==================== design 1
===== src/rtl/power_switch_sequencer_if.sv =====
// Request/status bundle between a retention domain's save/restore controller and its switch sequencer.
// Defining PSW_ACK_CHECK_EN adds the per-segment acknowledge input and the sticky timeout flag.
interface power_switch_sequencer_if #(
  parameter int unsigned NUM_SEGMENTS = 4
);
  logic                    power_switch_en;
  logic                    wake_req;
  logic [NUM_SEGMENTS-1:0] seg_en;
  logic                    pwr_good;
  logic                    power_up_done;
  logic                    ramp_busy;
  logic [2:0]              seq_state;
`ifdef PSW_ACK_CHECK_EN
  logic [NUM_SEGMENTS-1:0] psw_ack;
  logic                    ack_timeout;

  modport master (
    output power_switch_en, wake_req, psw_ack,
    input  seg_en, pwr_good, power_up_done, ramp_busy, seq_state, ack_timeout
  );
  modport slave (
    input  power_switch_en, wake_req, psw_ack,
    output seg_en, pwr_good, power_up_done, ramp_busy, seq_state, ack_timeout
  );
`else
  modport master (
    output power_switch_en, wake_req,
    input  seg_en, pwr_good, power_up_done, ramp_busy, seq_state
  );
  modport slave (
    input  power_switch_en, wake_req,
    output seg_en, pwr_good, power_up_done, ramp_busy, seq_state
  );
`endif
endinterface


===== src/rtl/power_switch_sequencer.sv =====
// Staggered header power-switch sequencer: ramps segments on/off one at a time, settles, reports pwr_good.
// Optional macro PSW_ACK_CHECK_EN gates every step on the per-segment switch acknowledge.
module power_switch_sequencer #(
  parameter int unsigned NUM_SEGMENTS   = 4,
  parameter int unsigned STAGGER_CYCLES = 8,
  parameter int unsigned SETTLE_CYCLES  = 16
) (
  input  logic                    clk,
  input  logic                    rst,
  power_switch_sequencer_if.slave bus
);
  localparam int unsigned CW   = $clog2(NUM_SEGMENTS + 1);
  localparam int unsigned TMAX = (STAGGER_CYCLES > SETTLE_CYCLES) ? STAGGER_CYCLES : SETTLE_CYCLES;
  localparam int unsigned TW   = $clog2(TMAX + 1);
  localparam logic [TW-1:0] STAG_TC   = TW'(STAGGER_CYCLES - 1);
  localparam logic [TW-1:0] SETTLE_TC = TW'(SETTLE_CYCLES - 1);
  localparam logic [CW-1:0] FULL      = CW'(NUM_SEGMENTS);
  localparam logic [CW-1:0] ONE       = CW'(1);

  typedef enum logic [2:0] {
    ST_ON        = 3'd0,
    ST_RAMP_DOWN = 3'd1,
    ST_OFF       = 3'd2,
    ST_RAMP_UP   = 3'd3,
    ST_SETTLE    = 3'd4
  } state_t;

  state_t                  state;
  logic [CW-1:0]           seg_count;
  logic [NUM_SEGMENTS-1:0] seg_en;
  logic [TW-1:0]           timer;
  logic                    pwr_good;
  logic                    power_up_done;
  logic                    ramp_busy;
  logic                    wake_fired;
  logic                    adv_ok;

`ifdef PSW_ACK_CHECK_EN
  localparam int unsigned ACK_TIMEOUT = 1024;

  logic [15:0] ack_wait;
  logic        ack_timeout;
  logic        stall;

  // Step permission: newest segment acknowledged on, just-dropped segment acknowledged off, all on to settle.
  always_comb begin
    adv_ok = 1'b1;
    case (state)
      ST_RAMP_UP:   adv_ok = |(bus.psw_ack & (NUM_SEGMENTS'(1) << (seg_count - ONE)));
      ST_RAMP_DOWN: adv_ok = ~|(bus.psw_ack & (NUM_SEGMENTS'(1) << seg_count));
      ST_SETTLE:    adv_ok = &bus.psw_ack;
      default:      adv_ok = 1'b1;
    endcase
  end

  assign stall = !adv_ok && ((state == ST_SETTLE) ||
                 (((state == ST_RAMP_UP) || (state == ST_RAMP_DOWN)) && (timer == STAG_TC)));

  // The sequence keeps waiting after a timeout; the flag only reports it.
  always_ff @(posedge clk or posedge rst) begin
    if (rst) begin
      ack_wait    <= '0;
      ack_timeout <= 1'b0;
    end else if (stall) begin
      if (ack_wait != 16'hFFFF) ack_wait <= ack_wait + 16'd1;
      if (ack_wait == 16'(ACK_TIMEOUT - 1)) ack_timeout <= 1'b1;
    end else begin
      ack_wait <= '0;
    end
  end

  assign bus.ack_timeout = ack_timeout;
`else
  assign adv_ok = 1'b1;
`endif

  // seg_en shadows seg_count as a thermometer code: shift right to drop, shift in a one to add.
  always_ff @(posedge clk or posedge rst) begin
    if (rst) begin
      state         <= ST_ON;
      seg_count     <= FULL;
      seg_en        <= '1;
      pwr_good      <= 1'b1;
      power_up_done <= 1'b0;
      ramp_busy     <= 1'b0;
      timer         <= '0;
      wake_fired    <= 1'b0;
    end else begin
      power_up_done <= 1'b0;
      case (state)
        ST_ON: begin
          if (!bus.power_switch_en) begin
            state     <= ST_RAMP_DOWN;
            seg_count <= seg_count - ONE;
            seg_en    <= seg_en >> 1;
            pwr_good  <= 1'b0;
            ramp_busy <= 1'b1;
            timer     <= '0;
          end
        end
        ST_RAMP_DOWN: begin
          if (bus.power_switch_en) begin
            seg_count <= seg_count + ONE;
            seg_en    <= {seg_en[NUM_SEGMENTS-2:0], 1'b1};
            timer     <= '0;
            state     <= (seg_count == FULL - ONE) ? ST_SETTLE : ST_RAMP_UP;
          end else if (timer == STAG_TC) begin
            if (adv_ok) begin
              seg_count <= seg_count - ONE;
              seg_en    <= seg_en >> 1;
              timer     <= '0;
              if (seg_count == ONE) begin
                state     <= ST_OFF;
                ramp_busy <= 1'b0;
              end
            end
          end else begin
            timer <= timer + TW'(1);
          end
        end
        ST_OFF: begin
          if (bus.wake_req && !wake_fired) begin
            power_up_done <= 1'b1;
            wake_fired    <= 1'b1;
          end
          if (bus.power_switch_en) begin
            state      <= ST_RAMP_UP;
            seg_count  <= ONE;
            seg_en     <= NUM_SEGMENTS'(1);
            ramp_busy  <= 1'b1;
            timer      <= '0;
            wake_fired <= 1'b0;
          end
        end
        ST_RAMP_UP: begin
          if (!bus.power_switch_en) begin
            seg_count <= seg_count - ONE;
            seg_en    <= seg_en >> 1;
            timer     <= '0;
            if (seg_count == ONE) begin
              state     <= ST_OFF;
              ramp_busy <= 1'b0;
            end else begin
              state <= ST_RAMP_DOWN;
            end
          end else if (timer == STAG_TC) begin
            if (adv_ok) begin
              seg_count <= seg_count + ONE;
              seg_en    <= {seg_en[NUM_SEGMENTS-2:0], 1'b1};
              timer     <= '0;
              if (seg_count == FULL - ONE) state <= ST_SETTLE;
            end
          end else begin
            timer <= timer + TW'(1);
          end
        end
        ST_SETTLE: begin
          if (!bus.power_switch_en) begin
            state     <= ST_RAMP_DOWN;
            seg_count <= seg_count - ONE;
            seg_en    <= seg_en >> 1;
            timer     <= '0;
          end else if (adv_ok) begin
            if (timer == SETTLE_TC) begin
              state     <= ST_ON;
              pwr_good  <= 1'b1;
              ramp_busy <= 1'b0;
              timer     <= '0;
            end else begin
              timer <= timer + TW'(1);
            end
          end
        end
        default: begin
          state      <= ST_ON;
          seg_count  <= FULL;
          seg_en     <= '1;
          pwr_good   <= 1'b1;
          ramp_busy  <= 1'b0;
          timer      <= '0;
          wake_fired <= 1'b0;
        end
      endcase
    end
  end

  assign bus.seg_en        = seg_en;
  assign bus.pwr_good      = pwr_good;
  assign bus.power_up_done = power_up_done;
  assign bus.ramp_busy     = ramp_busy;
  assign bus.seq_state     = state;

endmodule


===== src/flat_wrapper.sv =====
// flat-port wrapper written by rule: the top's interface ports become plain ports
module power_switch_sequencer_flat 
#(
  parameter int unsigned NUM_SEGMENTS   = 4,
  parameter int unsigned STAGGER_CYCLES = 8,
  parameter int unsigned SETTLE_CYCLES  = 16
)
  (clk, rst, bus_power_switch_en, bus_wake_req, bus_seg_en, bus_pwr_good, bus_power_up_done, bus_ramp_busy, bus_seq_state);
  power_switch_sequencer_if #(.NUM_SEGMENTS(NUM_SEGMENTS)) bus_i ();
  input  logic clk;
  input  logic rst;
  input wire logic [$bits(bus_i.power_switch_en)-1:0] bus_power_switch_en;
  input wire logic [$bits(bus_i.wake_req)-1:0] bus_wake_req;
  output wire logic [$bits(bus_i.seg_en)-1:0] bus_seg_en;
  output wire logic [$bits(bus_i.pwr_good)-1:0] bus_pwr_good;
  output wire logic [$bits(bus_i.power_up_done)-1:0] bus_power_up_done;
  output wire logic [$bits(bus_i.ramp_busy)-1:0] bus_ramp_busy;
  output wire logic [$bits(bus_i.seq_state)-1:0] bus_seq_state;
  assign bus_i.power_switch_en = bus_power_switch_en;
  assign bus_i.wake_req = bus_wake_req;
  assign bus_seg_en = bus_i.seg_en;
  assign bus_pwr_good = bus_i.pwr_good;
  assign bus_power_up_done = bus_i.power_up_done;
  assign bus_ramp_busy = bus_i.ramp_busy;
  assign bus_seq_state = bus_i.seq_state;
  power_switch_sequencer #(.NUM_SEGMENTS(NUM_SEGMENTS), .STAGGER_CYCLES(STAGGER_CYCLES), .SETTLE_CYCLES(SETTLE_CYCLES)) u_core (.clk(clk), .rst(rst), .bus(bus_i));
endmodule

===== config.mk =====
export PLATFORM = sky130hd
export DESIGN_NAME = power_switch_sequencer_flat
export DESIGN_NICKNAME = d
export VERILOG_FILES = /design/src/rtl/power_switch_sequencer_if.sv /design/src/rtl/power_switch_sequencer.sv /design/src/flat_wrapper.sv
export SDC_FILE = /design/constraint.sdc
export NUM_CORES = 1
export LEC_CHECK = 0
export CORE_AREA = 8 8 59 61
export DETAILED_ROUTE_END_ITERATION = 8
export DIE_AREA = 0 0 67 69
export HOLD_SLACK_MARGIN = 0.12
export PLACE_DENSITY_LB_ADDON = 0.1
export SYNTH_ARGS = -nofsm -noshare
export SYNTH_HDL_FRONTEND = slang
export SYNTH_SLANG_ARGS = --single-unit

===== constraint.sdc =====
create_clock -name clk -period 3.7 [get_ports clk]
set_input_delay 0.555 -clock clk [delete_from_list [all_inputs] [get_ports clk]]
set_output_delay 0.555 -clock clk [all_outputs]
set_load 0.01 [all_outputs]

==================== design 2
[config.mk]
export PLATFORM = sky130hd
export DESIGN_NAME = hcsr04_emulator
export DESIGN_NICKNAME = d
export VERILOG_FILES = /design/src/rtl/hcsr04_emulator.sv
export SDC_FILE = /design/constraint.sdc
export NUM_CORES = 1
export LEC_CHECK = 0
export ABC_CLOCK_PERIOD_IN_PS = 5600
export CORE_ASPECT_RATIO = 0.9
export CORE_MARGIN = 2
export CORE_UTILIZATION = 66
export DETAILED_ROUTE_END_ITERATION = 10
export DONT_BUFFER_PORTS = 1
export PLACE_DENSITY = 0.82
export SYNTH_ARGS = -nofsm -noshare
export SYNTH_HDL_FRONTEND = slang
export SYNTH_SLANG_ARGS = --single-unit
export TNS_END_PERCENT = 10
[constraint.sdc]
create_clock -name clock -period 5.6 [get_ports clock]
set_input_delay 1.12 -clock clock [delete_from_list [all_inputs] [get_ports clock]]
set_output_delay 1.12 -clock clock [all_outputs]
set_load 0.05 [all_outputs]
[src/rtl/hcsr04_emulator.sv]
// Pin-level model of one HC-SR04 ultrasonic ranger: trigger in, distance-sized echo out,
// including the lock-up defect that only a long enough power-off clears.
module hcsr04_emulator #(
  parameter int TRIGGER_MIN     = 270,
  parameter int BURST_CYCLES    = 12150,
  parameter int COUNTS_PER_INCH = 3996,
  parameter int MIN_INCHES      = 1,
  parameter int MAX_INCHES      = 160,
  parameter int ECHO_TIMEOUT    = 1026000,
  parameter int HOLDOFF_CYCLES  = 270000,
  parameter int POWERUP_CYCLES  = 2700000,
  parameter int POWER_OFF_MIN   = 13500000
) (
  input  logic       clock,
  input  logic       reset,
  input  logic       power,
  input  logic       trigger,
  input  logic [7:0] distance_inches,
  input  logic       target_present,
  input  logic       fault_enable,
  output logic       echo,
  output logic       busy,
  output logic       stuck,
  output logic       short_trigger,
  output logic [2:0] state
);

  typedef enum logic [2:0] {
    OFF       = 3'd0,
    WARMUP    = 3'd1,
    IDLE      = 3'd2,
    TRIG_HIGH = 3'd3,
    BURST     = 3'd4,
    ECHO      = 3'd5,
    HOLDOFF   = 3'd6,
    STUCK     = 3'd7
  } state_t;

  localparam logic [23:0] TRIG_MIN_C = 24'(TRIGGER_MIN);
  localparam logic [23:0] BURST_C    = 24'(BURST_CYCLES);
  localparam logic [23:0] HOLDOFF_C  = 24'(HOLDOFF_CYCLES);
  localparam logic [23:0] POWERUP_C  = 24'(POWERUP_CYCLES);
  localparam logic [23:0] OFF_MIN_C  = 24'(POWER_OFF_MIN);
  localparam logic [19:0] CPI_C      = 20'(COUNTS_PER_INCH);
  localparam logic [19:0] TIMEOUT_C  = 20'(ECHO_TIMEOUT);
  localparam logic [7:0]  MIN_IN_C   = 8'(MIN_INCHES);
  localparam logic [7:0]  MAX_IN_C   = 8'(MAX_INCHES);

  state_t      st;
  logic        trig_s1, trig_s2, trig_s3, trig_rise, trig_fall;
  logic        pwr_s1, pwr_s2;
  logic [23:0] count;
  logic [23:0] off_count;
  logic [19:0] echo_len, echo_count;
  logic        timeout_echo;

  assign state = st;

  // Two-flop synchronizers; trig_s3 is the previous synced value, and the
  // edge pulses are registered so the FSM sees a fall three clocks after the pin.
  always_ff @(posedge clock or negedge reset) begin
    if (!reset) begin
      trig_s1   <= 1'b0;
      trig_s2   <= 1'b0;
      trig_s3   <= 1'b0;
      trig_rise <= 1'b0;
      trig_fall <= 1'b0;
      pwr_s1    <= 1'b0;
      pwr_s2    <= 1'b0;
    end else begin
      trig_s1   <= trigger;
      trig_s2   <= trig_s1;
      trig_s3   <= trig_s2;
      trig_rise <= trig_s2 & ~trig_s3;
      trig_fall <= ~trig_s2 & trig_s3;
      pwr_s1    <= power;
      pwr_s2    <= pwr_s1;
    end
  end

  always_ff @(posedge clock or negedge reset) begin
    if (!reset) begin
      st            <= OFF;
      echo          <= 1'b0;
      busy          <= 1'b0;
      stuck         <= 1'b0;
      short_trigger <= 1'b0;
      count         <= '0;
      off_count     <= '0;
      echo_len      <= '0;
      echo_count    <= '0;
      timeout_echo  <= 1'b0;
    end else begin
      short_trigger <= 1'b0;
      // Losing supply overrides everything; stuck survives it on purpose.
      if (!pwr_s2) begin
        if (st != OFF) begin
          st        <= OFF;
          echo      <= 1'b0;
          busy      <= 1'b0;
          off_count <= '0;
        end else if (off_count < OFF_MIN_C) begin
          off_count <= off_count + 24'd1;
        end
      end else begin
        unique case (st)
          OFF: begin
            if (off_count >= OFF_MIN_C) stuck <= 1'b0;
            count <= '0;
            st    <= WARMUP;
          end
          WARMUP: begin
            if (count == POWERUP_C - 24'd1) begin
              count <= '0;
              st    <= stuck ? STUCK : IDLE;
            end else begin
              count <= count + 24'd1;
            end
          end
          IDLE: begin
            if (trig_rise) begin
              st    <= TRIG_HIGH;
              count <= 24'd1;
              busy  <= 1'b1;
            end
          end
          TRIG_HIGH: begin
            if (trig_fall) begin
              if (count >= TRIG_MIN_C) begin
                st    <= BURST;
                count <= '0;
              end else begin
                st            <= IDLE;
                busy          <= 1'b0;
                short_trigger <= 1'b1;
              end
            end else if (count < TRIG_MIN_C) begin
              count <= count + 24'd1;
            end
          end
          BURST: begin
            if (count == BURST_C - 24'd1) begin
              // Target inputs are sampled once here and then ignored until the next ping.
              if (target_present && distance_inches >= MIN_IN_C && distance_inches <= MAX_IN_C) begin
                echo_len     <= 20'(distance_inches) * CPI_C;
                timeout_echo <= 1'b0;
              end else begin
                echo_len     <= TIMEOUT_C;
                timeout_echo <= 1'b1;
              end
              echo       <= 1'b1;
              echo_count <= 20'd1;
              count      <= '0;
              st         <= ECHO;
            end else begin
              count <= count + 24'd1;
            end
          end
          ECHO: begin
            if (echo_count >= echo_len) begin
              echo  <= 1'b0;
              count <= '0;
              if (timeout_echo && fault_enable) begin
                stuck <= 1'b1;
                busy  <= 1'b0;
                st    <= STUCK;
              end else begin
                st <= HOLDOFF;
              end
            end else begin
              echo_count <= echo_count + 20'd1;
            end
          end
          HOLDOFF: begin
            if (count == HOLDOFF_C - 24'd1) begin
              count <= '0;
              busy  <= 1'b0;
              st    <= IDLE;
            end else begin
              count <= count + 24'd1;
            end
          end
          STUCK: begin
            echo <= 1'b0;
            busy <= 1'b0;
          end
          default: st <= OFF;
        endcase
      end
    end
  end

endmodule

==================== design 3
`src/rtl/score_accumulator.sv`:
```
`default_nettype none
// ============================================================================
// Module   : score_accumulator
// Purpose  : Running rhythm-game statistics (points, combo, max combo,
//            per-grade hit counts) with a serial double-dabble converter
//            that turns the point total into 4-digit BCD for the display.
// Revision : 1.0 - initial release
// ============================================================================
module score_accumulator #(
    parameter int PERFECT_PTS  = 10,
    parameter int GOOD_PTS     = 5,
    parameter int COMBO_THRESH = 10,
    parameter int MAX_SCORE    = 9999
) (
    input  logic        clk,
    input  logic        rst,
    input  logic        clear,
    input  logic        delete_note,
    input  logic [1:0]  score,
    input  logic        miss,
    output logic [13:0] total,
    output logic [7:0]  combo,
    output logic [7:0]  max_combo,
    output logic [7:0]  perfect_cnt,
    output logic [7:0]  good_cnt,
    output logic [7:0]  miss_cnt,
    output logic [15:0] bcd,
    output logic        bcd_valid,
    output logic        busy
);

    // Constants sized to the arithmetic they take part in.
    localparam logic [14:0] c_PERFECT_PTS  = 15'(PERFECT_PTS);
    localparam logic [14:0] c_GOOD_PTS     = 15'(GOOD_PTS);
    localparam logic [7:0]  c_COMBO_THRESH = 8'(COMBO_THRESH);
    localparam logic [14:0] c_MAX_SCORE    = 15'(MAX_SCORE);
    localparam logic [3:0]  c_LAST_SHIFT   = 4'd13;   // 14 input bits

    typedef enum logic [1:0] {
        S_IDLE  = 2'd0,
        S_SHIFT = 2'd1,
        S_DONE  = 2'd2
    } state_t;

    // ------------------------------------------------------------------
    // Registers
    // ------------------------------------------------------------------
    logic [13:0] total_q,     total_d;
    logic [7:0]  combo_q,     combo_d;
    logic [7:0]  max_combo_q, max_combo_d;
    logic [7:0]  perfect_q,   perfect_d;
    logic [7:0]  good_q,      good_d;
    logic [7:0]  miss_q,      miss_d;
    logic        pending_q,   pending_d;
    logic [15:0] bcd_q,       bcd_d;
    logic        bcd_valid_q, bcd_valid_d;
    state_t      state_q,     state_d;
    logic [13:0] bin_q,       bin_d;
    logic [15:0] scratch_q,   scratch_d;
    logic [3:0]  cnt_q,       cnt_d;

    // ------------------------------------------------------------------
    // Combinational helpers
    // ------------------------------------------------------------------
    logic        w_rst;
    logic        w_is_hit;
    logic        w_is_nohit;
    logic        w_is_perfect;
    logic [14:0] w_pts;
    logic [14:0] w_added;
    logic [14:0] w_sum;
    logic [13:0] w_total_next;
    logic [7:0]  w_combo_hit;
    logic [1:0]  w_miss_inc;
    logic [8:0]  w_miss_sum;
    logic        w_changed;
    logic [15:0] w_adj;

    assign w_rst = rst | clear;

    function automatic logic [7:0] sat_inc(input logic [7:0] v);
        return (v == 8'hFF) ? v : v + 8'd1;
    endfunction

    // Double-dabble correction: any BCD digit of 5 or more gets +3 before
    // the shift so that it carries correctly into the next digit.
    generate
        for (genvar gi = 0; gi < 4; gi++) begin : g_adj
            assign w_adj[4*gi +: 4] = (scratch_q[4*gi +: 4] >= 4'd5)
                                    ? scratch_q[4*gi +: 4] + 4'd3
                                    : scratch_q[4*gi +: 4];
        end
    endgenerate

    // Hit / miss bookkeeping: hit applied first, then a coincident miss.
    always_comb begin
        w_is_hit     = delete_note && (score != 2'b00);
        w_is_nohit   = delete_note && (score == 2'b00);
        w_is_perfect = w_is_hit && (score == 2'b11);
        w_pts        = w_is_perfect ? c_PERFECT_PTS : c_GOOD_PTS;

        // Multiplier looks at the combo before this hit counts.
        w_added = 15'd0;
        if (w_is_hit) begin
            w_added = (combo_q >= c_COMBO_THRESH) ? (w_pts << 1) : w_pts;
        end

        w_sum        = {1'b0, total_q} + w_added;
        w_total_next = (w_sum > c_MAX_SCORE) ? c_MAX_SCORE[13:0] : w_sum[13:0];
        w_changed    = (w_total_next != total_q);

        w_combo_hit = combo_q;
        if (w_is_hit) begin
            w_combo_hit = sat_inc(combo_q);
        end else if (w_is_nohit) begin
            w_combo_hit = 8'd0;
        end

        w_miss_inc = {1'b0, w_is_nohit} + {1'b0, miss};
        w_miss_sum = {1'b0, miss_q} + {7'd0, w_miss_inc};

        total_d     = w_total_next;
        max_combo_d = (w_combo_hit > max_combo_q) ? w_combo_hit : max_combo_q;
        combo_d     = miss ? 8'd0 : w_combo_hit;
        perfect_d   = w_is_perfect ? sat_inc(perfect_q) : perfect_q;
        good_d      = (w_is_hit && !w_is_perfect) ? sat_inc(good_q) : good_q;
        miss_d      = (w_miss_sum > 9'd255) ? 8'hFF : w_miss_sum[7:0];
    end

    // Converter next-state and datapath; a total change always wins over DONE.
    always_comb begin
        state_d     = state_q;
        bin_d       = bin_q;
        scratch_d   = scratch_q;
        cnt_d       = cnt_q;
        bcd_d       = bcd_q;
        bcd_valid_d = bcd_valid_q;
        pending_d   = pending_q;

        case (state_q)
            S_IDLE: begin
                if (pending_q) begin
                    bin_d     = total_q;
                    scratch_d = 16'd0;
                    cnt_d     = 4'd0;
                    pending_d = 1'b0;
                    state_d   = S_SHIFT;
                end
            end
            S_SHIFT: begin
                scratch_d = (w_adj << 1) | {15'd0, bin_q[13]};
                bin_d     = bin_q << 1;
                if (cnt_q == c_LAST_SHIFT) begin
                    state_d = S_DONE;
                end else begin
                    cnt_d = cnt_q + 4'd1;
                end
            end
            S_DONE: begin
                bcd_d = scratch_q;
                if (!pending_q) begin
                    bcd_valid_d = 1'b1;
                end
                state_d = S_IDLE;
            end
            default: begin
                state_d = S_IDLE;
            end
        endcase

        if (w_changed) begin
            pending_d   = 1'b1;
            bcd_valid_d = 1'b0;
        end
    end

    // State register for statistics and converter; rst/clear abort everything.
    always_ff @(posedge clk) begin
        if (w_rst) begin
            total_q     <= 14'd0;
            combo_q     <= 8'd0;
            max_combo_q <= 8'd0;
            perfect_q   <= 8'd0;
            good_q      <= 8'd0;
            miss_q      <= 8'd0;
            pending_q   <= 1'b0;
            bcd_q       <= 16'd0;
            bcd_valid_q <= 1'b1;
            state_q     <= S_IDLE;
            bin_q       <= 14'd0;
            scratch_q   <= 16'd0;
            cnt_q       <= 4'd0;
        end else begin
            total_q     <= total_d;
            combo_q     <= combo_d;
            max_combo_q <= max_combo_d;
            perfect_q   <= perfect_d;
            good_q      <= good_d;
            miss_q      <= miss_d;
            pending_q   <= pending_d;
            bcd_q       <= bcd_d;
            bcd_valid_q <= bcd_valid_d;
            state_q     <= state_d;
            bin_q       <= bin_d;
            scratch_q   <= scratch_d;
            cnt_q       <= cnt_d;
        end
    end

    assign total       = total_q;
    assign combo       = combo_q;
    assign max_combo   = max_combo_q;
    assign perfect_cnt = perfect_q;
    assign good_cnt    = good_q;
    assign miss_cnt    = miss_q;
    assign bcd         = bcd_q;
    assign bcd_valid   = bcd_valid_q;
    assign busy        = (state_q != S_IDLE);

endmodule
`default_nettype wire
```
`config.mk`:
```
export PLATFORM = sky130hd
export DESIGN_NAME = score_accumulator
export DESIGN_NICKNAME = d
export VERILOG_FILES = /design/src/rtl/score_accumulator.sv
export SDC_FILE = /design/constraint.sdc
export NUM_CORES = 1
export LEC_CHECK = 0
export CAP_MARGIN = 0
export CORE_UTILIZATION = 40
export CTS_BUF_LIST = sky130_fd_sc_hd__clkbuf_16
export DETAILED_ROUTE_END_ITERATION = 10
export GPL_TIMING_DRIVEN = 0
export PLACE_DENSITY = 0.73
export SLEW_MARGIN = 20
export SYNTH_ARGS = -nofsm -noshare
export SYNTH_HDL_FRONTEND = slang
export SYNTH_SLANG_ARGS = --single-unit
```
`constraint.sdc`:
```
create_clock -name clk -period 11 [get_ports clk]
set_input_delay 1.1 -clock clk [delete_from_list [all_inputs] [get_ports clk]]
set_output_delay 1.1 -clock clk [all_outputs]
set_load 0.02 [all_outputs]
```

==> screenshots <==
Clock wires, drivers and flops.
(a)
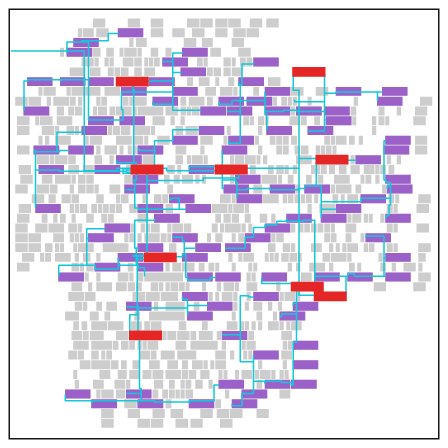
(b)
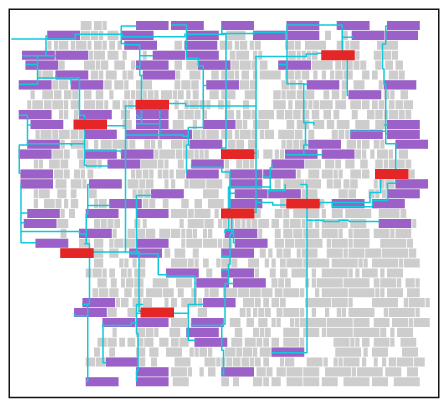
(c)
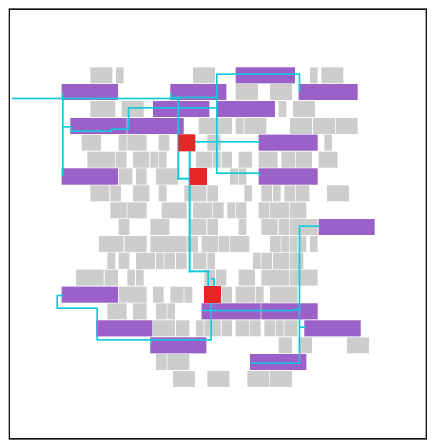
- fewest sequential cells: (c)
(b) comes from design 2.
(c) comes from design 1.
(a) comes from design 3.

Key to (b):
legend:
  clock-net drivers:
    colour: red
    count: 9
  clock wires:
    colour: cyan
    length: 1,270 um
  flip-flops:
    colour: purple
    count: 101
flops lie: widely spread
routed clock nets: 10

design_1/gates.png
Bar = 20 um.
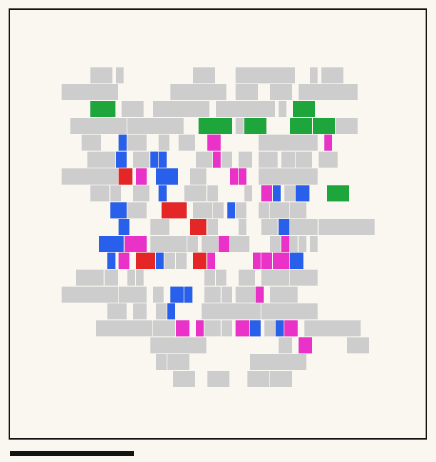
legend:
  nand cells:
    colour: blue
    cells: 21
    most_used: nand2_1
  and/or cells:
    colour: red
    cells: 5
    where: middle
  nor cells:
    colour: magenta
    cells: 21
    most_used: nor2_1
  mux cells:
    colour: green
    cells: 7
    most_used: mux2i_1
Non-Filler Instances: 188
Comb area share: 51.4%

==> impl_metrics.env, design 1 <==
# yosys + openroad results
export IMPL_logic_gates=110
export IMPL_pg_seq_w=0.000455
export IMPL_sh_seq_area_pct=32.6
export IMPL_yosysTopAreaCellShare_pct=24.2
export IMPL_status="completed"
export IMPL_p_clk_share_pct=9.1
export IMPL_largest_class="multi-input combinational cells"
export IMPL_cts_root_buffer="clkbuf_4"
export IMPL_crit_reg2reg_launch="u_core.timer[0]"
export IMPL_drtIter0Drc=37
export IMPL_whs_ns=0.470
export IMPL_r2r_slack_ns=1.66
export IMPL_hold_depth=1
export IMPL_min_path_type="register to register"
export IMPL_synthMuxAreaShare_pct=5.68
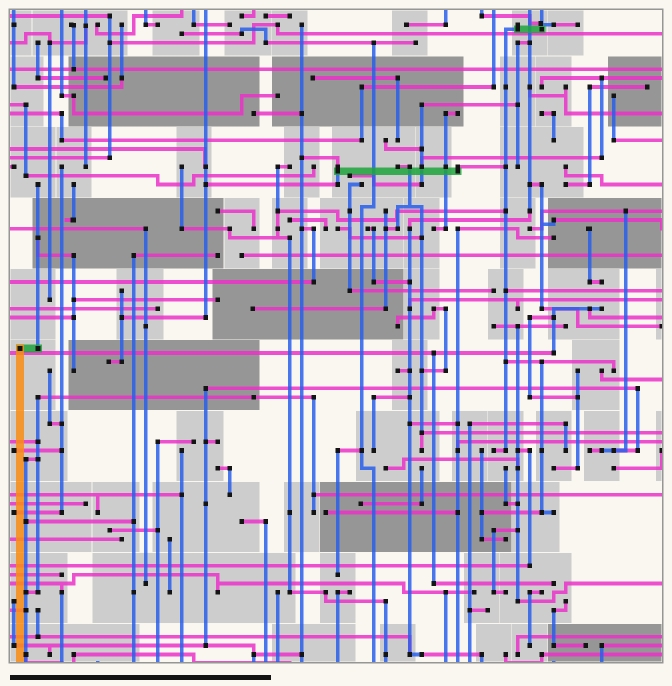
design_3/closeup.png
Bar = 10 um. Region (47, 23) to (72, 48) um. Cells in grey, sequential cells in the stronger grey; small squares are vias.
legend:
  M1:
    colour: magenta
  M4:
    colour: orange
  M3:
    colour: green
  M2:
    colour: blue
sequential cells in the window: 8
netlist names of flops here include: bin_q (5), total (2)
most frequent: nand2_1 (13), nor2_1 (9), dfxtp_1 (8)
cells with their middle in the window: 57

==> impl_metrics.env, design 3 <==
# yosys + openroad results
export IMPL_ys_warn_count=0
export IMPL_async_flop_share_pct=0
export IMPL_ys_top_cells_by_count="108 x dfxtp_1, 98 x nand2_1, 78 x nor2_1"
export IMPL_crit_path_start="score[1]"
export IMPL_area_share_nonclk_buffers_pct=13.3
export IMPL_min_period_ns=4.81
export IMPL_end_kind="register"
export IMPL_dp_cells=921
export IMPL_slew_viol_final=0
export IMPL_cp_cell_sequence="clkdlybuf4s50_1 -> or2_2 -> clkbuf_1 -> and3_1 -> ha_1 -> fa_1 -> a211o_1 -> nand3_1 -> o2111ai_1 -> a32oi_1 -> o211ai_2 -> a2111oi_4 -> nand2b_4 -> mux2_4 -> o211a_1"
export IMPL_p_clk_w=0.000323
export IMPL_critPathLaunchType="input pin"
export IMPL_grt_use_total_pct=19.0
export IMPL_finalHoldViolations=0
export IMPL_min_to="bcd[3]"
export IMPL_sh_seq_area_pct=31.8
export IMPL_vias_per_cell=5.17
export IMPL_yosysMostFrequentCell="dfxtp_1"
export IMPL_grtUsageMet3_pct=2.92
export IMPL_pre_cts_slack_ns=5.88
export IMPL_core_area_sq_um=13300
export IMPL_power_density_nw_per_um2=115
export IMPL_simple_gate_share_pct=24.0
export IMPL_status="completed"
export IMPL_fillers=1319
export IMPL_worstMarginPinSlew_ns=0.727
export IMPL_gr_total_overflow=0
export IMPL_holdCritStartpoint="bcd[3]"
export IMPL_postSynthAreaPerCell_sq_um=8.24
export IMPL_netlist_top_cells_area="dfxtp_1 39%, ha_1 6.8%, nand2_1 6.7%"
export IMPL_warnings=33
export IMPL_comb_share_pct=45.7
export IMPL_pg_seq_w=0.000401
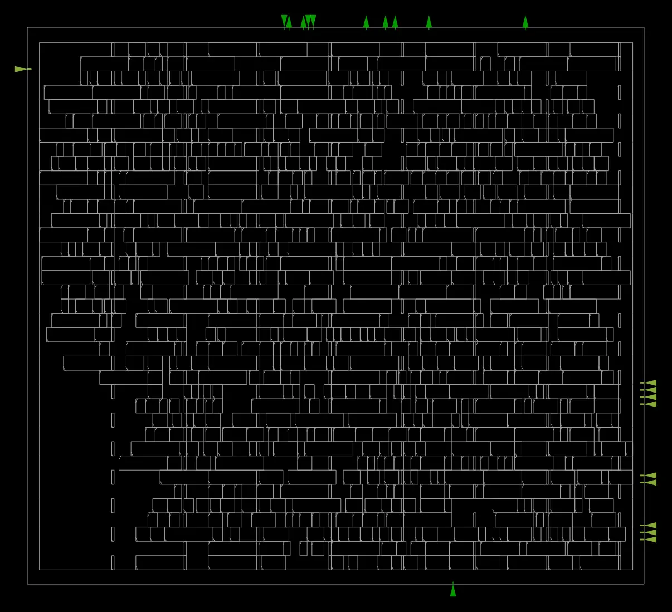
design_2/placed.png
register fraction of the total cell area: 31.3%
FFs & Latches: 101
Core Rows: 37
tapcell count: 156
Core Region: 11,400 sq um

==> impl_metrics.env, design 2 <==
# yosys + openroad results
export IMPL_status="completed"
export IMPL_leakagePower_nw=3.70
export IMPL_end_kind="register"
export IMPL_critPathLaunchType="input pin"
export IMPL_yosysMostFrequentCell="dfrtp_1"
export IMPL_area_share_nonclk_buffers_pct=0.559
export IMPL_drc_errors=0
export IMPL_synthToLayoutAreaGrowth_pct=5.14
export IMPL_drv_cap=0
export IMPL_worstMarginPinSlew_ns=1.08
export IMPL_power_density_nw_per_um2=327
export IMPL_htreeDepth=3
export IMPL_fp_dieH_um=106
export IMPL_aoi_share_pct=16.5
export IMPL_dp_cells=993
export IMPL_yosysTopAreaCell="dfrtp_1"
export IMPL_r2r_slack_ns=2.22
export IMPL_pg_seq_w=0.000876
export IMPL_ys_seq_share_pct=33.0
export IMPL_vias=6228

==================== design 4
design_4/gates.png
Bar = 20 um.
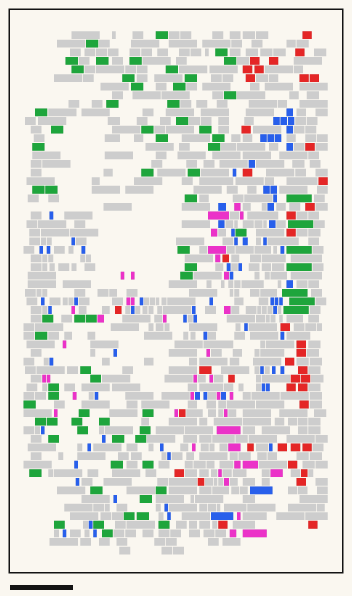

## src/rtl/dm_bus_ctrl.sv

```systemverilog
// dm_bus_ctrl: load/store unit to single-outstanding bus bridge.
// Captures a core access, places store data/strobes on byte lanes, runs a
// REQ/RSP handshake with a cycle-count timeout and returns extended load data.
// Optional feature: define DM_MISALIGN_TRAP_EN to fault misaligned H/W accesses
// without issuing a bus request; when undefined, misaligned low bits are ignored.
module dm_bus_ctrl #(
  parameter int XLEN    = 32,
  parameter int TIMEOUT = 16
) (
  input  logic              i_clk,
  input  logic              i_rst_n,
  input  logic              i_lsu_valid,
  input  logic              i_lsu_we,
  input  logic [2:0]        i_lsu_op,
  input  logic [XLEN-1:0]   i_lsu_addr,
  input  logic [XLEN-1:0]   i_lsu_wdata,
  output logic              o_lsu_stall,
  output logic              o_lsu_done,
  output logic [XLEN-1:0]   o_lsu_rdata,
  output logic              o_lsu_err,
  output logic              o_bus_req,
  output logic              o_bus_we,
  output logic [XLEN-1:0]   o_bus_addr,
  output logic [XLEN-1:0]   o_bus_wdata,
  output logic [XLEN/8-1:0] o_bus_wstrb,
  input  logic              i_bus_gnt,
  input  logic              i_bus_rvalid,
  input  logic              i_bus_err,
  input  logic [XLEN-1:0]   i_bus_rdata
);

  // Lane placement below assumes four byte lanes; refuse anything else.
  if (XLEN != 32) begin : g_bad_xlen
    $error("dm_bus_ctrl: XLEN must be 32");
  end
  // The counter is 8 bits wide and must allow at least one REQ and one RSP cycle.
  if (TIMEOUT < 2 || TIMEOUT > 255) begin : g_bad_timeout
    $error("dm_bus_ctrl: TIMEOUT must be in 2..255");
  end

  localparam logic [2:0] OP_B  = 3'b000;
  localparam logic [2:0] OP_H  = 3'b001;
  localparam logic [2:0] OP_W  = 3'b010;
  localparam logic [2:0] OP_BU = 3'b100;
  localparam logic [2:0] OP_HU = 3'b101;
  localparam logic [7:0] CNT_LAST = 8'(TIMEOUT - 1);

  typedef enum logic [1:0] {S_IDLE, S_REQ, S_RSP, S_DONE} state_t;

  state_t              state_reg, state_next;
  logic [7:0]          cnt_reg, cnt_next;
  logic [2:0]          op_reg;
  logic [1:0]          off_reg;
  logic                fault_reg;
  logic                bus_req_reg;
  logic                bus_we_reg;
  logic [XLEN-1:0]     bus_addr_reg;
  logic [XLEN-1:0]     bus_wdata_reg;
  logic [XLEN/8-1:0]   bus_wstrb_reg;
  logic [XLEN-1:0]     rdata_reg;
  logic                err_reg;
  logic                rsp_take;
  logic                abort;

  // ---- decode of the incoming request (used only at capture) ----
  logic                in_byte, in_half, in_word, in_misalign, in_fault;
  logic [XLEN/8-1:0]   wstrb_in;
  logic [XLEN-1:0]     wdata_in;

  assign in_byte = (i_lsu_op == OP_B) || (i_lsu_op == OP_BU);
  assign in_half = (i_lsu_op == OP_H) || (i_lsu_op == OP_HU);
  assign in_word = (i_lsu_op == OP_W);

`ifdef DM_MISALIGN_TRAP_EN
  assign in_misalign = (in_half && i_lsu_addr[0]) ||
                       (in_word && (i_lsu_addr[1:0] != 2'b00));
`else
  assign in_misalign = 1'b0;
`endif

  // Unknown width codes and trapped misalignment never reach the bus.
  assign in_fault = !(in_byte || in_half || in_word) || in_misalign;

  // Byte enables for stores; loads drive no strobes.
  always_comb begin
    wstrb_in = '0;
    if (i_lsu_we) begin
      if (in_byte)      wstrb_in = 4'b0001 << i_lsu_addr[1:0];
      else if (in_half) wstrb_in = i_lsu_addr[1] ? 4'b1100 : 4'b0011;
      else if (in_word) wstrb_in = 4'b1111;
    end
  end

  // Replicate the narrow store operand into every lane it could land in.
  genvar gi;
  for (gi = 0; gi < XLEN/8; gi++) begin : g_lane
    assign wdata_in[8*gi +: 8] = in_byte ? i_lsu_wdata[7:0] :
                                 in_half ? i_lsu_wdata[8*(gi%2) +: 8] :
                                           i_lsu_wdata[8*gi +: 8];
  end

  // ---- load data alignment and extension from the captured op/offset ----
  logic [4:0]      shamt;
  logic [XLEN-1:0] shifted;
  logic [XLEN-1:0] load_ext;

  // Move the addressed byte/half down to bit 0, then extend by op.
  always_comb begin
    shamt = '0;
    if (op_reg == OP_B || op_reg == OP_BU)      shamt = {off_reg, 3'b000};
    else if (op_reg == OP_H || op_reg == OP_HU) shamt = {off_reg[1], 4'b0000};
    shifted  = i_bus_rdata >> shamt;
    load_ext = shifted;
    case (op_reg)
      OP_B:    load_ext = {{(XLEN-8){shifted[7]}}, shifted[7:0]};
      OP_BU:   load_ext = {{(XLEN-8){1'b0}}, shifted[7:0]};
      OP_H:    load_ext = {{(XLEN-16){shifted[15]}}, shifted[15:0]};
      OP_HU:   load_ext = {{(XLEN-16){1'b0}}, shifted[15:0]};
      default: load_ext = shifted;
    endcase
  end

  // State and cycle-counter registers.
  always_ff @(posedge i_clk or negedge i_rst_n) begin
    if (!i_rst_n) begin
      state_reg <= S_IDLE;
      cnt_reg   <= '0;
    end else begin
      state_reg <= state_next;
      cnt_reg   <= cnt_next;
    end
  end

  // Next state; a faulted access passes through REQ without requesting so its
  // completion lines up with the captured fault flag. In RSP the response
  // beats a coinciding timeout.
  always_comb begin
    state_next = state_reg;
    cnt_next   = cnt_reg;
    rsp_take   = 1'b0;
    abort      = 1'b0;
    unique case (state_reg)
      S_IDLE: begin
        cnt_next = '0;
        if (i_lsu_valid) state_next = S_REQ;
      end
      S_REQ: begin
        cnt_next = cnt_reg + 8'd1;
        if (fault_reg || cnt_reg == CNT_LAST) begin
          state_next = S_DONE;
          abort      = 1'b1;
        end else if (i_bus_gnt) begin
          state_next = S_RSP;
        end
      end
      S_RSP: begin
        cnt_next = cnt_reg + 8'd1;
        if (i_bus_rvalid) begin
          state_next = S_DONE;
          rsp_take   = 1'b1;
        end else if (cnt_reg == CNT_LAST) begin
          state_next = S_DONE;
          abort      = 1'b1;
        end
      end
      S_DONE: begin
        cnt_next   = '0;
        state_next = S_IDLE;
      end
      default: state_next = S_IDLE;
    endcase
  end

  // Bus request is registered: high for every cycle spent in REQ, never for faults.
  always_ff @(posedge i_clk or negedge i_rst_n) begin
    if (!i_rst_n) bus_req_reg <= 1'b0;
    else          bus_req_reg <= (state_next == S_REQ) &&
                                 !(state_reg == S_IDLE && in_fault);
  end

  // Capture the access on acceptance and the result on completion.
  always_ff @(posedge i_clk or negedge i_rst_n) begin
    if (!i_rst_n) begin
      op_reg        <= '0;
      off_reg       <= '0;
      fault_reg     <= 1'b0;
      bus_we_reg    <= 1'b0;
      bus_addr_reg  <= '0;
      bus_wdata_reg <= '0;
      bus_wstrb_reg <= '0;
      rdata_reg     <= '0;
      err_reg       <= 1'b0;
    end else if (state_reg == S_IDLE && i_lsu_valid) begin
      op_reg        <= i_lsu_op;
      off_reg       <= i_lsu_addr[1:0];
      fault_reg     <= in_fault;
      bus_we_reg    <= i_lsu_we;
      bus_addr_reg  <= {i_lsu_addr[XLEN-1:2], 2'b00};
      bus_wdata_reg <= wdata_in;
      bus_wstrb_reg <= wstrb_in;
      rdata_reg     <= '0;
      err_reg       <= 1'b0;
    end else if (abort) begin
      rdata_reg <= '0;
      err_reg   <= 1'b1;
    end else if (rsp_take) begin
      rdata_reg <= (i_bus_err || bus_we_reg) ? '0 : load_ext;
      err_reg   <= i_bus_err;
    end
  end

  assign o_lsu_done  = (state_reg == S_DONE);
  assign o_lsu_stall = i_lsu_valid && !o_lsu_done;
  assign o_lsu_rdata = o_lsu_done ? rdata_reg : '0;
  assign o_lsu_err   = o_lsu_done && err_reg;
  assign o_bus_req   = bus_req_reg;
  assign o_bus_we    = bus_we_reg;
  assign o_bus_addr  = bus_addr_reg;
  assign o_bus_wdata = bus_wdata_reg;
  assign o_bus_wstrb = bus_wstrb_reg;

endmodule

```

## config.mk

```make
export PLATFORM = sky130hd
export DESIGN_NAME = dm_bus_ctrl
export DESIGN_NICKNAME = d
export VERILOG_FILES = /design/src/rtl/dm_bus_ctrl.sv
export SDC_FILE = /design/constraint.sdc
export NUM_CORES = 1
export LEC_CHECK = 0
export ABC_CLOCK_PERIOD_IN_PS = 2150
export CORE_ASPECT_RATIO = 1.75
export CORE_MARGIN = 4
export CORE_UTILIZATION = 35
export CTS_CLUSTER_DIAMETER = 100
export CTS_CLUSTER_SIZE = 28
export DETAILED_ROUTE_END_ITERATION = 8
export PLACE_DENSITY = 0.66
export SETUP_SLACK_MARGIN = 0.5
export SYNTH_ARGS = -nofsm -noshare
export SYNTH_HDL_FRONTEND = slang
export SYNTH_SLANG_ARGS = --single-unit
```

## constraint.sdc

```tcl
create_clock -name i_clk -period 2.15 [get_ports i_clk]
set_input_delay 0.215 -clock i_clk [delete_from_list [all_inputs] [get_ports i_clk]]
set_output_delay 0.215 -clock i_clk [all_outputs]
set_load 0.005 [all_outputs]
```

==================== design 5
$ cat src/rtl/boot_loader_pkg.sv
// Shared boot-loader definitions: FSM encoding, default memory geometry,
// and the word-address helper used by the loader.
package boot_loader_pkg;

    localparam int          DEF_MEM_WORDS = 256;
    localparam logic [31:0] DEF_ADDR_BASE = 32'h0000_0000;

    typedef enum logic [2:0] {
        S_LEN   = 3'd0,
        S_DATA  = 3'd1,
        S_WRITE = 3'd2,
        S_DONE  = 3'd3,
        S_ERR   = 3'd4
    } state_t;

    // Byte address of word 'idx' relative to the load base.
    function automatic logic [31:0] word_addr(input logic [31:0] base, input logic [31:0] idx);
        return base + (idx << 2);
    endfunction

endpackage

$ cat src/rtl/boot_loader_byte_packer.sv
// Assembles 4 consecutive bytes into one little-endian 32-bit word.
// The first byte accepted lands in bits [7:0]. next_word exposes the word
// as it will be once the current byte is taken, so the 4th byte can be
// consumed in the same cycle it arrives.
module byte_packer (
    input  logic        clk,
    input  logic        reset,
    input  logic        en,
    input  logic [7:0]  in_byte,
    output logic [31:0] next_word,
    output logic        word_ready
);

    logic [31:0] word;
    logic [1:0]  idx;

    // Shifting in from the top leaves byte k at [8k+7:8k] after 4 bytes.
    assign next_word  = {in_byte, word[31:8]};
    assign word_ready = en && (idx == 2'd3);

    // Byte shift register and position counter; idx wraps after each word.
    always_ff @(posedge clk) begin
        if (reset) begin
            word <= '0;
            idx  <= '0;
        end else if (en) begin
            word <= next_word;
            idx  <= idx + 2'd1;
        end
    end

endmodule

$ cat src/rtl/boot_loader.sv
// Boot-stream loader: reads a 32-bit word count header followed by that
// many words, writes each word to program memory, and holds the core in
// reset until the whole image is in place.
module boot_loader
    import boot_loader_pkg::*;
#(
    parameter int          MEM_WORDS = DEF_MEM_WORDS,
    parameter logic [31:0] ADDR_BASE = DEF_ADDR_BASE
) (
    input  logic        clk,
    input  logic        reset,
    input  logic [7:0]  in_byte,
    input  logic        in_valid,
    output logic        in_ready,
    output logic [31:0] mem_addr,
    output logic [31:0] mem_wdata,
    output logic        mem_wr,
    output logic        core_reset,
    output logic        boot_done,
    output logic        boot_err
);

    // One extra value of headroom so widx can represent MEM_WORDS itself.
    localparam int IW = $clog2(MEM_WORDS + 1);

    state_t        state;
    logic [IW-1:0] widx;
    logic [31:0]   count;
    logic [31:0]   packed_word;
    logic          word_ready;
    logic          xfer;

    assign xfer = in_valid && in_ready;

    // Header and data share one packer; its index wraps cleanly between them.
    byte_packer u_packer (
        .clk        (clk),
        .reset      (reset),
        .en         (xfer),
        .in_byte    (in_byte),
        .next_word  (packed_word),
        .word_ready (word_ready)
    );

    // Load FSM with all outputs registered.
    always_ff @(posedge clk) begin
        if (reset) begin
            state      <= S_LEN;
            widx       <= '0;
            count      <= '0;
            mem_addr   <= ADDR_BASE;
            mem_wdata  <= '0;
            mem_wr     <= 1'b0;
            in_ready   <= 1'b1;
            core_reset <= 1'b1;
            boot_done  <= 1'b0;
            boot_err   <= 1'b0;
        end else begin
            case (state)
                S_LEN: begin
                    if (word_ready) begin
                        // Full 32-bit compare so oversize counts never alias.
                        count <= packed_word;
                        if (packed_word == 32'd0) begin
                            state      <= S_DONE;
                            in_ready   <= 1'b0;
                            core_reset <= 1'b0;
                            boot_done  <= 1'b1;
                        end else if (packed_word > 32'(MEM_WORDS)) begin
                            state    <= S_ERR;
                            in_ready <= 1'b0;
                            boot_err <= 1'b1;
                        end else begin
                            state <= S_DATA;
                        end
                    end
                end
                S_DATA: begin
                    if (word_ready) begin
                        state     <= S_WRITE;
                        mem_wr    <= 1'b1;
                        in_ready  <= 1'b0;
                        mem_addr  <= word_addr(ADDR_BASE, 32'(widx));
                        mem_wdata <= packed_word;
                    end
                end
                S_WRITE: begin
                    mem_wr <= 1'b0;
                    widx   <= widx + 1'b1;
                    if (32'(widx) + 32'd1 == count) begin
                        state      <= S_DONE;
                        core_reset <= 1'b0;
                        boot_done  <= 1'b1;
                    end else begin
                        state    <= S_DATA;
                        in_ready <= 1'b1;
                    end
                end
                S_DONE: begin
                    state <= S_DONE;
                end
                S_ERR: begin
                    state <= S_ERR;
                end
                default: begin
                    state    <= S_ERR;
                    in_ready <= 1'b0;
                    boot_err <= 1'b1;
                end
            endcase
        end
    end

endmodule

$ cat config.mk
export PLATFORM = sky130hd
export DESIGN_NAME = boot_loader
export DESIGN_NICKNAME = d
export VERILOG_FILES = /design/src/rtl/boot_loader_pkg.sv /design/src/rtl/boot_loader_byte_packer.sv /design/src/rtl/boot_loader.sv
export SDC_FILE = /design/constraint.sdc
export NUM_CORES = 1
export LEC_CHECK = 0
export ABC_AREA = 1
export CAP_MARGIN = 20
export CORE_ASPECT_RATIO = 1.5
export CORE_MARGIN = 2
export CORE_UTILIZATION = 51
export DETAILED_ROUTE_END_ITERATION = 8
export PLACE_DENSITY = 0.77
export SLEW_MARGIN = 10
export SYNTH_ARGS = -nofsm -noshare
export SYNTH_HDL_FRONTEND = slang
export SYNTH_SLANG_ARGS = --single-unit
$ cat constraint.sdc
create_clock -name clk -period 2.1 [get_ports clk]
set_clock_uncertainty 0.2 [all_clocks]
set_input_delay 0.63 -clock clk [delete_from_list [all_inputs] [get_ports clk]]
set_output_delay 0.63 -clock clk [all_outputs]
set_load 0.1 [all_outputs]
==================== design 6
File: src/rtl/aes_pkg.sv
// Shared definitions for the AES plaintext/ciphertext DMA stages.
// Holds the sequencer state encoding and the AES slave register map.
package aes_pkg;

    typedef enum logic [1:0] {
        ST_IDLE = 2'd0,
        ST_RD   = 2'd1,
        ST_WR   = 2'd2,
        ST_DONE = 2'd3
    } state_t;

    localparam int          BLOCK_WORDS   = 4;
    localparam logic [3:0]  AES_PT_ADDR   = 4'h0;
    localparam logic [3:0]  AES_CT_ADDR   = 4'h4;
    localparam logic [3:0]  AES_STAT_ADDR = 4'h8;

endpackage

File: src/rtl/aes_plain_dma_if.sv
// Bus bundle for the plaintext DMA: Avalon-MM memory read master plus
// the Avalon-MM write master that targets the AES slave.
interface aes_plain_dma_if #(
    parameter int ADDR_W = 32
);
    logic [ADDR_W-1:0] m_address;
    logic              m_read;
    logic [31:0]       m_readdata;
    logic              m_waitrequest;
    logic              a_chipselect;
    logic [3:0]        a_address;
    logic              a_write;
    logic [31:0]       a_writedata;
    logic              a_waitrequest;

    modport master (
        output m_address, m_read,
        input  m_readdata, m_waitrequest,
        output a_chipselect, a_address, a_write, a_writedata,
        input  a_waitrequest
    );

    modport slave (
        input  m_address, m_read,
        output m_readdata, m_waitrequest,
        input  a_chipselect, a_address, a_write, a_writedata,
        output a_waitrequest
    );
endinterface

File: src/rtl/aes_plain_dma.sv
// Plaintext DMA: fetches whole 128-bit blocks from memory and pushes each
// one into the AES plaintext register as four 32-bit writes.
//
// state   | meaning
// IDLE    | waiting for start
// RD      | reading the four words of one block into the buffer
// WR      | writing the buffered block to the AES plaintext register
// DONE    | job finished (normal or aborted), one cycle then IDLE
module aes_plain_dma #(
    parameter int         ADDR_W      = 32,
    parameter int         CNT_W       = 16,
    parameter logic [3:0] AES_PT_ADDR = aes_pkg::AES_PT_ADDR
) (
    input  logic              clock,
    input  logic              resetn,
    input  logic              start,
    input  logic              abort,
    input  logic [ADDR_W-1:0] src_addr,
    input  logic [CNT_W-1:0]  num_blocks,
    output logic              busy,
    output logic              done,
    output logic [CNT_W-1:0]  blocks_done,
    aes_plain_dma_if.master   bus
);
    import aes_pkg::*;

    state_t            state_q;
    state_t            state_nx;
    logic [1:0]        widx;
    logic [1:0]        widx_inc;
    logic [31:0]       blk_buf [BLOCK_WORDS];
    logic [CNT_W-1:0]  num_q;
    logic              rd_acc;
    logic              wr_acc;
    logic              last_word;
    logic              last_block;

    always_comb begin
        state_nx   = state_q;
        rd_acc     = (state_q == ST_RD) && !bus.m_waitrequest;
        wr_acc     = (state_q == ST_WR) && !bus.a_waitrequest;
        last_word  = (widx == 2'(BLOCK_WORDS - 1));
        last_block = ((blocks_done + CNT_W'(1)) == num_q);
        widx_inc   = widx + 2'd1;
        case (state_q)
            ST_IDLE: begin
                if (start) begin
                    state_nx = (num_blocks != '0) ? ST_RD : ST_DONE;
                end
            end
            ST_RD: begin
                if (rd_acc && last_word) begin
                    state_nx = ST_WR;
                end
            end
            ST_WR: begin
                // abort is only honoured once a whole block has landed in the AES
                if (wr_acc && last_word) begin
                    state_nx = (last_block || abort) ? ST_DONE : ST_RD;
                end
            end
            ST_DONE: state_nx = ST_IDLE;
            default: state_nx = ST_IDLE;
        endcase
    end

    always_ff @(posedge clock or negedge resetn) begin
        if (!resetn) begin
            state_q <= ST_IDLE;
        end else begin
            state_q <= state_nx;
        end
    end

    // Every output is a flop; bus strobes are loaded from the next state so
    // the first read issues the cycle after start.
    always_ff @(posedge clock or negedge resetn) begin
        if (!resetn) begin
            busy             <= 1'b0;
            done             <= 1'b0;
            blocks_done      <= '0;
            num_q            <= '0;
            widx             <= '0;
            bus.m_address    <= '0;
            bus.m_read       <= 1'b0;
            bus.a_chipselect <= 1'b0;
            bus.a_address    <= '0;
            bus.a_write      <= 1'b0;
            bus.a_writedata  <= '0;
            for (int i = 0; i < BLOCK_WORDS; i++) begin
                blk_buf[i] <= '0;
            end
        end else begin
            busy             <= (state_nx != ST_IDLE);
            done             <= (state_q == ST_DONE);
            bus.m_read       <= (state_nx == ST_RD);
            bus.a_write      <= (state_nx == ST_WR);
            bus.a_chipselect <= (state_nx == ST_WR);
            bus.a_address    <= (state_nx == ST_WR) ? AES_PT_ADDR : 4'h0;

            case (state_q)
                ST_IDLE: begin
                    if (start) begin
                        bus.m_address <= {src_addr[ADDR_W-1:2], 2'b00};
                        num_q         <= num_blocks;
                        blocks_done   <= '0;
                        widx          <= '0;
                    end
                end
                ST_RD: begin
                    if (rd_acc) begin
                        blk_buf[widx] <= bus.m_readdata;
                        bus.m_address <= bus.m_address + ADDR_W'(4);
                        widx          <= widx_inc;
                        if (last_word) begin
                            bus.a_writedata <= blk_buf[0];
                        end
                    end
                end
                ST_WR: begin
                    if (wr_acc) begin
                        widx <= widx_inc;
                        if (last_word) begin
                            blocks_done <= blocks_done + CNT_W'(1);
                        end else begin
                            bus.a_writedata <= blk_buf[widx_inc];
                        end
                    end
                end
                default: ;
            endcase
        end
    end

endmodule
File: src/flat_wrapper.sv
// flat-port wrapper written by rule: the top's interface ports become plain ports
module aes_plain_dma_flat import aes_pkg::*;
#(
    parameter int         ADDR_W      = 32,
    parameter int         CNT_W       = 16,
    parameter logic [3:0] AES_PT_ADDR = aes_pkg::AES_PT_ADDR
)
  (clock, resetn, start, abort, src_addr, num_blocks, busy, done, blocks_done, bus_m_address, bus_m_read, bus_m_readdata, bus_m_waitrequest, bus_a_chipselect, bus_a_address, bus_a_write, bus_a_writedata, bus_a_waitrequest);
  aes_plain_dma_if #(.ADDR_W(ADDR_W)) bus_i ();
  input  logic clock;
  input  logic resetn;
  input  logic start;
  input  logic abort;
  input  logic [ADDR_W-1:0] src_addr;
  input  logic [CNT_W-1:0] num_blocks;
  output logic busy;
  output logic done;
  output logic [CNT_W-1:0] blocks_done;
  output wire logic [$bits(bus_i.m_address)-1:0] bus_m_address;
  output wire logic [$bits(bus_i.m_read)-1:0] bus_m_read;
  input wire logic [$bits(bus_i.m_readdata)-1:0] bus_m_readdata;
  input wire logic [$bits(bus_i.m_waitrequest)-1:0] bus_m_waitrequest;
  output wire logic [$bits(bus_i.a_chipselect)-1:0] bus_a_chipselect;
  output wire logic [$bits(bus_i.a_address)-1:0] bus_a_address;
  output wire logic [$bits(bus_i.a_write)-1:0] bus_a_write;
  output wire logic [$bits(bus_i.a_writedata)-1:0] bus_a_writedata;
  input wire logic [$bits(bus_i.a_waitrequest)-1:0] bus_a_waitrequest;
  assign bus_m_address = bus_i.m_address;
  assign bus_m_read = bus_i.m_read;
  assign bus_i.m_readdata = bus_m_readdata;
  assign bus_i.m_waitrequest = bus_m_waitrequest;
  assign bus_a_chipselect = bus_i.a_chipselect;
  assign bus_a_address = bus_i.a_address;
  assign bus_a_write = bus_i.a_write;
  assign bus_a_writedata = bus_i.a_writedata;
  assign bus_i.a_waitrequest = bus_a_waitrequest;
  aes_plain_dma #(.ADDR_W(ADDR_W), .CNT_W(CNT_W), .AES_PT_ADDR(AES_PT_ADDR)) u_core (.clock(clock), .resetn(resetn), .start(start), .abort(abort), .src_addr(src_addr), .num_blocks(num_blocks), .busy(busy), .done(done), .blocks_done(blocks_done), .bus(bus_i));
endmodule
File: config.mk
export PLATFORM = sky130hd
export DESIGN_NAME = aes_plain_dma_flat
export DESIGN_NICKNAME = d
export VERILOG_FILES = /design/src/rtl/aes_pkg.sv /design/src/rtl/aes_plain_dma_if.sv /design/src/rtl/aes_plain_dma.sv /design/src/flat_wrapper.sv
export SDC_FILE = /design/constraint.sdc
export NUM_CORES = 1
export LEC_CHECK = 0
export ABC_AREA = 1
export CORE_ASPECT_RATIO = 0.5
export CORE_MARGIN = 3
export CORE_UTILIZATION = 40
export DETAILED_ROUTE_END_ITERATION = 10
export HOLD_SLACK_MARGIN = 0.15
export PLACE_DENSITY = 0.69
export SYNTH_ARGS = -nofsm -noshare
export SYNTH_HDL_FRONTEND = slang
export SYNTH_SLANG_ARGS = --single-unit
File: constraint.sdc
create_clock -name clock -period 3.2 [get_ports clock]
set_input_delay 0.64 -clock clock [delete_from_list [all_inputs] [get_ports clock]]
set_output_delay 0.64 -clock clock [all_outputs]
set_load 0.05 [all_outputs]
==================== design 7
### config.mk
export PLATFORM = sky130hd
export DESIGN_NAME = crc8_serial
export DESIGN_NICKNAME = d
export VERILOG_FILES = /design/src/rtl/crc_pkg.sv /design/src/rtl/crc8_lfsr_step.sv /design/src/rtl/xorg.sv /design/src/rtl/crc8_serial.sv
export SDC_FILE = /design/constraint.sdc
export NUM_CORES = 1
export LEC_CHECK = 0
export CAP_MARGIN = 0
export CORE_ASPECT_RATIO = 0.8
export CORE_MARGIN = 2
export CORE_UTILIZATION = 50
export CTS_CLUSTER_DIAMETER = 40
export DETAILED_ROUTE_END_ITERATION = 8
export PLACE_DENSITY = 0.78
export RECOVER_POWER = 100
export SLEW_MARGIN = 40
export SYNTH_ARGS = -nofsm -noshare
export SYNTH_HDL_FRONTEND = slang
export SYNTH_HIERARCHICAL = 1
export SYNTH_SLANG_ARGS = --single-unit
### constraint.sdc
create_clock -name clk -period 2.7 [get_ports clk]
set_clock_uncertainty 0.2 [all_clocks]
set_input_delay 0.54 -clock clk [delete_from_list [all_inputs] [get_ports clk]]
set_output_delay 0.54 -clock clk [all_outputs]
set_load 0.02 [all_outputs]
### src/rtl/crc_pkg.sv
// Shared CRC-8 definitions: datapath width, generator polynomial and FSM state type.
package crc_pkg;

  localparam int CRC8_W = 8;
  localparam logic [CRC8_W-1:0] CRC8_POLY = 8'h07;

  typedef enum logic [1:0] {
    IDLE  = 2'd0,
    SHIFT = 2'd1,
    DONE  = 2'd2
  } crc_state_t;

endpackage

### src/rtl/crc8_lfsr_step.sv
// One MSB-first CRC-8 LFSR step: maps (crc, din) to the next remainder.
// Combinational, zero latency; no flow control, the caller decides when to register.
module crc8_lfsr_step
  import crc_pkg::*;
(
  input  logic [CRC8_W-1:0] crc,
  input  logic              din,
  output logic [CRC8_W-1:0] nxt
);

  logic fb;

  xorg u_fb (.a(crc[CRC8_W-1]), .b(din), .y(fb));

  assign nxt[0] = fb;

  // Each polynomial tap folds the feedback bit into the shifted value.
  for (genvar i = 1; i < CRC8_W; i++) begin : g_bit
    if (CRC8_POLY[i]) begin : g_tap
      xorg u_tap (.a(crc[i-1]), .b(fb), .y(nxt[i]));
    end else begin : g_shift
      assign nxt[i] = crc[i-1];
    end
  end

endmodule

### src/rtl/xorg.sv
// Two-input XOR gate, the shared feedback element of the gate-level datapath.
// Purely combinational, no flow control.
module xorg (
  input  logic a,
  input  logic b,
  output logic y
);

  assign y = a ^ b;

endmodule

### src/rtl/crc8_serial.sv
// Bit-serial CRC-8 generator/checker framed by start/last; remainder valid one edge after the last bit.
// No backpressure: every din_valid bit in SHIFT is absorbed; din_valid outside SHIFT is ignored.
module crc8_serial
  import crc_pkg::*;
#(
  parameter logic [CRC8_W-1:0] INIT  = 8'h00,
  parameter int                CNT_W = 16
) (
  input  logic              clk,
  input  logic              rst_n,
  input  logic              start,
  input  logic              din_valid,
  input  logic              din,
  input  logic              last,
  output logic [CRC8_W-1:0] crc,
  output logic              crc_valid,
  output logic              match,
  output logic              busy,
  output logic [CNT_W-1:0]  bit_cnt
);

  crc_state_t        state, state_nxt;
  logic [CRC8_W-1:0] crc_step, crc_nxt;
  logic [CNT_W-1:0]  cnt_nxt;

  crc8_lfsr_step u_step (.crc(crc), .din(din), .nxt(crc_step));

  always_comb begin
    state_nxt = state;
    crc_nxt   = crc;
    cnt_nxt   = bit_cnt;
    case (state)
      IDLE, DONE: begin
        if (start) begin
          state_nxt = SHIFT;
          crc_nxt   = INIT;
          cnt_nxt   = '0;
        end else begin
          state_nxt = IDLE;
        end
      end
      SHIFT: begin
        // A coincident bit is dropped on restart.
        if (start) begin
          crc_nxt = INIT;
          cnt_nxt = '0;
        end else if (din_valid) begin
          crc_nxt = crc_step;
          if (bit_cnt != '1) cnt_nxt = bit_cnt + CNT_W'(1);
          if (last) state_nxt = DONE;
        end
      end
      default: state_nxt = IDLE;
    endcase
  end

  always_ff @(posedge clk or negedge rst_n) begin
    if (!rst_n) begin
      state     <= IDLE;
      crc       <= INIT;
      bit_cnt   <= '0;
      crc_valid <= 1'b0;
      busy      <= 1'b0;
    end else begin
      state     <= state_nxt;
      crc       <= crc_nxt;
      bit_cnt   <= cnt_nxt;
      crc_valid <= (state_nxt == DONE);
      busy      <= (state_nxt == SHIFT);
    end
  end

  assign match = crc_valid && (crc == '0);

endmodule


## Gallery

Cell placement.
panel A
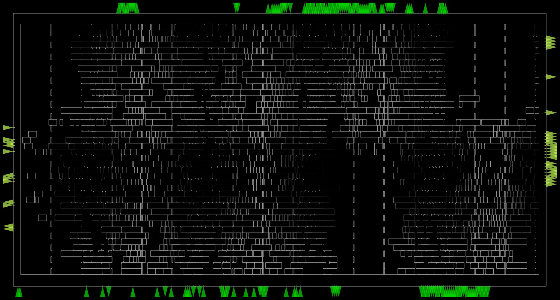
panel B
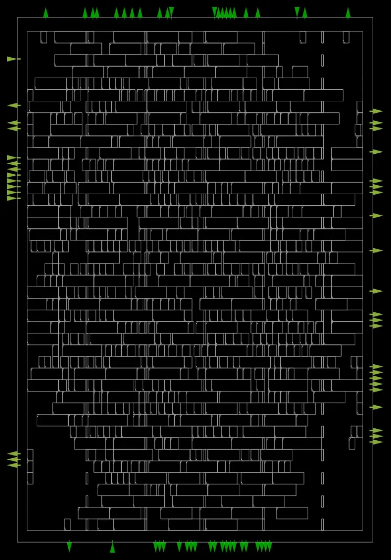
panel C
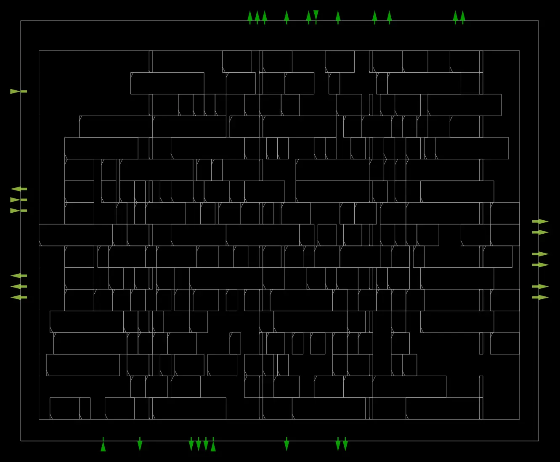
panel D
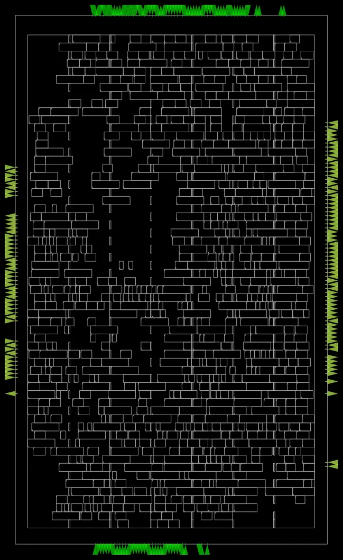
Design 7 is panel C.
Design 5 is panel B.
Design 6 is panel A.
Design 4 is panel D.

design_4/route_heat.png
21 x 36 tiles, from black (low) to pale yellow (high), scaled to the fullest tile. Values are wire area over tile area, all layers added.
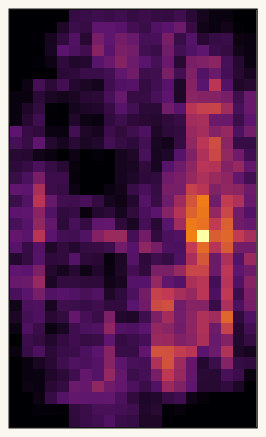
tiles over half the peak: 5.0%
nearly empty tiles: 11%
fullest tile: 0.92
via count: 5,223
GR Util All Layers: 22.0%

## Picture notes: design_4/gates.png
legend:
  nor cells:
    colour: magenta
    cells: 39
    most_used: nor2_1
  nand cells:
    colour: blue
    cells: 75
    most_used: nand2_1
    where: widely spread
  and/or cells:
    colour: red
    cells: 42
    most_used: and2_4
  mux cells:
    colour: green
    cells: 73
    most_used: mux2_2
Comb area share: 30.4%
most frequent logic cell in the layout: clkdlybuf4s50_1
Non-Filler Instances: 988

==> impl_metrics.env, design 4 <==
# yosys + openroad results
export IMPL_sh_seq_area_pct=30.4
export IMPL_critical_path_max_stage_delay_ns=0.39
export IMPL_critPathCapture="rdata_reg[20]"
export IMPL_yosysMostFrequentCell="dfrtp_1"
export IMPL_netlist_instances=528
export IMPL_p_clk_share_pct=22.5
export IMPL_grt_busiest_layer="met2"
export IMPL_die_x_um=105
export IMPL_rr_worst_depth=9
export IMPL_area_share_nonclk_buffers_pct=30.1
export IMPL_gp_congestion=0.879
export IMPL_crit_type="register to register"
export IMPL_synth_cell_type_count=47
export IMPL_clkSlewWorstSetupHoldPaths_ns=0.06
export IMPL_p_comb_share_pct=47.8
export IMPL_grt_pass1_wl_um=31500
export IMPL_routed_wirelength_um=21800
export IMPL_switching_share_pct=34.1
export IMPL_layout_top_cells="172 x clkdlybuf4s50_1, 116 x dfrtp_1, 53 x nand2_1"
export IMPL_postCtsSetupBuffers=24
export IMPL_num_rows=61
export IMPL_num_io_pins=211
export IMPL_cts_tree="built"
export IMPL_drc_errors=0
export IMPL_logic_family="multiplexers"
export IMPL_slew_viol_final=0
export IMPL_crit_family="AND-OR/OR-AND gates"
export IMPL_wl_met2_um=12300
export IMPL_routed_top_layer="met4"
export IMPL_synth_xor_area_share_pct=0.910
export IMPL_status="completed"
export IMPL_min_path_type="input pin to asynchronous set/reset pin"
export IMPL_grt_max_degree=118
export IMPL_warnings=35
export IMPL_vias_per_cell=5.29
export IMPL_end_kind="register"
export IMPL_n_all_inverters=16
export IMPL_powerComb_w=0.00578
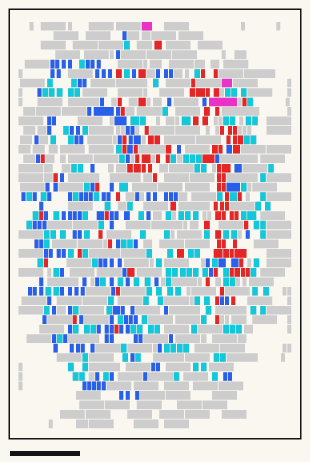
design_5/gates.png
Bar = 20 um.
legend:
  nand cells:
    colour: red
    cells: 96
    most_used: nand2_1
  xor and xnor cells:
    colour: magenta
    cells: 3
    most_used: xor2_1
  nor cells:
    colour: blue
    cells: 170
    most_used: nor2_1
  aoi and oai cells:
    colour: cyan
    cells: 163
    most_used: o21ai_0
most frequent logic cell in the layout: nor2_1
Comb area share: 31.9%
Non-Filler Instances: 850

==> impl_metrics.env, design 5 <==
# yosys + openroad results
export IMPL_layout_top_cells="158 x nor2_1, 115 x dfxtp_1, 74 x o21ai_0"
export IMPL_warnings=26
export IMPL_core_area_sq_um=9200
export IMPL_tns_ns=0
export IMPL_final_util_pct=71.5
export IMPL_seqPwrFrac_pct=42.0
export IMPL_p_comb_share_pct=9.6
export IMPL_logic_family="simple AND/OR/NAND/NOR gates"
export IMPL_area_share_nonclk_buffers_pct=19.6
export IMPL_whs_ns=0.296
export IMPL_critPathMaxFanout=5
export IMPL_reg_top3="count x32, mem_wdata x32, u_packer.word x24"
export IMPL_status="completed"
export IMPL_critical_path_max_stage_delay_ns=0.31
export IMPL_min_period_ns=1.98
export IMPL_n_antenna_cell=0
export IMPL_grt_max_degree=72
export IMPL_wl_met2_um=6900
export IMPL_ys_warn_count=0
export IMPL_p_clk_share_pct=48.4
export IMPL_p_sw_w=0.00142
export IMPL_cts_tree="built"
export IMPL_synthToLayoutAreaGrowth_pct=36.7
export IMPL_n_all_buffers=85
export IMPL_edf_count=0
export IMPL_vias=4551
export IMPL_drtIter0Drc=272
export IMPL_ys_seq_share_pct=48.2
export IMPL_r2r_slack_ns=0.12
export IMPL_n_all_inverters=47
export IMPL_ant_nets=0
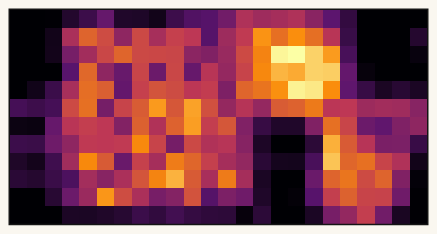
design_6/route_heat.png
24 x 12 tiles, from black (low) to pale yellow (high), scaled to the fullest tile. Values are wire area over tile area, all layers added.
nearly empty tiles: 15%
fullest tile: 0.48
tiles over half the peak: 33%
drt total wl: 32,300 um
GR Util All Layers: 21.0%
routed len/inst: 17.3 um

==> impl_metrics.env, design 6 <==
# yosys + openroad results
export IMPL_status="completed"
export IMPL_yosysTopAreaCellShare_pct=51.2
export IMPL_crit_slowest_cell="nor2_2"
export IMPL_powerComb_w=0.00661
export IMPL_rr_worst_depth=10
export IMPL_cts_sinks=230
export IMPL_n_all_buffers=192
export IMPL_die_x_um=243
export IMPL_worstMarginPinSlew_ns=1.09
export IMPL_ff_count=230
export IMPL_cts_hold_buffers=1
export IMPL_synth_cell_type_count=44
export IMPL_num_io_pins=175
export IMPL_pg_seq_w=0.00495
export IMPL_min_path_type="register to register"
export IMPL_use_met2_pct=35.6
export IMPL_vias_per_cell=5.35
export IMPL_cts_tree="built"
export IMPL_yosysMostFrequentCell="nand2_1"
export IMPL_stdcell_area_sq_um=14100
export IMPL_rsz0062_at_grt="false"
export IMPL_finalHoldViolations=0
export IMPL_grtUsageMet3_pct=3.31
export IMPL_clkCellAreaFrac_pct=5.33
export IMPL_grt_max_degree=84
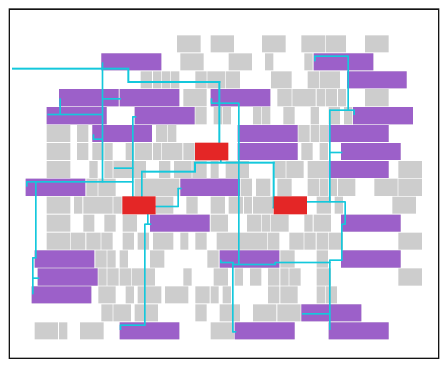
design_7/clock_wires.png
legend:
  clock wires:
    colour: cyan
    length: 333 um
  clock-net drivers:
    colour: red
    count: 3
  flip-flops:
    colour: purple
    count: 28
flops lie: widely spread
routed clock nets: 4
clk ins delay skew pair: 0.28 ns
Clk power: 0.000260 W
clock share of power: 30.7%

==> impl_metrics.env, design 7 <==
# yosys + openroad results
export IMPL_leakagePower_nw=0.840
export IMPL_logic_gates=121
export IMPL_grt_pass1_wl_um=5660
export IMPL_crit_type="input pin to register"
export IMPL_core_area_sq_um=2790
export IMPL_fp_utilization_pct=53.3
export IMPL_cp_depth=6
export IMPL_layout_top_cells="29 x dlygate4sd3_1, 28 x nand2_1, 28 x dfrtp_1"
export IMPL_tap_cells=38
export IMPL_synthFlopType="dfrtp_1"
export IMPL_postSynthAreaPerCell_sq_um=9.00
export IMPL_postCtsSetupBuffers=0
export IMPL_use_met2_pct=34.7
export IMPL_layout_top_cell="dlygate4sd3_1"
export IMPL_finalPower_w=0.000849
export IMPL_min_to="crc[5]"
export IMPL_crit_path_start="din_valid"
export IMPL_crit_slowest_cell="dlygate4sd3_1"
export IMPL_num_rows=17
export IMPL_r2r_end="bit_cnt[3]"
export IMPL_ys_flops=28
export IMPL_yosysTopAreaCellShare_pct=47.2
export IMPL_fp_dieH_um=52.7
export IMPL_portBuffers=32
export IMPL_status="completed"
export IMPL_comb_share_pct=37.5
export IMPL_htreeDepth=1
export IMPL_routed_top_layer="met4"
export IMPL_num_clock_buffers=4
export IMPL_setup_viol=0
export IMPL_wl_met3_um=162
export IMPL_largest_class="registers"
export IMPL_min_path_type="register to register"
export IMPL_worst_slack_ns=0.340
export IMPL_vias_per_cell=5.88
export IMPL_instances_no_fill=229
export IMPL_antenna_found_initial=0
export IMPL_crit_reg2reg_launch="bit_cnt[0]"
export IMPL_clkCellAreaFrac_pct=3.01
export IMPL_yosysTopAreaCell="dfrtp_1"
export IMPL_cts_hold_buffers=0


==> notes/layouts.md <==
Pictures saved along the way, in no particular order.

Gate families picked out.
Plate I
Bar = 20 um.
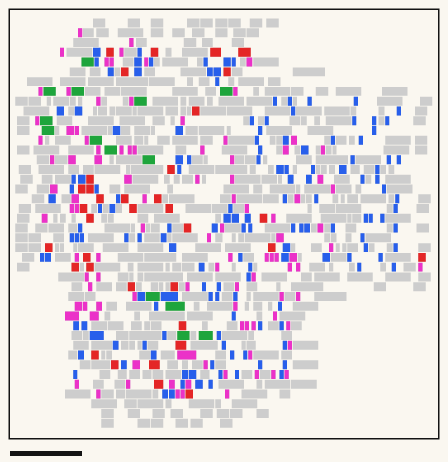
Plate II
Bar = 20 um.
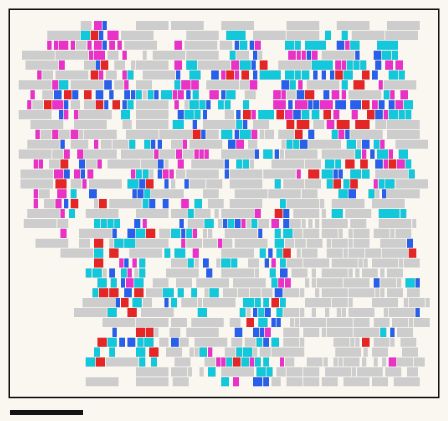
Plate III
Bar = 50 um.
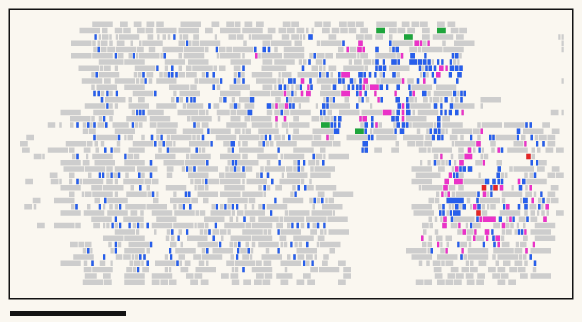
Plate IV
Bar = 20 um.
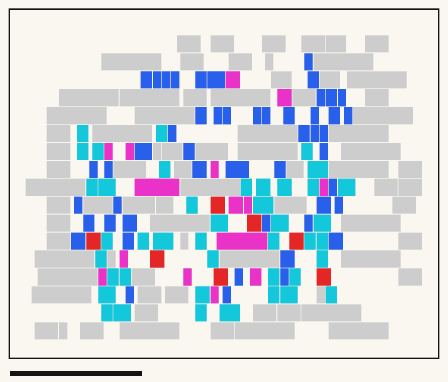
Plate III comes from design 6.
Plate I comes from design 3.
Plate II comes from design 2.
Plate IV comes from design 7.
- smallest die: Plate IV
- fewest cells: Plate IV


==> screenshots <==
Clock wires, drivers and flops.
picture 1
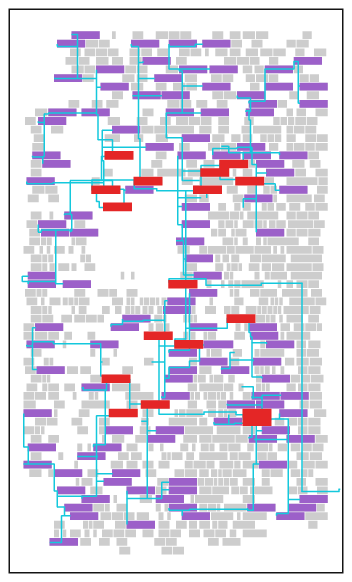
picture 2
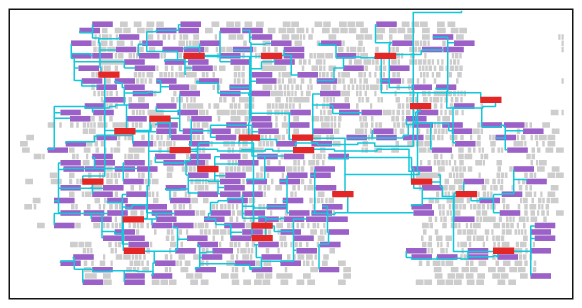
picture 3
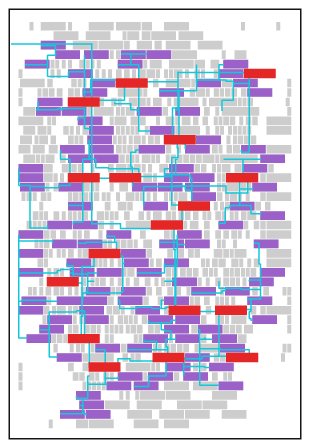
Of these, most sequential cells: picture 2
picture 3 -> design 5
picture 1 -> design 4
picture 2 -> design 6

Key to picture 2:
legend:
  flip-flops:
    colour: purple
    count: 230
  clock wires:
    colour: cyan
    length: 3,010 um
  clock-net drivers:
    colour: red
    count: 22
routed clock nets: 23
flops lie: widely spread

Power figures rest on the tool's default switching activity, not on a simulated workload.
